==================== design 1
### config.mk
export PLATFORM = sky130hd
export DESIGN_NAME = shift_rows_serial
export DESIGN_NICKNAME = d
export VERILOG_FILES = /design/src/rtl/shift_rows_serial.sv
export SDC_FILE = /design/constraint.sdc
export NUM_CORES = 1
export LEC_CHECK = 0
export CAP_MARGIN = 20
export CORE_AREA = 2 2 165 134
export CTS_CLUSTER_DIAMETER = 100
export DETAILED_ROUTE_END_ITERATION = 12
export DIE_AREA = 0 0 167 136
export MAX_ROUTING_LAYER = met4
export PLACE_DENSITY = 0.76
export SYNTH_ARGS = -nofsm -noshare
export SYNTH_HDL_FRONTEND = slang
export SYNTH_SLANG_ARGS = --single-unit
### constraint.sdc
create_clock -name clk -period 3.66 [get_ports clk]
set_input_delay 0.732 -clock clk [delete_from_list [all_inputs] [get_ports clk]]
set_output_delay 0.732 -clock clk [all_outputs]
set_load 0.005 [all_outputs]
### src/rtl/shift_rows_serial.sv
// Byte-serial AES ShiftRows with a ping-pong pair of 16-byte banks, column-major in and out.
// Define SHIFT_ROWS_INV_EN to add the inv port and a per-bank InvShiftRows mode bit.
module shift_rows_serial (
  input  logic       clk,
  input  logic       rst_n,
  input  logic [7:0] in_byte,
  input  logic       in_valid,
  output logic       in_ready,
`ifdef SHIFT_ROWS_INV_EN
  input  logic       inv,
`endif
  output logic [7:0] out_byte,
  output logic       out_valid,
  input  logic       out_ready,
  output logic       out_last,
  output logic       busy
);

  logic            wb_reg;
  logic            rb_reg;
  logic [3:0]      wc_reg;
  logic [3:0]      rc_reg;
  logic [1:0]      full_reg;
  logic [1:0][7:0] rd_byte;
  logic            in_fire;
  logic            out_fire;
  logic            wr_done;
  logic            rd_done;
  logic [1:0]      row;
  logic [1:0]      col;
  logic [1:0]      src_col;
  logic [3:0]      src_idx;

  assign in_ready  = !full_reg[wb_reg];
  assign out_valid = full_reg[rb_reg];
  assign in_fire   = in_valid && in_ready;
  assign out_fire  = out_valid && out_ready;
  assign wr_done   = in_fire && (wc_reg == 4'd15);
  assign rd_done   = out_fire && (rc_reg == 4'd15);

  // Output byte k sits at row k%4, column k/4; the column shift wraps naturally in 2 bits.
  assign row = rc_reg[1:0];
  assign col = rc_reg[3:2];

`ifdef SHIFT_ROWS_INV_EN
  logic [1:0] mode_reg;
  assign src_col = mode_reg[rb_reg] ? (col - row) : (col + row);
`else
  assign src_col = col + row;
`endif

  assign src_idx  = {src_col, row};
  assign out_byte = out_valid ? rd_byte[rb_reg] : 8'h00;
  assign out_last = out_valid && (rc_reg == 4'd15);
  assign busy     = (|full_reg) || (wc_reg != 4'd0);

  always_ff @(posedge clk or negedge rst_n) begin
    if (!rst_n) begin
      wb_reg <= 1'b0;
      rb_reg <= 1'b0;
      wc_reg <= 4'd0;
      rc_reg <= 4'd0;
    end else begin
      if (in_fire) begin
        wc_reg <= wc_reg + 4'd1;
        if (wr_done) wb_reg <= !wb_reg;
      end
      if (out_fire) begin
        rc_reg <= rc_reg + 4'd1;
        if (rd_done) rb_reg <= !rb_reg;
      end
    end
  end

  // Each bank owns its storage and full flag; a fill on one bank and a drain on the
  // other in the same edge land independently, which keeps streaming at one byte/cycle.
  for (genvar gi = 0; gi < 2; gi++) begin : g_bank
    logic [7:0] mem_reg [16];
    logic       full_bank_reg;

    always_ff @(posedge clk or negedge rst_n) begin
      if (!rst_n) begin
        for (int i = 0; i < 16; i++) mem_reg[i] <= 8'h00;
      end else if (in_fire && (wb_reg == 1'(gi))) begin
        mem_reg[wc_reg] <= in_byte;
      end
    end

    always_ff @(posedge clk or negedge rst_n) begin
      if (!rst_n) begin
        full_bank_reg <= 1'b0;
      end else if (wr_done && (wb_reg == 1'(gi))) begin
        full_bank_reg <= 1'b1;
      end else if (rd_done && (rb_reg == 1'(gi))) begin
        full_bank_reg <= 1'b0;
      end
    end

`ifdef SHIFT_ROWS_INV_EN
    logic mode_bank_reg;
    always_ff @(posedge clk or negedge rst_n) begin
      if (!rst_n) begin
        mode_bank_reg <= 1'b0;
      end else if (in_fire && (wb_reg == 1'(gi)) && (wc_reg == 4'd0)) begin
        mode_bank_reg <= inv;
      end
    end
    assign mode_reg[gi] = mode_bank_reg;
`endif

    assign full_reg[gi] = full_bank_reg;
    assign rd_byte[gi]  = mem_reg[src_idx];
  end

endmodule

==================== design 2
**config.mk**
```make
export PLATFORM = sky130hd
export DESIGN_NAME = spi_master_nbyte
export DESIGN_NICKNAME = d
export VERILOG_FILES = /design/src/rtl/spi_pkg.sv /design/src/rtl/spi_clk_div.sv /design/src/rtl/spi_master_nbyte.sv
export SDC_FILE = /design/constraint.sdc
export NUM_CORES = 1
export LEC_CHECK = 0
export ABC_AREA = 1
export CAP_MARGIN = 15
export CORE_MARGIN = 3
export CORE_UTILIZATION = 36
export CTS_BUF_LIST = sky130_fd_sc_hd__clkbuf_8
export CTS_CLUSTER_SIZE = 24
export DETAILED_ROUTE_END_ITERATION = 8
export GPL_ROUTABILITY_DRIVEN = 1
export PLACE_DENSITY = 0.64
export SLEW_MARGIN = 0
export SYNTH_ARGS = -nofsm -noshare
export SYNTH_HDL_FRONTEND = slang
export SYNTH_SLANG_ARGS = --single-unit
```
**constraint.sdc**
```tcl
create_clock -name clk -period 2.8 [get_ports clk]
set_clock_uncertainty 0.05 [all_clocks]
set_input_delay 0.7 -clock clk [delete_from_list [all_inputs] [get_ports clk]]
set_output_delay 0.7 -clock clk [all_outputs]
set_load 0.02 [all_outputs]
```
**src/rtl/spi_pkg.sv**
```systemverilog
// Shared types and helpers for the N-byte SPI master.
package spi_pkg;

    localparam int unsigned SPI_BYTE_W = 8;

    typedef enum logic [2:0] {
        ST_IDLE  = 3'd0,
        ST_SETUP = 3'd1,
        ST_XFER  = 3'd2,
        ST_GAP   = 3'd3,
        ST_DONE  = 3'd4
    } spi_state_t;

    // Bits needed to hold counts 0..max_cnt (never narrower than one bit).
    function automatic int unsigned cnt_w(input int unsigned max_cnt);
        return (max_cnt < 1) ? 1 : $clog2(max_cnt + 1);
    endfunction

endpackage

```
**src/rtl/spi_clk_div.sv**
```systemverilog
// SCLK half-period generator: rise/fall strobes mark the clk edge where sclk changes.
module spi_clk_div
    import spi_pkg::*;
#(
    parameter int unsigned CLK_DIV = 50
) (
    input  logic clk,
    input  logic rst_n,
    input  logic en,
    output logic rise_c,
    output logic fall_c,
    output logic sclk
);

    localparam int unsigned HC_W = cnt_w(CLK_DIV - 1);

    logic [HC_W-1:0] hc_q, hc_d;
    logic            sclk_q, sclk_d;
    logic            tick_c;

    // Counter and sclk fall back to idle whenever the divider is disabled.
    always_comb begin
        tick_c = en && (hc_q == HC_W'(CLK_DIV - 1));
        rise_c = tick_c && !sclk_q;
        fall_c = tick_c && sclk_q;
        hc_d   = '0;
        sclk_d = 1'b0;
        if (en) begin
            hc_d   = tick_c ? '0 : hc_q + 1'b1;
            sclk_d = sclk_q ^ tick_c;
        end
    end

    always_ff @(posedge clk or negedge rst_n) begin
        if (!rst_n) begin
            hc_q   <= '0;
            sclk_q <= 1'b0;
        end else begin
            hc_q   <= hc_d;
            sclk_q <= sclk_d;
        end
    end

    assign sclk = sclk_q;

endmodule

```
**src/rtl/spi_master_nbyte.sv**
```systemverilog
// Mode-0 SPI master running one full-duplex NUM_BYTES transaction per accepted start.
module spi_master_nbyte
    import spi_pkg::*;
#(
    parameter int unsigned NUM_BYTES = 5,
    parameter int unsigned CLK_DIV   = 50,
    parameter int unsigned SS_SETUP  = 1000,
    parameter int unsigned BYTE_GAP  = 1000
) (
    input  logic                              clk,
    input  logic                              rst_n,
    input  logic                              start,
    input  logic [SPI_BYTE_W*NUM_BYTES-1:0]   tx_data,
    output logic                              busy,
    output logic                              done,
    output logic [SPI_BYTE_W*NUM_BYTES-1:0]   rx_data,
    output logic                              sclk,
    output logic                              mosi,
    input  logic                              miso,
    output logic                              ss_n
);

    localparam int unsigned W        = SPI_BYTE_W * NUM_BYTES;
    localparam int unsigned BIT_W    = cnt_w(SPI_BYTE_W - 1);
    localparam int unsigned BYTE_W   = cnt_w(NUM_BYTES - 1);
    localparam int unsigned DLY_MAX  = (SS_SETUP > BYTE_GAP) ? SS_SETUP : BYTE_GAP;
    localparam int unsigned DLY_W    = cnt_w(DLY_MAX - 1);
    localparam int unsigned GAP_LAST = (BYTE_GAP > 0) ? BYTE_GAP - 1 : 0;

    spi_state_t        state_q, state_d;
    logic [W-1:0]      tx_q, tx_d;
    logic [W-1:0]      rx_q, rx_d;
    logic [W-1:0]      rx_data_q, rx_data_d;
    logic [BIT_W-1:0]  bit_q, bit_d;
    logic [BYTE_W-1:0] byte_q, byte_d;
    logic [DLY_W-1:0]  dly_q, dly_d;
    logic              ss_n_q, ss_n_d;
    logic              busy_q, busy_d;
    logic              done_q, done_d;
    logic              rise_c, fall_c;

    spi_clk_div #(.CLK_DIV(CLK_DIV)) u_clk_div (
        .clk    (clk),
        .rst_n  (rst_n),
        .en     (state_q == ST_XFER),
        .rise_c (rise_c),
        .fall_c (fall_c),
        .sclk   (sclk)
    );

    always_comb begin
        state_d = state_q;
        tx_d    = tx_q;
        rx_d    = rx_q;
        bit_d   = bit_q;
        byte_d  = byte_q;
        dly_d   = dly_q;
        case (state_q)
            // DONE accepts start exactly like IDLE so back-to-back requests lose no cycle.
            ST_IDLE, ST_DONE: begin
                state_d = ST_IDLE;
                if (start) begin
                    state_d = ST_SETUP;
                    tx_d    = tx_data;
                    rx_d    = '0;
                    bit_d   = '0;
                    byte_d  = '0;
                    dly_d   = '0;
                end
            end
            ST_SETUP: begin
                if (dly_q == DLY_W'(SS_SETUP - 1)) begin
                    state_d = ST_XFER;
                    dly_d   = '0;
                end else begin
                    dly_d = dly_q + 1'b1;
                end
            end
            ST_XFER: begin
                if (rise_c) rx_d = {rx_q[W-2:0], miso};
                if (fall_c) begin
                    tx_d = {tx_q[W-2:0], 1'b0};
                    if (bit_q == BIT_W'(SPI_BYTE_W - 1)) begin
                        bit_d = '0;
                        if (byte_q == BYTE_W'(NUM_BYTES - 1)) begin
                            state_d = ST_DONE;
                        end else if (BYTE_GAP == 0) begin
                            byte_d = byte_q + 1'b1;
                        end else begin
                            state_d = ST_GAP;
                            dly_d   = '0;
                        end
                    end else begin
                        bit_d = bit_q + 1'b1;
                    end
                end
            end
            ST_GAP: begin
                if (dly_q == DLY_W'(GAP_LAST)) begin
                    state_d = ST_XFER;
                    dly_d   = '0;
                    byte_d  = byte_q + 1'b1;
                end else begin
                    dly_d = dly_q + 1'b1;
                end
            end
            default: state_d = ST_IDLE;
        endcase

        // Outputs are registered from the next state so they line up with it.
        busy_d    = (state_d == ST_SETUP) || (state_d == ST_XFER) || (state_d == ST_GAP);
        ss_n_d    = !busy_d;
        done_d    = (state_d == ST_DONE);
        rx_data_d = done_d ? rx_q : rx_data_q;
    end

    always_ff @(posedge clk or negedge rst_n) begin
        if (!rst_n) begin
            state_q   <= ST_IDLE;
            tx_q      <= '0;
            rx_q      <= '0;
            rx_data_q <= '0;
            bit_q     <= '0;
            byte_q    <= '0;
            dly_q     <= '0;
            ss_n_q    <= 1'b1;
            busy_q    <= 1'b0;
            done_q    <= 1'b0;
        end else begin
            state_q   <= state_d;
            tx_q      <= tx_d;
            rx_q      <= rx_d;
            rx_data_q <= rx_data_d;
            bit_q     <= bit_d;
            byte_q    <= byte_d;
            dly_q     <= dly_d;
            ss_n_q    <= ss_n_d;
            busy_q    <= busy_d;
            done_q    <= done_d;
        end
    end

    assign busy    = busy_q;
    assign done    = done_q;
    assign rx_data = rx_data_q;
    assign ss_n    = ss_n_q;
    assign mosi    = tx_q[W-1];

endmodule

```
==================== design 3
--- config.mk ---
export PLATFORM = sky130hd
export DESIGN_NAME = mux4_rr_arbiter
export DESIGN_NICKNAME = d
export VERILOG_FILES = /design/src/rtl/mux4_arb_pkg.sv /design/src/rtl/mux4_rr_arbiter.sv
export SDC_FILE = /design/constraint.sdc
export NUM_CORES = 1
export LEC_CHECK = 0
export ABC_AREA = 1
export CAP_MARGIN = 20
export CORE_AREA = 2 2 47 49
export DETAILED_ROUTE_END_ITERATION = 7
export DIE_AREA = 0 0 49 51
export GPL_TIMING_DRIVEN = 0
export PLACE_DENSITY = 0.77
export SYNTH_ARGS = -nofsm -noshare
export SYNTH_HDL_FRONTEND = slang
export SYNTH_SLANG_ARGS = --single-unit
--- constraint.sdc ---
create_clock -name CLK -period 2.6 [get_ports CLK]
set_input_delay 0.39 -clock CLK [delete_from_list [all_inputs] [get_ports CLK]]
set_output_delay 0.39 -clock CLK [all_outputs]
set_load 0.02 [all_outputs]
--- src/rtl/mux4_arb_pkg.sv ---
// Shared types and helpers for the four-way round-robin mux arbiter.
//   NREQ   : number of requesters (fixed at 4, matches the mux width)
//   SEL_W  : width of the mux select / grant index
//   state_t: arbiter state (IDLE, BUSY)
//   pick_t : result of a round-robin search (found flag + winning index)
package mux4_arb_pkg;

  localparam int unsigned NREQ  = 4;
  localparam int unsigned SEL_W = 2;

  typedef enum logic {
    IDLE = 1'b0,
    BUSY = 1'b1
  } state_t;

  typedef struct packed {
    logic             found;
    logic [SEL_W-1:0] idx;
  } pick_t;

  // First set request bit at or after ptr, ascending, wrapping modulo NREQ.
  // Offsets are scanned from highest to lowest, so the smallest offset is
  // written last and therefore wins.
  function automatic pick_t rr_pick(input logic [NREQ-1:0]  req,
                                    input logic [SEL_W-1:0] ptr);
    pick_t            p;
    logic [SEL_W-1:0] k;
    p = '0;
    for (int i = NREQ - 1; i >= 0; i--) begin
      k = ptr + SEL_W'(i);
      if (req[k]) begin
        p.found = 1'b1;
        p.idx   = k;
      end
    end
    return p;
  endfunction

endpackage

--- src/rtl/mux4_rr_arbiter.sv ---
// Round-robin scheduler for a shared 4-input mux. Holds a one-hot grant for
// at most MAX_HOLD consecutive cycles, then rotates to the next requester.
// Ports:
//   CLK   : clock, rising edge
//   RST_N : asynchronous active-low reset
//   REQ   : level request per requester
//   GNT   : registered one-hot grant, or all zero
//   SEL   : mux select, index of the current or last grant
//   VALID : high while any GNT bit is set
module mux4_rr_arbiter
  import mux4_arb_pkg::*;
#(
  parameter int unsigned MAX_HOLD = 4
) (
  input  logic             CLK,
  input  logic             RST_N,
  input  logic [NREQ-1:0]  REQ,
  output logic [NREQ-1:0]  GNT,
  output logic [SEL_W-1:0] SEL,
  output logic             VALID
);

  localparam int unsigned CNT_W = $clog2(MAX_HOLD + 1);

  state_t            r_state;
  logic [SEL_W-1:0]  r_ptr;
  logic [CNT_W-1:0]  r_cnt;
  logic [NREQ-1:0]   r_gnt;
  logic [SEL_W-1:0]  r_sel;
  logic              r_valid;

  logic              w_release;
  logic [SEL_W-1:0]  w_ptr_eff;
  pick_t             w_pick;

  // While BUSY, r_sel is the index of the current grant.
  always_comb begin
    w_release = (r_state == BUSY) &&
                (!REQ[r_sel] || (r_cnt == CNT_W'(MAX_HOLD)));
    // On release the pointer moves past the holder in the same edge, so the
    // holder becomes lowest priority for this pick.
    w_ptr_eff = w_release ? (r_sel + SEL_W'(1)) : r_ptr;
    w_pick    = rr_pick(REQ, w_ptr_eff);
  end

  // State, pointer, tenure counter and registered outputs.
  always_ff @(posedge CLK or negedge RST_N) begin
    if (!RST_N) begin
      r_state <= IDLE;
      r_ptr   <= '0;
      r_cnt   <= '0;
      r_gnt   <= '0;
      r_sel   <= '0;
      r_valid <= 1'b0;
    end else begin
      case (r_state)
        IDLE: begin
          if (w_pick.found) begin
            r_gnt   <= NREQ'(1) << w_pick.idx;
            r_sel   <= w_pick.idx;
            r_valid <= 1'b1;
            r_cnt   <= CNT_W'(1);
            r_state <= BUSY;
          end else begin
            // SEL keeps its last value to avoid toggling the mux select.
            r_gnt   <= '0;
            r_valid <= 1'b0;
          end
        end
        BUSY: begin
          if (!w_release) begin
            r_cnt <= r_cnt + CNT_W'(1);
          end else begin
            r_ptr <= w_ptr_eff;
            if (w_pick.found) begin
              // Handoff without a bubble cycle.
              r_gnt <= NREQ'(1) << w_pick.idx;
              r_sel <= w_pick.idx;
              r_cnt <= CNT_W'(1);
            end else begin
              r_gnt   <= '0;
              r_valid <= 1'b0;
              r_cnt   <= '0;
              r_state <= IDLE;
            end
          end
        end
        default: begin
          r_state <= IDLE;
          r_gnt   <= '0;
          r_valid <= 1'b0;
        end
      endcase
    end
  end

  assign GNT   = r_gnt;
  assign SEL   = r_sel;
  assign VALID = r_valid;

endmodule

==================== design 4
===== src/rtl/gcbp_pkg.sv =====
// Shared definitions for the GCBP BRAM write sequencer: FSM encoding,
// default tile geometry and the index-width helper.
package gcbp_pkg;

   typedef enum logic [1:0] {
      ST_IDLE   = 2'd0,
      ST_ACTIVE = 2'd1,
      ST_DONE   = 2'd2
   } gcbp_state_e;

   localparam int DEF_H_TILES = 4;
   localparam int DEF_V_TILES = 4;
   localparam int DEF_TILE_W  = 64;
   localparam int DEF_TILE_H  = 64;
   localparam int DEF_DATA_W  = 8;

   // Bits needed to index n items; never less than one.
   function automatic int idx_w(input int n);
      return (n <= 1) ? 1 : $clog2(n);
   endfunction

endpackage


===== src/rtl/gcbp_tile_onehot_dec.sv =====
// Tile coordinate (h, v) to one-hot BRAM select; bit index is v*H_TILES+h.
module gcbp_tile_onehot_dec #(
   parameter int H_TILES = 4,
   parameter int V_TILES = 4,
   parameter int HW      = 3,
   parameter int VW      = 3
) (
   input  logic [HW-1:0]              h,
   input  logic [VW-1:0]              v,
   input  logic                       en,
   output logic [H_TILES*V_TILES-1:0] onehot
);

   always_comb begin
      onehot = '0;
      for (int vi = 0; vi < V_TILES; vi++) begin
         for (int hi = 0; hi < H_TILES; hi++) begin
            onehot[vi*H_TILES+hi] = en && (h == HW'(hi)) && (v == VW'(vi));
         end
      end
   end

endmodule


===== src/rtl/gcbp_bram_write_sequencer.sv =====
// Scatters a raster pixel stream into an H_TILES x V_TILES array of tile BRAMs.
// Optional macro GCBP_TILE_MASK_EN adds i_tile_mask to suppress writes per tile.
module gcbp_bram_write_sequencer
   import gcbp_pkg::*;
#(
   parameter int H_TILES = DEF_H_TILES,
   parameter int V_TILES = DEF_V_TILES,
   parameter int TILE_W  = DEF_TILE_W,
   parameter int TILE_H  = DEF_TILE_H,
   parameter int DATA_W  = DEF_DATA_W
) (
   input  logic                              i_clk,
   input  logic                              i_rst,
   input  logic                              i_pix_valid,
   input  logic [DATA_W-1:0]                 i_pix_data,
   input  logic                              i_sof,
   input  logic                              i_eol,
`ifdef GCBP_TILE_MASK_EN
   input  logic [H_TILES*V_TILES-1:0]        i_tile_mask,
`endif
   output logic [H_TILES*V_TILES-1:0]        o_bram_wea,
   output logic [idx_w(TILE_W*TILE_H)-1:0]   o_bram_addr,
   output logic [DATA_W-1:0]                 o_bram_din,
   output logic                              o_frame_done,
   output logic                              o_busy
);

   localparam int LW       = $clog2(TILE_W);
   localparam int LH       = $clog2(TILE_H);
   localparam int COL_MAX  = H_TILES * TILE_W;
   localparam int LINE_MAX = V_TILES * TILE_H;
   // One spare bit so the column can park at COL_MAX and the line at LINE_MAX.
   localparam int CW       = idx_w(COL_MAX) + 1;
   localparam int RW       = idx_w(LINE_MAX) + 1;
   localparam int NT       = H_TILES * V_TILES;

   gcbp_state_e   state, state_nxt;
   logic [CW-1:0] col, col_nxt, col_p0;
   logic [RW-1:0] line, line_nxt, line_p0;
   logic          take_p0, in_rng_p0, last_p0;
   logic [NT-1:0] onehot_p0, wr_mask;

`ifdef GCBP_TILE_MASK_EN
   assign wr_mask = i_tile_mask;
`else
   assign wr_mask = '1;
`endif

   always_ff @(posedge i_clk) begin
      if (i_rst) begin
         state <= ST_IDLE;
         col   <= '0;
         line  <= '0;
      end else begin
         state <= state_nxt;
         col   <= col_nxt;
         line  <= line_nxt;
      end
   end

   // Stage p0: effective coordinate of the incoming pixel (SOF forces 0,0)
   always_comb begin
      state_nxt = state;
      col_nxt   = col;
      line_nxt  = line;
      col_p0    = i_sof ? '0 : col;
      line_p0   = i_sof ? '0 : line;
      take_p0   = i_pix_valid && (i_sof || (state == ST_ACTIVE));
      in_rng_p0 = (col_p0 < CW'(COL_MAX)) && (line_p0 < RW'(LINE_MAX));
      last_p0   = take_p0 && i_eol && (line_p0 == RW'(LINE_MAX - 1));
      if (take_p0) begin
         if (i_eol) begin
            col_nxt  = '0;
            line_nxt = line_p0 + 1'b1;
         end else begin
            col_nxt  = (col_p0 == CW'(COL_MAX)) ? col_p0 : col_p0 + 1'b1;
            line_nxt = line_p0;
         end
         state_nxt = last_p0 ? ST_DONE : ST_ACTIVE;
      end
   end

   gcbp_tile_onehot_dec #(
      .H_TILES (H_TILES),
      .V_TILES (V_TILES),
      .HW      (CW - LW),
      .VW      (RW - LH)
   ) u_dec (
      .h      (col_p0[CW-1:LW]),
      .v      (line_p0[RW-1:LH]),
      .en     (take_p0 && in_rng_p0),
      .onehot (onehot_p0)
   );

   // Stage p1: registered BRAM write port
   always_ff @(posedge i_clk) begin
      if (i_rst) begin
         o_bram_wea   <= '0;
         o_bram_addr  <= '0;
         o_bram_din   <= '0;
         o_frame_done <= 1'b0;
      end else begin
         o_bram_wea   <= onehot_p0 & wr_mask;
         o_bram_addr  <= {line_p0[LH-1:0], col_p0[LW-1:0]};
         o_bram_din   <= i_pix_data;
         o_frame_done <= last_p0;
      end
   end

   assign o_busy = (state == ST_ACTIVE);

endmodule


===== config.mk =====
export PLATFORM = sky130hd
export DESIGN_NAME = gcbp_bram_write_sequencer
export DESIGN_NICKNAME = d
export VERILOG_FILES = /design/src/rtl/gcbp_pkg.sv /design/src/rtl/gcbp_tile_onehot_dec.sv /design/src/rtl/gcbp_bram_write_sequencer.sv
export SDC_FILE = /design/constraint.sdc
export NUM_CORES = 1
export LEC_CHECK = 0
export CAP_MARGIN = 15
export CORE_MARGIN = 2
export CORE_UTILIZATION = 40
export CTS_CLUSTER_DIAMETER = 200
export DETAILED_ROUTE_END_ITERATION = 6
export GPL_ROUTABILITY_DRIVEN = 0
export GPL_TIMING_DRIVEN = 0
export HOLD_SLACK_MARGIN = 0.12
export PLACE_DENSITY_LB_ADDON = 0.12
export SYNTH_ARGS = -nofsm -noshare
export SYNTH_HDL_FRONTEND = slang
export SYNTH_SLANG_ARGS = --single-unit

===== constraint.sdc =====
create_clock -name i_clk -period 2.8 [get_ports i_clk]
set_input_delay 0.7 -clock i_clk [delete_from_list [all_inputs] [get_ports i_clk]]
set_output_delay 0.7 -clock i_clk [all_outputs]
set_load 0.1 [all_outputs]

==================== design 5
### config.mk
export PLATFORM = sky130hd
export DESIGN_NAME = spi_master
export DESIGN_NICKNAME = d
export VERILOG_FILES = /design/src/rtl/spi_pkg.sv /design/src/rtl/spi_clk_div.sv /design/src/rtl/spi_master.sv
export SDC_FILE = /design/constraint.sdc
export NUM_CORES = 1
export LEC_CHECK = 0
export CAP_MARGIN = 30
export CORE_ASPECT_RATIO = 1.75
export CORE_MARGIN = 2
export CORE_UTILIZATION = 57
export DETAILED_ROUTE_END_ITERATION = 12
export GPL_ROUTABILITY_DRIVEN = 1
export PLACE_DENSITY_LB_ADDON = 0.15
export SLEW_MARGIN = 10
export SYNTH_ARGS = -nofsm -noshare
export SYNTH_HDL_FRONTEND = slang
export SYNTH_SLANG_ARGS = --single-unit
### constraint.sdc
create_clock -name sclk -period 4.4 [get_ports sclk]
set_clock_uncertainty 0.05 [all_clocks]
set_input_delay 0.66 -clock sclk [delete_from_list [all_inputs] [get_ports sclk]]
set_output_delay 0.66 -clock sclk [all_outputs]
set_load 0.01 [all_outputs]
### src/rtl/spi_pkg.sv
// spi_pkg: shared SPI master types and mode constants.
package spi_pkg;

    typedef enum logic [2:0] {
        IDLE,
        PRE_HI,
        PRE_LO,
        SETUP,
        BIT_HI,
        BIT_LO
    } spi_master_state_t;

    localparam logic SPI_CPOL = 1'b0;
    localparam logic SPI_CPHA = 1'b0;

endpackage

### src/rtl/spi_clk_div.sv
// spi_clk_div: emits a one-cycle tick every CLK_DIV sclk cycles, restartable by clr_i.
module spi_clk_div #(
    parameter int CLK_DIV = 2
) (
    input  logic sclk,
    input  logic rst,
    input  logic clr_i,
    output logic tick_o
);

    localparam int CW = $clog2(CLK_DIV) + 1;

    logic [CW-1:0] cnt_q;

    assign tick_o = cnt_q == CW'(CLK_DIV - 1);

    // Count to CLK_DIV-1 then wrap; a clear forces the next phase to start at 0.
    always_ff @(posedge sclk or posedge rst) begin
        if (rst)
            cnt_q <= '0;
        else if (clr_i || tick_o)
            cnt_q <= '0;
        else
            cnt_q <= cnt_q + 1'b1;
    end

endmodule

### src/rtl/spi_master.sv
// spi_master: SPI mode-0 initiator, MSB first; SPI_MASTER_BURST_EN allows back-to-back words under one cs_n.
module spi_master
    import spi_pkg::*;
#(
    parameter int WIDTH   = 8,
    parameter int CLK_DIV = 2
) (
    input  logic             sclk,
    input  logic             rst,
    input  logic             start,
    input  logic [WIDTH-1:0] din,
    output logic             ready,
    output logic             busy,
    output logic             done,
    output logic [WIDTH-1:0] dout,
    output logic             spi_clk,
    output logic             cs_n,
    output logic             mosi,
    input  logic             miso
);

    localparam int BW = $clog2(WIDTH);

    spi_master_state_t state_q, state_d;
    logic [BW-1:0]    bit_q, bit_d;
    logic [WIDTH-1:0] tx_q, tx_d, rx_q, rx_d, dout_q, dout_d;
    logic             spi_clk_q, spi_clk_d, cs_n_q, cs_n_d, mosi_q, mosi_d;
    logic             tick, last, fin, accept, clr;

    assign clr = state_d != state_q;

    spi_clk_div #(.CLK_DIV(CLK_DIV)) u_div (
        .sclk  (sclk),
        .rst   (rst),
        .clr_i (clr),
        .tick_o(tick)
    );

    assign last = bit_q == BW'(WIDTH - 1);
    assign fin  = (state_q == BIT_LO) && tick && last;

`ifdef SPI_MASTER_BURST_EN
    assign ready = (state_q == IDLE) || fin;
`else
    assign ready = state_q == IDLE;
`endif

    assign busy    = !ready;
    assign accept  = start && ready;
    assign done    = fin;
    assign dout    = fin ? rx_q : dout_q;
    assign spi_clk = spi_clk_q;
    assign cs_n    = cs_n_q;
    assign mosi    = mosi_q;

    // State register.
    always_ff @(posedge sclk or posedge rst) begin
        if (rst)
            state_q <= IDLE;
        else
            state_q <= state_d;
    end

    // Datapath and registered SPI pins.
    always_ff @(posedge sclk or posedge rst) begin
        if (rst) begin
            bit_q     <= '0;
            tx_q      <= '0;
            rx_q      <= '0;
            dout_q    <= '0;
            spi_clk_q <= SPI_CPOL;
            cs_n_q    <= 1'b1;
            mosi_q    <= 1'b0;
        end else begin
            bit_q     <= bit_d;
            tx_q      <= tx_d;
            rx_q      <= rx_d;
            dout_q    <= dout_d;
            spi_clk_q <= spi_clk_d;
            cs_n_q    <= cs_n_d;
            mosi_q    <= mosi_d;
        end
    end

    // Phase sequencing: each phase lasts one divider period; pins are set on phase entry.
    always_comb begin
        state_d   = state_q;
        bit_d     = bit_q;
        tx_d      = tx_q;
        rx_d      = rx_q;
        dout_d    = fin ? rx_q : dout_q;
        spi_clk_d = spi_clk_q;
        cs_n_d    = cs_n_q;
        mosi_d    = mosi_q;
        unique case (state_q)
            IDLE: if (accept) begin
                state_d   = PRE_HI;
                spi_clk_d = 1'b1;
                cs_n_d    = 1'b1;
                tx_d      = din;
                bit_d     = '0;
            end
            PRE_HI: if (tick) begin
                state_d   = PRE_LO;
                spi_clk_d = 1'b0;
            end
            PRE_LO: if (tick) begin
                state_d = SETUP;
                cs_n_d  = 1'b0;
                mosi_d  = tx_q[WIDTH-1];
            end
            SETUP: if (tick) begin
                state_d   = BIT_HI;
                spi_clk_d = 1'b1;
            end
            BIT_HI: if (tick) begin
                state_d   = BIT_LO;
                spi_clk_d = 1'b0;
                rx_d      = {rx_q[WIDTH-2:0], miso};
                tx_d      = tx_q << 1;
                mosi_d    = last ? 1'b0 : tx_q[WIDTH-2];
            end
            BIT_LO: if (tick) begin
                if (!last) begin
                    state_d   = BIT_HI;
                    spi_clk_d = 1'b1;
                    bit_d     = bit_q + 1'b1;
                end else if (accept) begin
                    state_d   = BIT_HI;
                    spi_clk_d = 1'b1;
                    bit_d     = '0;
                    tx_d      = din;
                    mosi_d    = din[WIDTH-1];
                end else begin
                    state_d = IDLE;
                    cs_n_d  = 1'b1;
                end
            end
            default: state_d = IDLE;
        endcase
    end

endmodule

Design 2, metal 3:
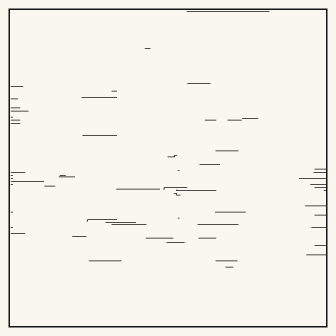
nets with wire on the layer = 38
longest straight run = 36.6 um

==> impl_metrics.yaml, design 2 <==
# synthesis and place-and-route metrics
run_status:
  status: "completed"
final_timing:
  layout_worst_path_cycle_share_pct: 81.9
  min_period_ps: 2290
  rsz0062_at_grt: "no"
  hold_violations: 0
yosys:
  async_flop_share_pct: 100
  edf_count: 0
  ys_chip_area_sq_um: 6510
  synth.largest_area_cell: "dfrtp_1"
  yosys_warnings: 0
  flop_cell: "dfrtp_1"
clock_tree:
  cts_buffers: 17
  clockBufferDepth: 2
  clk_latency_ps: 440
  holdBufCountCts: 0
grt:
  grt_pass1_vias: 4728
placed_design:
  dp_cells: 1032
  portBuffers: 88
hold_path:
  hp-class: "input port to asynchronous set/reset pin"
die:
  die_w_um: 140
  core-area_sq_um: 17500
  io_pins: 89
detailed_routing:
  top_layer: "met4"
  drt-met1-wl_um: 6080
  drtAntennaViolNets: 0
critical_path:
  worstSetupPathType: "flop to primary output"
  worstPathArrival_ps: 1540
  rr_worst_depth: 13
  cpPeakStageDelay_ps: 590
  worstReg2RegEnd: "rx_data[4]"
layout:
  lay_top_count: "nand2_1"
  fin_cells: 1061
flow_run:
  openroad.warnings: 29
design 2: worst max path at each step:
| stage | startpoint | endpoint | slack [ps] | cells past startpoint |
|---|---|---|---|---|
| after floorplan | state_q[2] | rx_data[0] | 770 | 12 |
| after global placement | start | tx_q[2] | 460 | 8 |
| after detailed placement | start | tx_q[6] | 440 | 7 |
| after CTS | ss_n | ss_n | 470 | 1 |
| after global routing | ss_n | ss_n | 430 | 1 |
| final | ss_n | ss_n | 510 | 1 |
design 2: layout make-up:
class	count	area, sq um
multi-input combinational	453	2200
tap	225	282
inverter	108	408
fill	1709	9460
sequential	149	3730
clock buffer	19	262
clock inverter	10	134
timing repair buffer	97	1000
design 2: logic make-up (layout without fill, tap and decap cells):
logic type | count (synthesis) | after routing | share of synthesized area [%]
adders and majority gates | 9 | 9 | 1.73
and+or+nand+nor | 264 | 264 | 17.5
xor gates and xnor gates | 3 | 3 | 0.404
DFF | 149 | 149 | 57.3
buffers and inverters | 145 | 234 | 9.00
AOI/OAI and AO/OA | 177 | 177 | 14.1
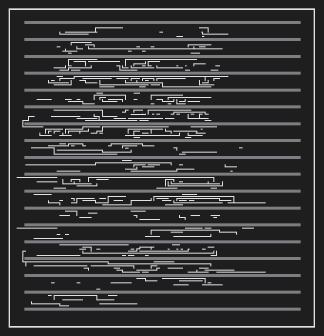
Design 3: signal wires on met1
Supply wires on this layer in gray.
share of all routed wire = 48%
nets with wire on the layer = 143
main direction = horizontal
longest straight run = 24.8 um
wire length on this layer = 921 um

Design 3, wiring heat map:
Scale bar: 10 um. 10 x 10 tiles, from dark purple (low) to yellow (high), scaled to the fullest tile. Values are wire area over tile area, all layers added.
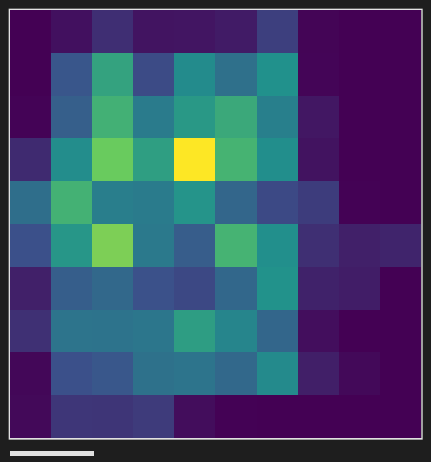
fullest tile = 0.48
tiles over half the peak = 16%
mean over tiles = 0.12
wire length per cell: 10.7 um
via count: 868

==> impl_metrics.yaml, design 3 <==
# synthesis and place-and-route metrics
run_status:
  status: "completed"
critical_path:
  rr_worst_depth: 16
  start_kind: "input port"
  path_max_fanout: 9
  worstReg2RegEnd: "GNT[0]"
  cp-endpoint: "GNT[0]"
grt:
  grt_pass1_vias: 840
  grt_pass1_wl_um: 3350
  grt_antenna_before_repair: 0
yosys:
  ys_chip_area_sq_um: 990
  yosys_warnings: 0
  synth.largest_area_cell: "dfrtp_1"
  ys_top_cells_by_area: "dfrtp_1 33%, nand2_1 20%, nand3_1 7.6%"
  flop_cell: "dfrtp_1"
  yosys.cell_count.top_type: "nand2_1"
  aoi_share_pct: 4.17
flow_run:
  max-cap-violations: 0
  openroad.warnings: 27
clock_tree:
  clock_tree.root_cell: "clkbuf_4"
  clk_latency_ps: 270
  path_clk_slew_ps: 80
  htreeDepth: 1
  holdBufCountCts: 0
  cts_buffers: 3
  clockBufferDepth: 2
die:
  die_w_um: 49
layout:
  fill_cells: 204
  drive_gt1_share_pct: 20.9
hold_path:
  hp-class: "input port to asynchronous set/reset pin"
detailed_routing:
  drc_errors: 0
placed_design:
  portBuffers: 12
  gp_congestion: 0.873
  place_ws_ps: 97.5
final_timing:
  setup_viol: 0
  tightest_slew_ps: 596
  setup_ws_ps: 391
  fmax_ghz: 0.453
==> design 3: logic make-up (layout without fill, tap and decap cells) <==
group | after synthesis | in the layout
AND-OR/OR-AND | 7 | 7
buffers and inverters | 16 | 32
AND/OR/NAND/NOR | 98 | 98
flip-flops | 13 | 13
adder cells (fa/ha/maj) | 2 | 2
XOR/XNOR | 1 | 1
==> design 3: layer usage <==
layer  vias to the layer above  wire (um)  track usage (%)
met5                         -          0                0
met3                         0         65             2.92
met1                       386        921             21.1
met2                        20        948             31.1
li1                        462          -                -
met4                         0          0             4.29
==> design 3: registers in the layout, indices dropped and copies added, names as in the netlist <==
name and count:
GNT 4, SEL 2, VALID 1, r_cnt 3, r_ptr 2, r_state 1
==> design 3: area by class of cell <==
cell class	instances	area (sq um)	area share [%]
multi-input combinational	108	601	51.3
sequential	13	325	27.8
timing repair buffer	12	120	10.3
inverter	15	56.3	4.81
tap	28	35.0	2.99
clock buffer	4	26.3	2.24
buffer	1	7.51	0.641
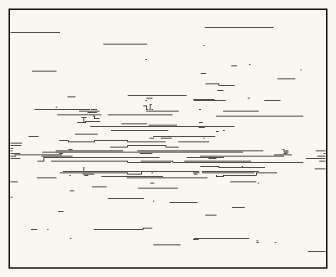
Design 1: metal 3
wire length on this layer = 1,910 um
share of all routed wire = 6.6%
nets with wire on the layer = 81
longest straight run = 106 um
main direction = horizontal

Design 1, the metal 4 layer:
Scale bar: 50 um. Supply wires on this layer in gray. Cells faint in the background.
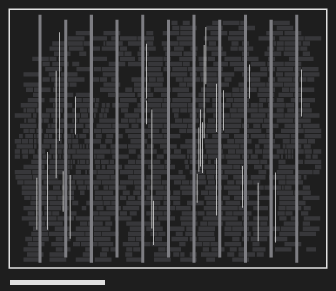
main direction = vertical
nets with wire on the layer = 17
longest straight run = 62.6 um
wire length on this layer = 763 um
share of all routed wire = 2.6%

==> impl_metrics.yaml, design 1 <==
# synthesis and place-and-route metrics
run_status:
  status: "complete, but fails checks"
  violations: "negative setup slack"
critical_path:
  cpPeakStageDelay_ps: 540
  regToRegSetupSlack_ps: 1340
  critPathRequiredTime_ps: 2930
  cp_slowest_cell: "mux4_2"
die:
  die_w_um: 167
  n_tap_cell: 275
  chipArea_sq_um: 22700
grt:
  grt.busiest_layer: "met2"
  grt.met1_usage_pct: 37.3
yosys:
  fp_nets: 810
  aoi_share_pct: 1.00
layout:
  regArea_sq_um: 6710
  seq_cells: 268
  fin_area_sq_um: 14300
final_timing:
  setup_ws_ps: -36.5
  setup_viol: 1
  fin_tns_setup_ps: -36.5
clock_tree:
  path_clk_slew_ps: 60
  holdBufCountCts: 0
[design 1: routing by layer]
metal  part of all wire [%]  vias to the layer above
met5                      0                        -
met4                    2.6                        0
met3                    6.6                       61
met2                     47                      205
met1                     43                     3848
li1                       -                     3004
[design 1: placed cells by master (no fill, tap or decap), drive strengths merged, types with 3 or more instances in the layout]
master	netlist	layout
clkdlybuf4s50	0	15
clkbuf	29	39
mux2	272	272
dfrtp	268	268
nor3	4	4
nand2b	4	4
inv	3	3
clkinv	0	4
xnor2	8	8
nand4	3	3
o31ai	3	3
buf	29	32
ha	6	6
dlygate4sd2	0	5
mux2i	15	15
nand2	26	26
mux4	68	68
o22ai	7	7
nor2	17	17
nand3	7	7
o21ai	6	6
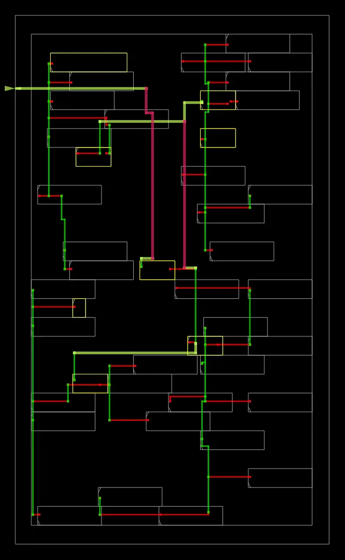
Design 5: clock routing
CTS sink count: 35
Num CTS Buffers: 5
clk latency late pin: 290 ps
sequential cell count: 35
final-layout clock buffer total: 6

Design 5, the metal 2 layer:
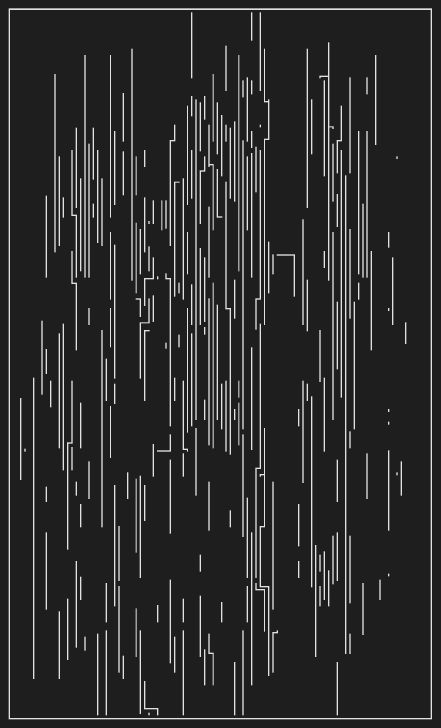
longest straight run = 51.3 um
main direction = vertical
wirelength, routed: 3040 um
via count: 1,087

==> impl_metrics.yaml, design 5 <==
# synthesis and place-and-route metrics
layout:
  comb.multi_input.count: 76
  inverters: 10
  buffers: 27
  drive_gt1_share_pct: 29.5
critical_path:
  endpoint_kind: "primary output"
  timing.critical_path.mode_cell: "ha_1"
  r2r-start: "bit_q[0]"
  cp_slowest_cell: "or4_1"
yosys:
  yosys.area_share.simple_pct: 7.82
  syn_inst: 129
  aoi_share_pct: 9.74
  flop_cell: "dfrtp_1"
detailed_routing:
  met2WireLength_um: 1760
  drt_iter0_drc: 10
  top_layer: "met4"
die:
  chipArea_sq_um: 3440
  fp_util_pct: 59.2
  rows: 26
clock_tree:
  htreeDepth: 2
  cts_tree: "done"
run_status:
  status: "completed"
==> design 5: sequential cells by signal (all words and copies together) (netlist names) <==
name and flops:
mosi 1, tx_q 8, spi_clk 1, rx_q 8
bit_q 3, dout_q 8, u_div.cnt_q 2, cs_n 1
state_q 3
==> design 5: per-stage QoR <==
step | instances | util [%] | hold WS (ps)
global placement | 176 | 68.0 | 371
detailed placement | 176 | 68.0 | 396
floorplan | 129 | - | 360
global route | 184 | 72.1 | 421
finish | 184 | 72.1 | 413
CTS | 184 | 72.1 | 404
Design 4, signal wires on met1:
Supply wires on this layer in gray.
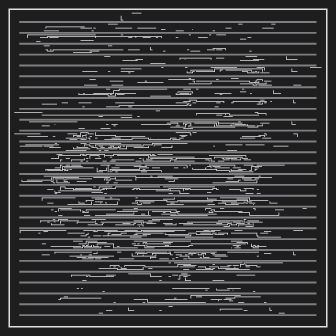
wire length on this layer = 2,400 um
nets with wire on the layer = 291
longest straight run = 34.0 um
main direction = horizontal
share of all routed wire = 46%
GR Layer Usage met1: 22.3%
via count: 1,957

==> impl_metrics.yaml, design 4 <==
# synthesis and place-and-route metrics
yosys:
  yosys.cell_count.top_type: "dfxtp_1"
  ys_chip_area_sq_um: 2260
  netlist.area_leader.share_pct: 50.5
  ys_top_cells_by_area: "dfxtp_1 50%, nor2_1 4.8%, a21oi_1 4.0%"
  fp_nets: 262
  async_flop_share_pct: 0
detailed_routing:
  drt_iter0_drc: 169
  route.met3.wl_um: 233
  met2WireLength_um: 2430
  drtAntennaViolNets: 0
clock_tree:
  htreeDepth: 3
  clock-sinks: 57
  cts_resized: 1
  clockBufferDepth: 2
  cts_tree: "done"
layout:
  reg.largest.list: "o_bram_wea: 16 flops, o_bram_addr: 12 flops"
  fin_cells: 380
  drive_gt1_share_pct: 9.74
run_status:
  status: "completed"
final_timing:
  fmax_ghz: 0.382
  hold_violations: 0
  fin_tns_setup_ps: 0
  setup_viol: 0
hold_path:
  hp-start: "state[1]"
die:
  die_w_um: 79.2
critical_path:
  regToRegSetupSlack_ps: 960
grt:
  met3_usage_pct: 4.20
[design 4: worst min-delay path, stage by stage (launching register included)]
cell and delay [ps]:
dfxtp_1 320, nand2_1 50, a21oi_1 50
[design 4: stage by stage]
step | setup WS (ps) | util (%)
after detailed placement | -430 | 51.9
after global routing | 18.9 | 55.1
after CTS | 31.7 | 54.9
after floorplan | 380 | -
final | 181 | 55.1
after global placement | -415 | 51.9
[design 4: kinds of logic (layout without fill, tap and decap cells)]
family	after synthesis	after routing	synth area share, %
fa+ha+maj	4	4	2.21
compound gates	52	52	14.3
flops	57	57	50.5
mux	1	1	0.443
buf+inv	19	82	4.04
simple gates	112	112	28.6
[design 4: placed cells by master, fill, tap and decap left out, drive strengths merged, types with 4 or more instances in the layout]
cell type,netlist,routed
nand2b,5,5
and2,13,13
clkdlybuf4s50,0,48
or4,6,6
o21ai,16,16
nand2,8,8
ha,4,4
nand4,4,4
nand3b,6,6
nor3,4,4
dfxtp,57,57
a21oi,18,18
nor4,4,4
buf,7,6
clkbuf,8,18
nand3,8,8
nor2b,12,12
nor2,29,29

==================== design 6
Design 6, clock routing:
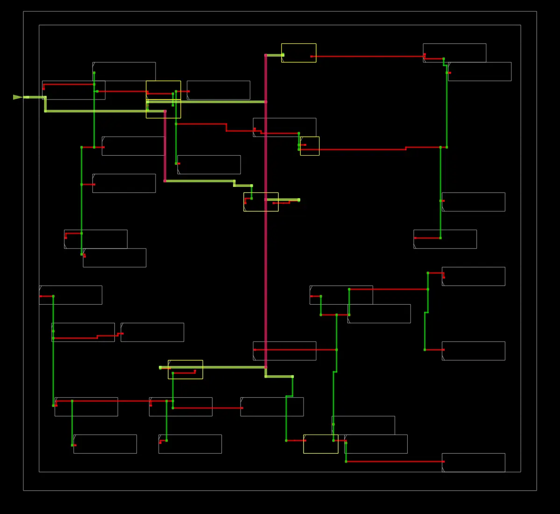

File: src/rtl/sort4_ctrl_if.sv
// Handshake bundle for sort4_ctrl: load side, drain side and status.
// slave is the sorter's view; master is the producer/consumer view.
interface sort4_ctrl_if;
    logic       in_valid;
    logic       in_ready;
    logic [3:0] in_data;
    logic       out_valid;
    logic       out_ready;
    logic [3:0] out_data;
    logic       out_last;
    logic       busy;
    logic [2:0] swap_cnt;

    modport slave (
        input  in_valid, in_data, out_ready,
        output in_ready, out_valid, out_data, out_last, busy, swap_cnt
    );

    modport master (
        output in_valid, in_data, out_ready,
        input  in_ready, out_valid, out_data, out_last, busy, swap_cnt
    );
endinterface

File: src/rtl/sort4_ctrl.sv
// Four-sample batch sorter: load 4 nibbles, bubble sort in 6 fixed cycles
// with a single shared comparator, then stream the result with backpressure.
module sort4_ctrl #(
    parameter bit DESC = 1'b0
) (
    input  logic         clk,
    input  logic         rst_n,
    sort4_ctrl_if.slave  bus
);

    typedef enum logic [1:0] {S_LOAD, S_SORT, S_OUT} state_t;

    state_t      r_state;
    state_t      w_next;

    logic [3:0]  r_buf [4];
    logic [1:0]  r_cnt;
    logic [1:0]  r_k;
    logic [1:0]  r_pass;
    logic [1:0]  r_idx;
    logic [2:0]  r_swap_cnt;

    logic [1:0]  w_idx_n;
    logic [1:0]  w_idx_lim;
    logic [3:0]  w_a;
    logic [3:0]  w_b;
    logic [2:0]  w_cmp;
    logic        w_swap;
    logic        w_pass_end;
    logic        w_sort_done;
    logic        w_in_fire;
    logic        w_out_fire;

    // The only magnitude comparator; it always looks at the pair (i, i+1).
    assign w_idx_n   = r_idx + 2'd1;
    assign w_a       = r_buf[r_idx];
    assign w_b       = r_buf[w_idx_n];
    assign w_cmp     = {(w_a > w_b), (w_a == w_b), (w_a < w_b)};

    // Equal operands never swap, which keeps the sort stable.
    assign w_swap      = (r_state == S_SORT) && !w_cmp[1] && (DESC ? w_cmp[0] : w_cmp[2]);
    assign w_idx_lim   = 2'd2 - r_pass;
    assign w_pass_end  = (r_idx == w_idx_lim);
    assign w_sort_done = (r_state == S_SORT) && w_pass_end && (r_pass == 2'd2);
    assign w_in_fire   = (r_state == S_LOAD) && bus.in_valid;
    assign w_out_fire  = (r_state == S_OUT) && bus.out_ready;

    assign bus.in_ready  = (r_state == S_LOAD);
    assign bus.out_valid = (r_state == S_OUT);
    assign bus.out_data  = r_buf[r_k];
    assign bus.out_last  = (r_state == S_OUT) && (r_k == 2'd3);
    assign bus.busy      = (r_state == S_SORT) || (r_state == S_OUT);
    assign bus.swap_cnt  = r_swap_cnt;

    always_ff @(posedge clk or negedge rst_n) begin
        if (!rst_n) begin
            r_state <= S_LOAD;
        end else begin
            r_state <= w_next;
        end
    end

    always_comb begin
        w_next = r_state;
        case (r_state)
            S_LOAD:  if (w_in_fire && (r_cnt == 2'd3)) w_next = S_SORT;
            S_SORT:  if (w_sort_done) w_next = S_OUT;
            S_OUT:   if (w_out_fire && (r_k == 2'd3)) w_next = S_LOAD;
            default: w_next = S_LOAD;
        endcase
    end

    always_ff @(posedge clk or negedge rst_n) begin
        if (!rst_n) begin
            for (int unsigned i = 0; i < 4; i++) begin
                r_buf[i] <= '0;
            end
            r_cnt      <= '0;
            r_k        <= '0;
            r_pass     <= '0;
            r_idx      <= '0;
            r_swap_cnt <= '0;
        end else begin
            if (w_in_fire) begin
                r_buf[r_cnt] <= bus.in_data;
                r_cnt        <= r_cnt + 2'd1;
                // swap_cnt stays readable through OUT and clears only when a new batch starts.
                if (r_cnt == 2'd0) begin
                    r_swap_cnt <= '0;
                end
            end

            if (r_state == S_SORT) begin
                if (w_swap) begin
                    r_buf[r_idx]   <= w_b;
                    r_buf[w_idx_n] <= w_a;
                    r_swap_cnt     <= r_swap_cnt + 3'd1;
                end
                if (w_pass_end) begin
                    r_idx  <= '0;
                    r_pass <= w_sort_done ? 2'd0 : r_pass + 2'd1;
                end else begin
                    r_idx <= r_idx + 2'd1;
                end
            end

            // k wraps 3 -> 0 on the final transfer, ready for the next batch.
            if (w_out_fire) begin
                r_k <= r_k + 2'd1;
            end
        end
    end

endmodule
File: src/flat_wrapper.sv
// flat-port wrapper written by rule: the top's interface ports become plain ports
module sort4_ctrl_flat 
#(
    parameter bit DESC = 1'b0
)
  (clk, rst_n, bus_in_valid, bus_in_data, bus_out_ready, bus_in_ready, bus_out_valid, bus_out_data, bus_out_last, bus_busy, bus_swap_cnt);
  sort4_ctrl_if bus_i ();
  input  logic clk;
  input  logic rst_n;
  input wire logic [$bits(bus_i.in_valid)-1:0] bus_in_valid;
  input wire logic [$bits(bus_i.in_data)-1:0] bus_in_data;
  input wire logic [$bits(bus_i.out_ready)-1:0] bus_out_ready;
  output wire logic [$bits(bus_i.in_ready)-1:0] bus_in_ready;
  output wire logic [$bits(bus_i.out_valid)-1:0] bus_out_valid;
  output wire logic [$bits(bus_i.out_data)-1:0] bus_out_data;
  output wire logic [$bits(bus_i.out_last)-1:0] bus_out_last;
  output wire logic [$bits(bus_i.busy)-1:0] bus_busy;
  output wire logic [$bits(bus_i.swap_cnt)-1:0] bus_swap_cnt;
  assign bus_i.in_valid = bus_in_valid;
  assign bus_i.in_data = bus_in_data;
  assign bus_i.out_ready = bus_out_ready;
  assign bus_in_ready = bus_i.in_ready;
  assign bus_out_valid = bus_i.out_valid;
  assign bus_out_data = bus_i.out_data;
  assign bus_out_last = bus_i.out_last;
  assign bus_busy = bus_i.busy;
  assign bus_swap_cnt = bus_i.swap_cnt;
  sort4_ctrl #(.DESC(DESC)) u_core (.clk(clk), .rst_n(rst_n), .bus(bus_i));
endmodule
File: config.mk
export PLATFORM = sky130hd
export DESIGN_NAME = sort4_ctrl_flat
export DESIGN_NICKNAME = d
export VERILOG_FILES = /design/src/rtl/sort4_ctrl_if.sv /design/src/rtl/sort4_ctrl.sv /design/src/flat_wrapper.sv
export SDC_FILE = /design/constraint.sdc
export NUM_CORES = 1
export LEC_CHECK = 0
export CAP_MARGIN = 20
export CELL_PAD_IN_SITES_DETAIL_PLACEMENT = 1
export CELL_PAD_IN_SITES_GLOBAL_PLACEMENT = 1
export CORE_AREA = 2 2 73 68
export CTS_BUF_LIST = sky130_fd_sc_hd__clkbuf_2 sky130_fd_sc_hd__clkbuf_4 sky130_fd_sc_hd__clkbuf_8
export CTS_CLUSTER_SIZE = 30
export DETAILED_ROUTE_END_ITERATION = 12
export DIE_AREA = 0 0 75 70
export PLACE_DENSITY = 0.91
export SLEW_MARGIN = 5
export SYNTH_ARGS = -nofsm -noshare
export SYNTH_HDL_FRONTEND = slang
export SYNTH_SLANG_ARGS = --single-unit
export TNS_END_PERCENT = 10
File: constraint.sdc
create_clock -name clk -period 6.5 [get_ports clk]
set_clock_uncertainty 0.15 [all_clocks]
set_input_delay 1.3 -clock clk [delete_from_list [all_inputs] [get_ports clk]]
set_output_delay 1.3 -clock clk [all_outputs]
set_load 0.03 [all_outputs]
==================== design 7
==> config.mk <==
export PLATFORM = sky130hd
export DESIGN_NAME = s100_bus_slave_responder
export DESIGN_NICKNAME = d
export VERILOG_FILES = /design/src/rtl/s100_bus_slave_responder.sv
export SDC_FILE = /design/constraint.sdc
export NUM_CORES = 1
export LEC_CHECK = 0
export CAP_MARGIN = 20
export CORE_MARGIN = 1.5
export CORE_UTILIZATION = 47
export CTS_CLUSTER_SIZE = 8
export DETAILED_ROUTE_END_ITERATION = 7
export PLACE_DENSITY = 0.66
export SKIP_LAST_GASP = 1
export SLEW_MARGIN = 10
export SYNTH_ARGS = -nofsm -noshare
export SYNTH_HDL_FRONTEND = slang
export SYNTH_SLANG_ARGS = --single-unit
==> constraint.sdc <==
create_clock -name clockIn -period 12.8 [get_ports clockIn]
set_input_delay 1.92 -clock clockIn [delete_from_list [all_inputs] [get_ports clockIn]]
set_output_delay 1.92 -clock clockIn [all_outputs]
set_load 0.05 [all_outputs]
==> src/rtl/s100_bus_slave_responder.sv <==
// S-100 bus slave: synchronizes the asynchronous bus, decodes a 2^WIN_BITS-byte register
// window, inserts read wait states and aborts stalled cycles. Optional macro: S100_EXT_ADDR_EN.
module s100_bus_slave_responder #(
  parameter logic [19:0] BASE_ADDR   = 20'hF0000,
  parameter int          WIN_BITS    = 4,
  parameter int          WAIT_STATES = 2,
  parameter int          TIMEOUT     = 255
) (
  input  logic                clockIn,
  input  logic                reset,
  input  logic [15:0]         S100adr0_15,
  input  logic [3:0]          S100adr16_19,
  input  logic                pSYNC,
  input  logic                pSTVAL,
  input  logic                pDBIN,
  input  logic                n_pWR,
  input  logic                sMEMR,
  input  logic                sMWRT,
  input  logic [7:0]          busDO,
  output logic [7:0]          busDI,
  output logic                busDI_oe,
  output logic                n_pRDY,
  input  logic [WIN_BITS-1:0] loc_addr,
  output logic [7:0]          loc_rdata,
  output logic                wr_pulse,
  output logic                timeout_err
);

  localparam int              WIN_SIZE = 1 << WIN_BITS;
  localparam int              SW       = 34;
  localparam logic [SW-1:0]   SYNC_RST = SW'(6'b010100);  // pSTVAL and n_pWR idle high
  localparam logic [7:0]      TO_LIM   = 8'(TIMEOUT);
  localparam logic [3:0]      WS_LAST  = 4'(WAIT_STATES - 1);

  typedef enum logic [2:0] {
    S_IDLE, S_DECODE, S_RD_WAIT, S_RD_DRIVE, S_WR_WAIT, S_WR_DONE, S_IGNORE
  } state_t;

  logic [SW-1:0] raw, meta_q, sync_q;
  logic [3:0]    ext_s;
  logic [15:0]   adr_s;
  logic [7:0]    busdo_s;
  logic          psync_s, pstval_s, pdbin_s, npwr_s, smemr_s, smwrt_s;
  logic          psync_p_q, pdbin_p_q, npwr_p_q;
  logic          psync_rise, pdbin_fall, npwr_fall;

  assign raw = {S100adr16_19, S100adr0_15, busDO, pSYNC, pSTVAL, pDBIN, n_pWR, sMEMR, sMWRT};
  assign {ext_s, adr_s, busdo_s, psync_s, pstval_s, pdbin_s, npwr_s, smemr_s, smwrt_s} = sync_q;

  // NOTE: every clocked block uses non-blocking assignments so all flops sample pre-edge values.
  always_ff @(posedge clockIn or posedge reset) begin
    if (reset) begin
      meta_q    <= SYNC_RST;
      sync_q    <= SYNC_RST;
      psync_p_q <= 1'b0;
      pdbin_p_q <= 1'b0;
      npwr_p_q  <= 1'b1;
    end else begin
      meta_q    <= raw;
      sync_q    <= meta_q;
      psync_p_q <= psync_s;
      pdbin_p_q <= pdbin_s;
      npwr_p_q  <= npwr_s;
    end
  end

  assign psync_rise = psync_s & ~psync_p_q;
  assign pdbin_fall = ~pdbin_s & pdbin_p_q;
  assign npwr_fall  = ~npwr_s & npwr_p_q;

  state_t              state_q;
  logic [19:0]         addr_q;
  logic                memr_q, mwrt_q;
  logic [3:0]          wait_q;
  logic [7:0]          to_q;
  logic [7:0]          busdi_q;
  logic                oe_q, rdy_n_q, wr_pulse_q, to_err_q;
  logic [7:0]          window_q [WIN_SIZE];
  logic [WIN_BITS-1:0] off;
  logic                hit, timeout_hit;

  assign off = addr_q[WIN_BITS-1:0];

`ifdef S100_EXT_ADDR_EN
  assign hit = (addr_q[19:WIN_BITS] == BASE_ADDR[19:WIN_BITS]);
`else
  // A16..A19 are ignored, so the window aliases in every 64K bank.
  assign hit = (addr_q[15:WIN_BITS] == BASE_ADDR[15:WIN_BITS]);
  wire unused_ext = ^addr_q[19:16];
`endif

  assign timeout_hit = ((state_q == S_RD_DRIVE) || (state_q == S_WR_WAIT)) && (to_q == TO_LIM);

  always_ff @(posedge clockIn or posedge reset) begin
    if (reset) begin
      state_q    <= S_IDLE;
      addr_q     <= '0;
      memr_q     <= 1'b0;
      mwrt_q     <= 1'b0;
      wait_q     <= '0;
      to_q       <= '0;
      busdi_q    <= '0;
      oe_q       <= 1'b0;
      rdy_n_q    <= 1'b1;
      wr_pulse_q <= 1'b0;
      to_err_q   <= 1'b0;
      // NOTE: the window is a small register file that must read back as zero after reset,
      // so it is cleared here rather than inferred as an unreset RAM.
      for (int i = 0; i < WIN_SIZE; i++) window_q[i] <= '0;
    end else begin
      wr_pulse_q <= 1'b0;
      to_err_q   <= 1'b0;
      if (psync_rise && !pstval_s) begin
        addr_q  <= {ext_s, adr_s};
        memr_q  <= smemr_s;
        mwrt_q  <= smwrt_s;
        oe_q    <= 1'b0;
        rdy_n_q <= 1'b1;
        state_q <= S_DECODE;
      end else if (psync_rise && state_q != S_IDLE) begin
        oe_q    <= 1'b0;
        rdy_n_q <= 1'b1;
        state_q <= S_IDLE;
      end else if (timeout_hit) begin
        oe_q     <= 1'b0;
        rdy_n_q  <= 1'b1;
        to_err_q <= 1'b1;
        state_q  <= S_IDLE;
      end else begin
        case (state_q)
          S_IDLE: state_q <= S_IDLE;
          S_DECODE: begin
            if (hit && memr_q && !mwrt_q) begin
              if (WAIT_STATES == 0) begin
                to_q    <= '0;
                state_q <= S_RD_DRIVE;
              end else begin
                wait_q  <= '0;
                rdy_n_q <= 1'b0;
                state_q <= S_RD_WAIT;
              end
            end else if (hit && mwrt_q && !memr_q) begin
              to_q    <= '0;
              state_q <= S_WR_WAIT;
            end else begin
              state_q <= S_IGNORE;
            end
          end
          S_RD_WAIT: begin
            if (wait_q == WS_LAST) begin
              rdy_n_q <= 1'b1;
              to_q    <= '0;
              state_q <= S_RD_DRIVE;
            end else begin
              wait_q <= wait_q + 4'd1;
            end
          end
          S_RD_DRIVE: begin
            busdi_q <= window_q[off];
            if (pdbin_fall) begin
              oe_q    <= 1'b0;
              state_q <= S_IDLE;
            end else begin
              // Never drive the data bus while the master is writing.
              oe_q <= pdbin_s & npwr_s;
              to_q <= to_q + 8'd1;
            end
          end
          S_WR_WAIT: begin
            if (npwr_fall) begin
              window_q[off] <= busdo_s;
              wr_pulse_q    <= 1'b1;
              state_q       <= S_WR_DONE;
            end else begin
              to_q <= to_q + 8'd1;
            end
          end
          S_WR_DONE: if (npwr_s) state_q <= S_IDLE;
          S_IGNORE:  state_q <= S_IGNORE;
          default:   state_q <= S_IDLE;
        endcase
      end
    end
  end

  assign busDI       = busdi_q;
  assign busDI_oe    = oe_q;
  assign n_pRDY      = rdy_n_q;
  assign wr_pulse    = wr_pulse_q;
  assign timeout_err = to_err_q;
  assign loc_rdata   = window_q[loc_addr];

endmodule

==================== design 8
$ cat config.mk
export PLATFORM = sky130hd
export DESIGN_NAME = pf_ddr4_dm_lane_dly_ctrl
export DESIGN_NICKNAME = d
export VERILOG_FILES = /design/src/rtl/pf_ddr4_dm_lane_dly_ctrl.sv
export SDC_FILE = /design/constraint.sdc
export NUM_CORES = 1
export LEC_CHECK = 0
export CORE_AREA = 3 3 94 96
export CTS_CLUSTER_SIZE = 28
export DETAILED_ROUTE_END_ITERATION = 8
export DIE_AREA = 0 0 97 99
export GPL_TIMING_DRIVEN = 0
export PLACE_DENSITY = 0.46
export SLEW_MARGIN = 20
export SYNTH_ARGS = -nofsm -noshare
export SYNTH_HDL_FRONTEND = slang
export SYNTH_SLANG_ARGS = --single-unit
$ cat constraint.sdc
create_clock -name FAB_CLK -period 2.9 [get_ports FAB_CLK]
set_input_delay 0.58 -clock FAB_CLK [delete_from_list [all_inputs] [get_ports FAB_CLK]]
set_output_delay 0.58 -clock FAB_CLK [all_outputs]
set_load 0.01 [all_outputs]
$ cat src/rtl/pf_ddr4_dm_lane_dly_ctrl.sv
// TX delay-line controller for one DDR4 DM lane IOD: walks the line to an absolute tap one MOVE at a time.
// Optional DM_DLY_CTRL_MOVE_CNT_EN adds a saturating MOVE_CNT[15:0] pulse counter.
module pf_ddr4_dm_lane_dly_ctrl #(
   parameter int unsigned TAP_W      = 8,
   parameter int unsigned MAX_TAP    = 127,
   parameter int unsigned INIT_TAP   = 1,
   parameter int unsigned SETTLE_CYC = 4
) (
   input  logic             FAB_CLK,
   input  logic             TX_SYNC_RST,
   input  logic             REQ_VALID,
   output logic             REQ_READY,
   input  logic [TAP_W-1:0] REQ_TAP,
   input  logic             REQ_LOAD,
   output logic             DELAY_LINE_MOVE,
   output logic             DELAY_LINE_DIRECTION,
   output logic             DELAY_LINE_LOAD,
   input  logic             DELAY_LINE_OUT_OF_RANGE,
   output logic [TAP_W-1:0] CUR_TAP,
   output logic             DONE,
   output logic             DONE_ERR,
`ifdef DM_DLY_CTRL_MOVE_CNT_EN
   output logic [15:0]      MOVE_CNT,
`endif
   output logic             ERR
);

   localparam int unsigned CNT_W = (SETTLE_CYC > 1) ? $clog2(SETTLE_CYC) : 1;

   typedef enum logic [1:0] {S_IDLE, S_LOAD, S_STEP, S_SETTLE} state_t;

   state_t           state_q, state_d;
   logic [TAP_W-1:0] cur_tap_q, cur_tap_d;
   logic [TAP_W-1:0] target_q, target_d;
   logic [CNT_W-1:0] cnt_q, cnt_d;
   logic             dir_q, dir_d;
   logic             done_q, done_d;
   logic             done_err_q, done_err_d;
   logic             err_q, err_d;
   logic             oor_q, oor_d;
   logic             op_load_q, op_load_d;
   logic             oor_seen;

   always_ff @(posedge FAB_CLK) begin
      if (TX_SYNC_RST) begin
         state_q    <= S_IDLE;
         cur_tap_q  <= TAP_W'(INIT_TAP);
         target_q   <= '0;
         cnt_q      <= '0;
         dir_q      <= 1'b0;
         done_q     <= 1'b0;
         done_err_q <= 1'b0;
         err_q      <= 1'b0;
         oor_q      <= 1'b0;
         op_load_q  <= 1'b0;
      end else begin
         state_q    <= state_d;
         cur_tap_q  <= cur_tap_d;
         target_q   <= target_d;
         cnt_q      <= cnt_d;
         dir_q      <= dir_d;
         done_q     <= done_d;
         done_err_q <= done_err_d;
         err_q      <= err_d;
         oor_q      <= oor_d;
         op_load_q  <= op_load_d;
      end
   end

   // CUR_TAP moves on the edge that enters STEP/LOAD, so it is already updated while the pulse is high.
   always_comb begin
      state_d    = state_q;
      cur_tap_d  = cur_tap_q;
      target_d   = target_q;
      cnt_d      = cnt_q;
      dir_d      = dir_q;
      done_d     = 1'b0;
      done_err_d = 1'b0;
      err_d      = err_q;
      oor_d      = oor_q;
      op_load_d  = op_load_q;
      oor_seen   = oor_q | DELAY_LINE_OUT_OF_RANGE;
      case (state_q)
         S_IDLE: begin
            if (REQ_VALID) begin
               if (REQ_LOAD) begin
                  op_load_d = 1'b1;
                  cur_tap_d = TAP_W'(INIT_TAP);
                  state_d   = S_LOAD;
               end else if (REQ_TAP > TAP_W'(MAX_TAP)) begin
                  done_d     = 1'b1;
                  done_err_d = 1'b1;
                  err_d      = 1'b1;
               end else if (REQ_TAP == cur_tap_q) begin
                  done_d = 1'b1;
               end else begin
                  op_load_d = 1'b0;
                  target_d  = REQ_TAP;
                  dir_d     = (REQ_TAP > cur_tap_q);
                  cur_tap_d = (REQ_TAP > cur_tap_q) ? cur_tap_q + TAP_W'(1) : cur_tap_q - TAP_W'(1);
                  state_d   = S_STEP;
               end
            end
         end
         S_LOAD, S_STEP: begin
            cnt_d   = '0;
            oor_d   = 1'b0;
            state_d = S_SETTLE;
         end
         S_SETTLE: begin
            cnt_d = cnt_q + CNT_W'(1);
            oor_d = oor_seen;
            if (cnt_q == CNT_W'(SETTLE_CYC - 1)) begin
               if (oor_seen) begin
                  done_d     = 1'b1;
                  done_err_d = 1'b1;
                  err_d      = 1'b1;
                  state_d    = S_IDLE;
               end else if (op_load_q || (cur_tap_q == target_q)) begin
                  done_d  = 1'b1;
                  state_d = S_IDLE;
               end else begin
                  cur_tap_d = dir_q ? cur_tap_q + TAP_W'(1) : cur_tap_q - TAP_W'(1);
                  state_d   = S_STEP;
               end
            end
         end
         default: state_d = S_IDLE;
      endcase
   end

   assign REQ_READY            = (state_q == S_IDLE);
   assign DELAY_LINE_MOVE      = (state_q == S_STEP);
   assign DELAY_LINE_LOAD      = (state_q == S_LOAD);
   assign DELAY_LINE_DIRECTION = dir_q;
   assign CUR_TAP              = cur_tap_q;
   assign DONE                 = done_q;
   assign DONE_ERR             = done_err_q;
   assign ERR                  = err_q;

`ifdef DM_DLY_CTRL_MOVE_CNT_EN
   logic [15:0] move_cnt_q;

   always_ff @(posedge FAB_CLK) begin
      if (TX_SYNC_RST)
         move_cnt_q <= '0;
      else if (DELAY_LINE_MOVE && (move_cnt_q != '1))
         move_cnt_q <= move_cnt_q + 16'd1;
   end

   assign MOVE_CNT = move_cnt_q;
`endif

endmodule
==================== design 9
==> src/rtl/mmio_gpio_slot.sv <==
// ============================================================================
// mmio_gpio_slot : GPIO peripheral on one MMIO slot with edge interrupts
// Revision 1.0
// ============================================================================
`default_nettype none

module mmio_gpio_slot #(
  parameter int GPIO_WIDTH  = 16,
  parameter int SYNC_STAGES = 2
) (
  input  logic                  aclk,
  input  logic                  arst_n,
  input  logic                  chip_select,
  input  logic                  read,
  input  logic                  write,
  input  logic [7:0]            reg_addr,
  input  logic [31:0]           wr_data,
  output logic [31:0]           rd_data,
  output logic                  wr_done,
  output logic                  rd_done,
  output logic                  idle,
  output logic                  slave_error,
  output logic                  decode_error,
  input  logic [GPIO_WIDTH-1:0] gpio_in,
  output logic [GPIO_WIDTH-1:0] gpio_out,
  output logic [GPIO_WIDTH-1:0] gpio_oe,
  output logic                  irq
);

  localparam logic [7:0] ADDR_DATA_OUT = 8'h00;
  localparam logic [7:0] ADDR_DIR      = 8'h04;
  localparam logic [7:0] ADDR_DATA_IN  = 8'h08;
  localparam logic [7:0] ADDR_INT_EN   = 8'h0C;
  localparam logic [7:0] ADDR_INT_STAT = 8'h10;
  localparam logic [7:0] ADDR_EDGE_SEL = 8'h14;

  typedef enum logic [1:0] {
    ST_IDLE    = 2'd0,
    ST_RESP    = 2'd1,
    ST_RELEASE = 2'd2
  } state_t;

  state_t state, state_nxt;

  logic [GPIO_WIDTH-1:0] data_out, dir, int_en, int_stat, edge_sel;
  logic [GPIO_WIDTH-1:0] sync_q [SYNC_STAGES];
  logic [GPIO_WIDTH-1:0] data_in, data_in_prev, edge_hits, clr_mask;
  logic                  accept, dec_err, slv_err, wr_en, rd_only;
  logic [31:0]           rd_mux;
  logic                  unused_wr_data;

  // Upper write-data bits are dropped for narrow configurations.
  assign unused_wr_data = ^wr_data;

  assign data_in   = sync_q[SYNC_STAGES-1];
  assign gpio_out  = data_out;
  assign gpio_oe   = dir;
  assign idle      = (state == ST_IDLE);

  assign accept    = (state == ST_IDLE) && chip_select && (read || write);
  assign dec_err   = (reg_addr[1:0] != 2'b00) || (reg_addr > ADDR_EDGE_SEL);
  assign slv_err   = !dec_err && ((read && write) || (write && reg_addr == ADDR_DATA_IN));
  assign rd_only   = read && !write;
  assign wr_en     = accept && write && !read && !dec_err && (reg_addr != ADDR_DATA_IN);

  assign edge_hits = (edge_sel & ~data_in & data_in_prev) | (~edge_sel & data_in & ~data_in_prev);
  assign clr_mask  = (wr_en && reg_addr == ADDR_INT_STAT) ? wr_data[GPIO_WIDTH-1:0] : '0;

  always_comb begin
    rd_mux = '0;
    case (reg_addr)
      ADDR_DATA_OUT: rd_mux[GPIO_WIDTH-1:0] = data_out;
      ADDR_DIR:      rd_mux[GPIO_WIDTH-1:0] = dir;
      ADDR_DATA_IN:  rd_mux[GPIO_WIDTH-1:0] = data_in;
      ADDR_INT_EN:   rd_mux[GPIO_WIDTH-1:0] = int_en;
      ADDR_INT_STAT: rd_mux[GPIO_WIDTH-1:0] = int_stat;
      ADDR_EDGE_SEL: rd_mux[GPIO_WIDTH-1:0] = edge_sel;
      default:       rd_mux = '0;
    endcase
  end

  always_comb begin
    state_nxt = state;
    case (state)
      ST_IDLE:    if (accept) state_nxt = ST_RESP;
      ST_RESP:    state_nxt = ST_RELEASE;
      ST_RELEASE: if (!chip_select) state_nxt = ST_IDLE;
      default:    state_nxt = ST_IDLE;
    endcase
  end

  always_ff @(posedge aclk or negedge arst_n) begin
    if (!arst_n) state <= ST_IDLE;
    else         state <= state_nxt;
  end

  always_ff @(posedge aclk or negedge arst_n) begin
    if (!arst_n) begin
      for (int i = 0; i < SYNC_STAGES; i++) sync_q[i] <= '0;
      data_in_prev <= '0;
    end else begin
      sync_q[0] <= gpio_in;
      for (int i = 1; i < SYNC_STAGES; i++) sync_q[i] <= sync_q[i-1];
      data_in_prev <= data_in;
    end
  end

  always_ff @(posedge aclk or negedge arst_n) begin
    if (!arst_n) begin
      data_out <= '0;
      dir      <= '0;
      int_en   <= '0;
      edge_sel <= '0;
      int_stat <= '0;
      irq      <= 1'b0;
    end else begin
      if (wr_en) begin
        case (reg_addr)
          ADDR_DATA_OUT: data_out <= wr_data[GPIO_WIDTH-1:0];
          ADDR_DIR:      dir      <= wr_data[GPIO_WIDTH-1:0];
          ADDR_INT_EN:   int_en   <= wr_data[GPIO_WIDTH-1:0];
          ADDR_EDGE_SEL: edge_sel <= wr_data[GPIO_WIDTH-1:0];
          default:       ;
        endcase
      end
      // Edge set is OR-ed after the clear so a coincident edge wins.
      int_stat <= (int_stat & ~clr_mask) | edge_hits;
      irq      <= |(int_stat & int_en);
    end
  end

  always_ff @(posedge aclk or negedge arst_n) begin
    if (!arst_n) begin
      wr_done      <= 1'b0;
      rd_done      <= 1'b0;
      slave_error  <= 1'b0;
      decode_error <= 1'b0;
      rd_data      <= '0;
    end else begin
      wr_done      <= accept && write;
      rd_done      <= accept && rd_only;
      slave_error  <= accept && slv_err;
      decode_error <= accept && dec_err;
      if (accept && rd_only) rd_data <= dec_err ? 32'h0 : rd_mux;
    end
  end

endmodule

`default_nettype wire
==> config.mk <==
export PLATFORM = sky130hd
export DESIGN_NAME = mmio_gpio_slot
export DESIGN_NICKNAME = d
export VERILOG_FILES = /design/src/rtl/mmio_gpio_slot.sv
export SDC_FILE = /design/constraint.sdc
export NUM_CORES = 1
export LEC_CHECK = 0
export ABC_CLOCK_PERIOD_IN_PS = 2970
export CAP_MARGIN = 20
export CORE_ASPECT_RATIO = 0.7
export CORE_MARGIN = 5
export CORE_UTILIZATION = 52
export CTS_CLUSTER_DIAMETER = 50
export CTS_CLUSTER_SIZE = 20
export DETAILED_ROUTE_END_ITERATION = 16
export HOLD_SLACK_MARGIN = 0.1
export PLACE_DENSITY_LB_ADDON = 0.3
export SLEW_MARGIN = 20
export SYNTH_ARGS = -nofsm -noshare
export SYNTH_HDL_FRONTEND = slang
export SYNTH_SLANG_ARGS = --single-unit
==> constraint.sdc <==
create_clock -name aclk -period 2.97 [get_ports aclk]
set_input_delay 0.4455 -clock aclk [delete_from_list [all_inputs] [get_ports aclk]]
set_output_delay 0.4455 -clock aclk [all_outputs]
set_load 0.03 [all_outputs]
Design 9, signal wires on met1:
Supply wires on this layer in gray.
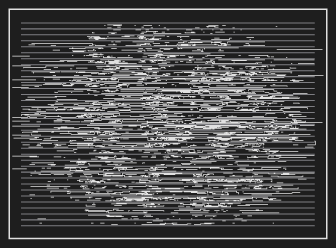
wire length on this layer = 7,480 um
share of all routed wire = 45%
main direction = horizontal
via count: 4,648
GR Layer Usage met1: 34.5%
wirelength, routed: 16,500 um

Design 9, the metal 4 layer:
Scale bar: 50 um. Supply wires on this layer in gray. Cells faint in the background.
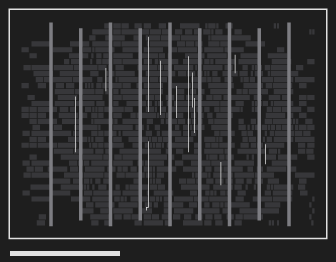
share of all routed wire = 1.5%
longest straight run = 43.5 um

==> impl_metrics.yaml, design 9 <==
# synthesis and place-and-route metrics
layout:
  drive_gt1_share_pct: 23.9
  logic_area_sq_um: 2490
  seq_cells: 151
  comb.multi_input.count: 319
  clkbuf_count: 19
detailed_routing:
  drc_errors: 0
  drt_iter0_drc: 531
  drtPass1Iterations: 5
die:
  rows: 34
  fp_util_pct: 52.8
  io_pins: 131
  die_w_um: 144
  n_tap_cell: 162
yosys:
  syn_inst: 514
  synth_flops: 151
  synthTopLogicFamily: "multiplexers"
  edf_count: 0
  yosysUniqueCellTypes: 43
  ys_seq_share_pct: 57.8
  yosys_warnings: 0
final_timing:
  fin_tns_setup_ps: 0
  setup_viol: 0
  fin_hold_ws_ps: 346
  slew_viol_final: 0
grt:
  grt_antenna_before_repair: 0
  grt.overflow.total: 0
critical_path:
  path_max_fanout: 12
  endpoint_kind: "flop"
placed_design:
  gp_congestion: 0.852
  hpwlAfterDp_um: 11300
flow_run:
  max-cap-violations: 0
  openroad.warnings: 42
hold_path:
  hold_end: "data_in[8]"
clock_tree:
  clk_latency_ps: 420
  holdBufCountCts: 1
run_status:
  status: "completed"
[design 9: metal layers]
layer  share of wire (%)  wire, um  global-route usage, %
met2                  45      7500                   33.1
met3                 8.0      1320                   6.68
met4                 1.5       242                   6.45
met5                   0         0                      0
met1                  45      7480                   34.5
[design 9: Yosys cell counts (3+ instances only)]
cell / n / area (sq um)
dfrtp_1: 151 / 3780
mux2_2: 76 / 856
nand2_1: 50 / 188
o211ai_1: 26 / 195
nor2_1: 22 / 82.6
inv_1: 20 / 75.1
a22oi_1: 16 / 120
buf_4: 16 / 120
o31ai_1: 16 / 120
a22o_1: 15 / 131
clkbuf_1: 12 / 45.0
mux2i_1: 12 / 120
nand3_1: 12 / 60.1
mux2_4: 10 / 150
o21ai_0: 6 / 30.0
o22ai_1: 6 / 37.5
buf_2: 5 / 25.0
a221oi_1: 4 / 35.0
nor2b_1: 4 / 25.0
buf_1: 3 / 11.3
[design 9: critical path, cell delays in order]
cell             delay (ps)
clkdlybuf4s50_1         420
or3_4                   450
nor4_4                  270
or4b_1                  560
buf_4                   250
mux2_2                  290
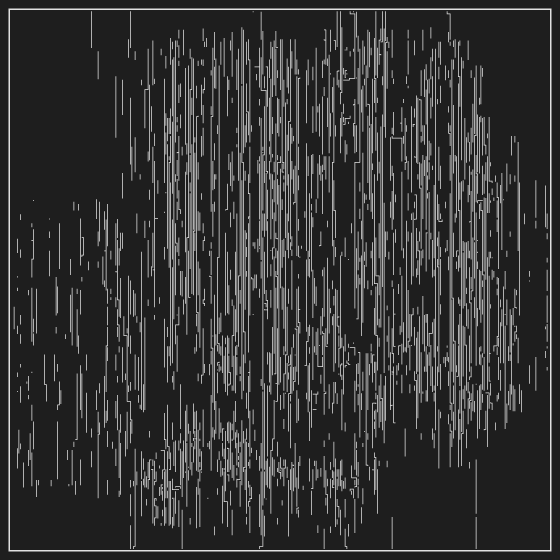
Design 7: the metal 2 layer
main direction = vertical
longest straight run = 109 um
wirelength, routed: 23,400 um
met2 GRT Util: 35.0%
via count: 6,222

==> impl_metrics.yaml, design 7 <==
# synthesis and place-and-route metrics
critical_path:
  worstReg2RegEnd: "window_q[49]"
  path_cells: "clkdlybuf4s50_1, buf_4, mux4_2, mux4_2, clkdlybuf4s50_1"
  endpoint_kind: "primary output"
detailed_routing:
  drtAntennaViolNets: 0
  drtPass1Iterations: 6
final_timing:
  fmax_ghz: 0.151
  tightest_slew_ps: 1130
die:
  rows: 54
  core-area_sq_um: 22000
clock_tree:
  clockBufferDepth: 3
  cts_buffers: 35
  cts_tree: "done"
layout:
  buffers: 68
  largestClassByArea: "sequential cells"
hold_path:
  min_path_cells: 0
grt:
  grt_pass1_vias: 6597
  grt.busiest_layer: "met2"
run_status:
  status: "completed"
yosys:
  async_flop_share_pct: 100
  flop_cell: "dfrtp_1"
## design 7: through the flow
stage | hold slack [ps] | std cells | setup WS (ps) | utilization [%] | instance area, sq um
after floorplan | 331 | 676 | 4420 | - | 10700
after global placement | 332 | 976 | 6150 | 52.0 | 11500
after detailed placement | 335 | 979 | 6180 | 52.2 | 11500
after CTS | 343 | 1026 | 6180 | 56.6 | 12500
after global routing | 350 | 1027 | 6130 | 56.7 | 12500
final | 341 | 1027 | 6180 | 56.7 | 12500
## design 7: kinds of logic after synthesis
| group | Yosys count | share of synthesized area, % |
|---|---|---|
| flip-flops | 236 | 55.4 |
| multiplexers | 235 | 33.3 |
| AND/OR/NAND/NOR | 106 | 5.85 |
| buffers and inverters | 49 | 2.03 |
| AND-OR/OR-AND | 47 | 3.12 |
| adder cells (fa/ha/maj) | 3 | 0.351 |
## design 7: cell usage in the layout, fill, tap and decap left out, drive strengths merged, types with 14 or more instances in the layout
| cell type | instances |
|---|---|
| clkdlybuf4s50 | 54 |
| nor2 | 17 |
| mux2 | 147 |
| buf | 14 |
| mux2i | 16 |
| o21ai | 14 |
| nand2 | 25 |
| dfrtp | 230 |
| mux4 | 72 |
| clkbuf | 43 |
Design 8, the metal 2 layer:
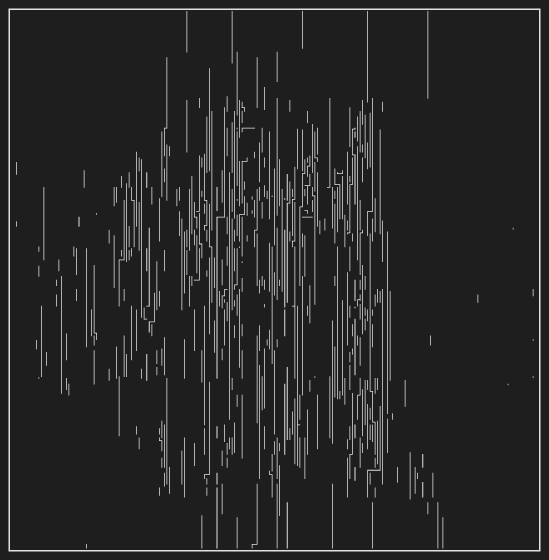
wire length on this layer = 2,740 um
share of all routed wire = 46%
longest straight run = 45.2 um

Design 8, metal 3:
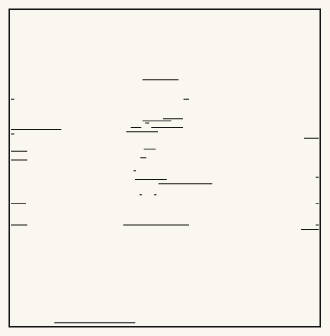
main direction = horizontal
nets with wire on the layer = 25
longest straight run = 25.1 um
share of all routed wire = 2.9%
wire length on this layer = 175 um

==> impl_metrics.yaml, design 8 <==
# synthesis and place-and-route metrics
final_timing:
  fin_tns_setup_ps: 0
  tightest_slew_ps: 685
  finClkSkew_ps: 1.91
flow_run:
  openroad.warnings: 30
critical_path:
  r2r-start: "CUR_TAP[3]"
  endpoint_kind: "flop"
  cpPeakStageDelay_ps: 500
hold_path:
  min_path_cells: 2
placed_design:
  gp_congestion: 0.846
  hpwlAfterDp_um: 4560
  place_area_sq_um: 2390
detailed_routing:
  top_layer: "met4"
  drc_errors: 0
yosys:
  yosys_warnings: 0
clock_tree:
  holdBufCountCts: 0
run_status:
  status: "completed"
layout:
  nonClkBufAreaFrac_pct: 12.9
[design 8: worst register-to-register path, stage by stage (launching register included)]
cell      delay, ps
dfxtp_1         520
inv_1           180
ha_1            370
nand4_4         190
o21bai_4        110
a211oi_4        300
a21boi_4        300
buf_4           210
o21ai_0         100
a211o_1         310
[design 8: how the worst max path moves through the flow]
| stage | slack [ps] | endpoint | startpoint | cells past startpoint |
|---|---|---|---|---|
| final | 110 | CUR_TAP[2] | REQ_TAP[7] | 8 |
| after global placement | -290 | CUR_TAP[5] | REQ_TAP[7] | 9 |
| after floorplan | 550 | CUR_TAP[3] | CUR_TAP[4] | 9 |
| after detailed placement | -280 | CUR_TAP[5] | REQ_TAP[7] | 9 |
| after global routing | 1 | CUR_TAP[5] | REQ_TAP[7] | 9 |
| after CTS | 20 | CUR_TAP[5] | REQ_TAP[7] | 9 |
[design 8: per-stage QoR]
stage,instances,util (%)
after floorplan,243,-
after global placement,374,29.3
after detailed placement,374,29.3
after CTS,378,30.2
after global routing,379,30.6
final,379,30.6
Design 6, the metal 4 layer:
Scale bar: 20 um. Supply wires on this layer in gray. Cells faint in the background.
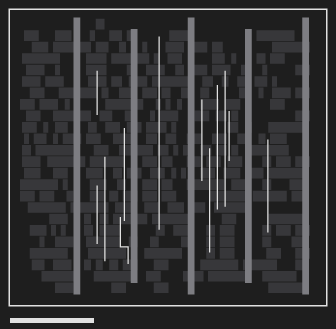
share of all routed wire = 4.0%
nets with wire on the layer = 12

About 'clock routing' of design 6:
sequential cell count: 29
final-layout clock buffer total: 7
CTS sink count: 29
Num CTS Buffers: 5
clk latency late pin: 300 ps

==> impl_metrics.yaml, design 6 <==
# synthesis and place-and-route metrics
run_status:
  status: "completed"
critical_path:
  path_cells: "inv_1, ha_1, clkinv_1, mux2i_1, ha_1, nor2b_1, o31a_1, o211ai_2, o22ai_1"
  endpoint_kind: "flop"
  cp_slowest_cell: "dfrtp_1"
  path_max_fanout: 19
flow_run:
  max-cap-violations: 0
detailed_routing:
  drtAntennaViolNets: 0
  drt_iter0_drc: 295
  top_layer: "met4"
  vias: 1933
yosys:
  fa_ha_area_share_pct: 11.1
  aoi_share_pct: 18.7
  syn_avg_cell_area_sq_um: 10.8
  syn_inst: 208
  yosysUniqueCellTypes: 36
grt:
  grt.met1_usage_pct: 33.9
layout:
  logic_area_sq_um: 1420
  nonClkBufAreaFrac_pct: 7.35
  fill_cells: 515
  largest_register_ffs: 16
final_timing:
  fin_tns_setup_ps: 0
  fmax_ghz: 0.250
  slew_viol_final: 0
die:
  io_pins: 19
clock_tree:
  clock_tree.root_cell: "clkbuf_8"
==> design 6: metrics by stage <==
step                      setup slack [ps]  hold WS [ps]  instances  util [%]  area [sq um]
after floorplan                       3330           332        208         -          2250
after global routing                  2280           393        287      55.6          2550
after global placement                2740           345        280      53.6          2460
after detailed placement              2560           355        280      53.6          2460
final                                 2500           354        287      55.6          2550
after CTS                             2540           364        287      55.6          2550
==> design 6: logic make-up (layout without fill, tap and decap cells) <==
logic type,count (synthesis),count (layout)
buffers and inverters,24,38
xor gates and xnor gates,5,5
muxes,42,42
and+or+nand+nor,32,32
AOI/OAI and AO/OA,56,56
adders and majority gates,20,20
DFF,29,29
==> design 6: final timing paths <==
kind	startpoint	to	slack, ps
min in group asynchronous	rst_n	u_core.r_buf[15]	1250
min	u_core.bus.swap_cnt[0]	u_core.bus.swap_cnt[0]	350
max reg2reg	u_core.r_idx[0]	u_core.r_buf[4]	2500
max in group asynchronous	rst_n	u_core.r_state[0]	4640
min reg2reg	u_core.bus.swap_cnt[0]	u_core.bus.swap_cnt[0]	350
max	u_core.r_idx[0]	u_core.r_buf[4]	2500


==> gallery <==
Signal wires on met1.
Supply wires on this layer in gray.
panel A
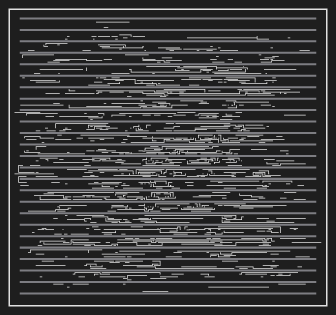
panel B
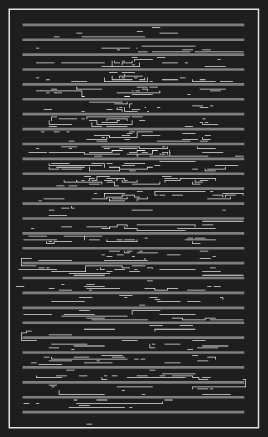
panel C
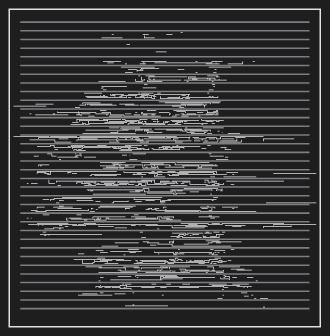
panel D
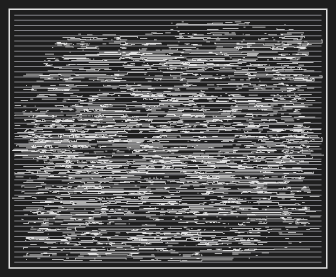
panel E
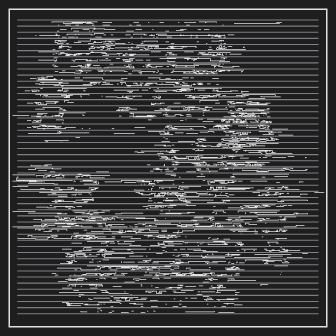
panel F
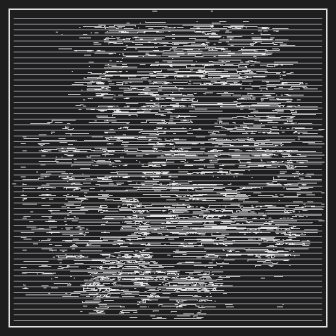
panel A: design 6
panel E: design 2
panel D: design 1
panel F: design 7
panel C: design 8
panel B: design 5


## Gallery

The metal 2 layer.
image #1
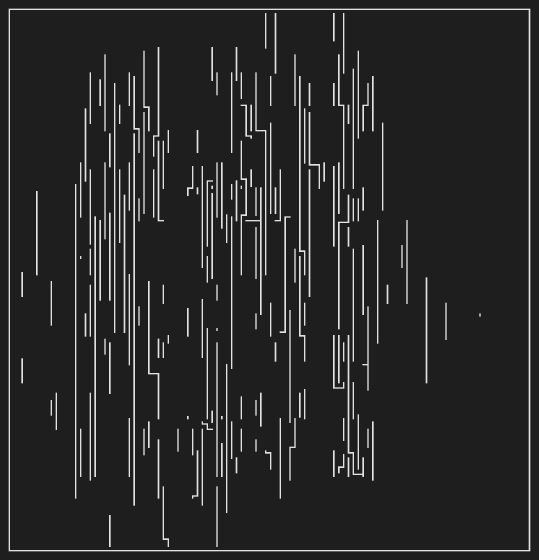
image #2
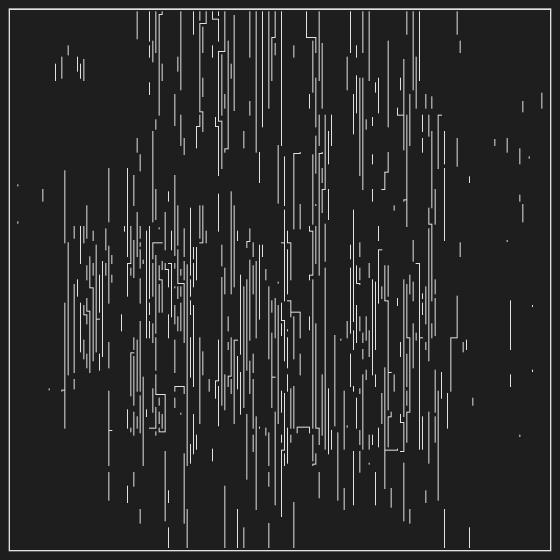
image #3
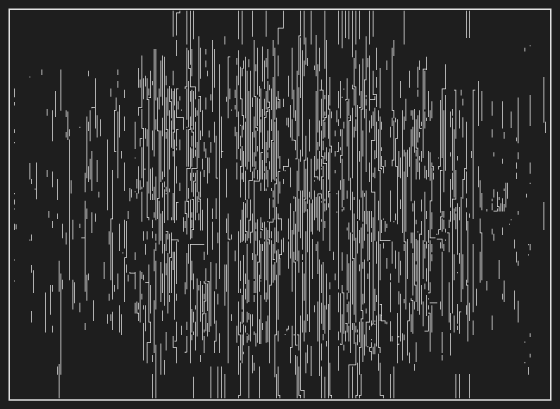
image #4
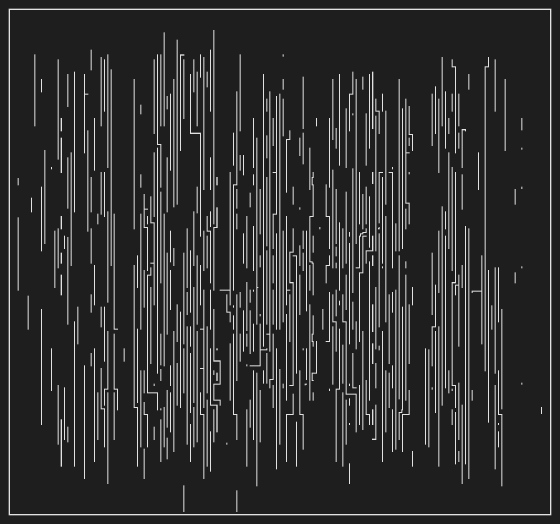
image #5
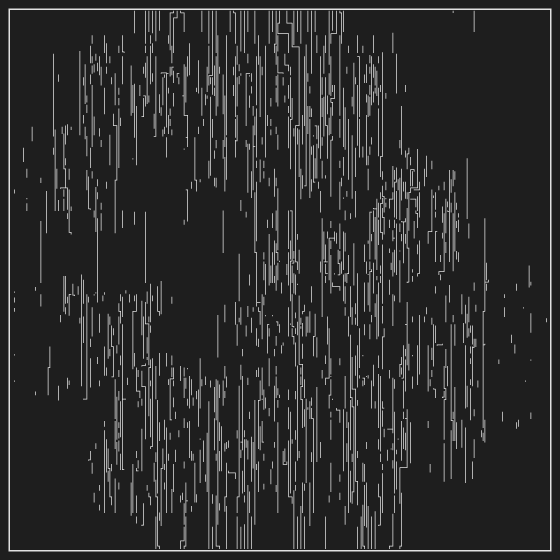
image #6
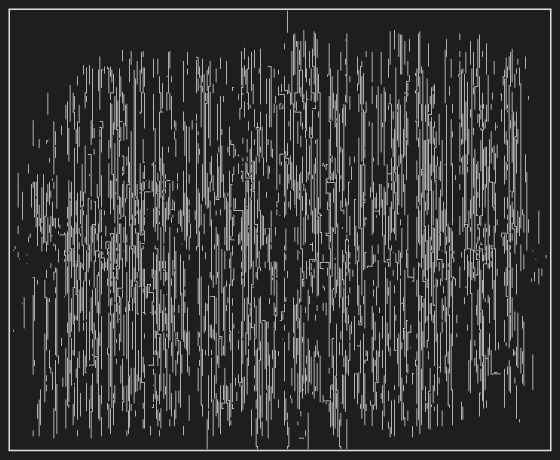
- image #5 = design 2
- image #2 = design 4
- image #1 = design 3
- image #6 = design 1
- image #3 = design 9
- image #4 = design 6

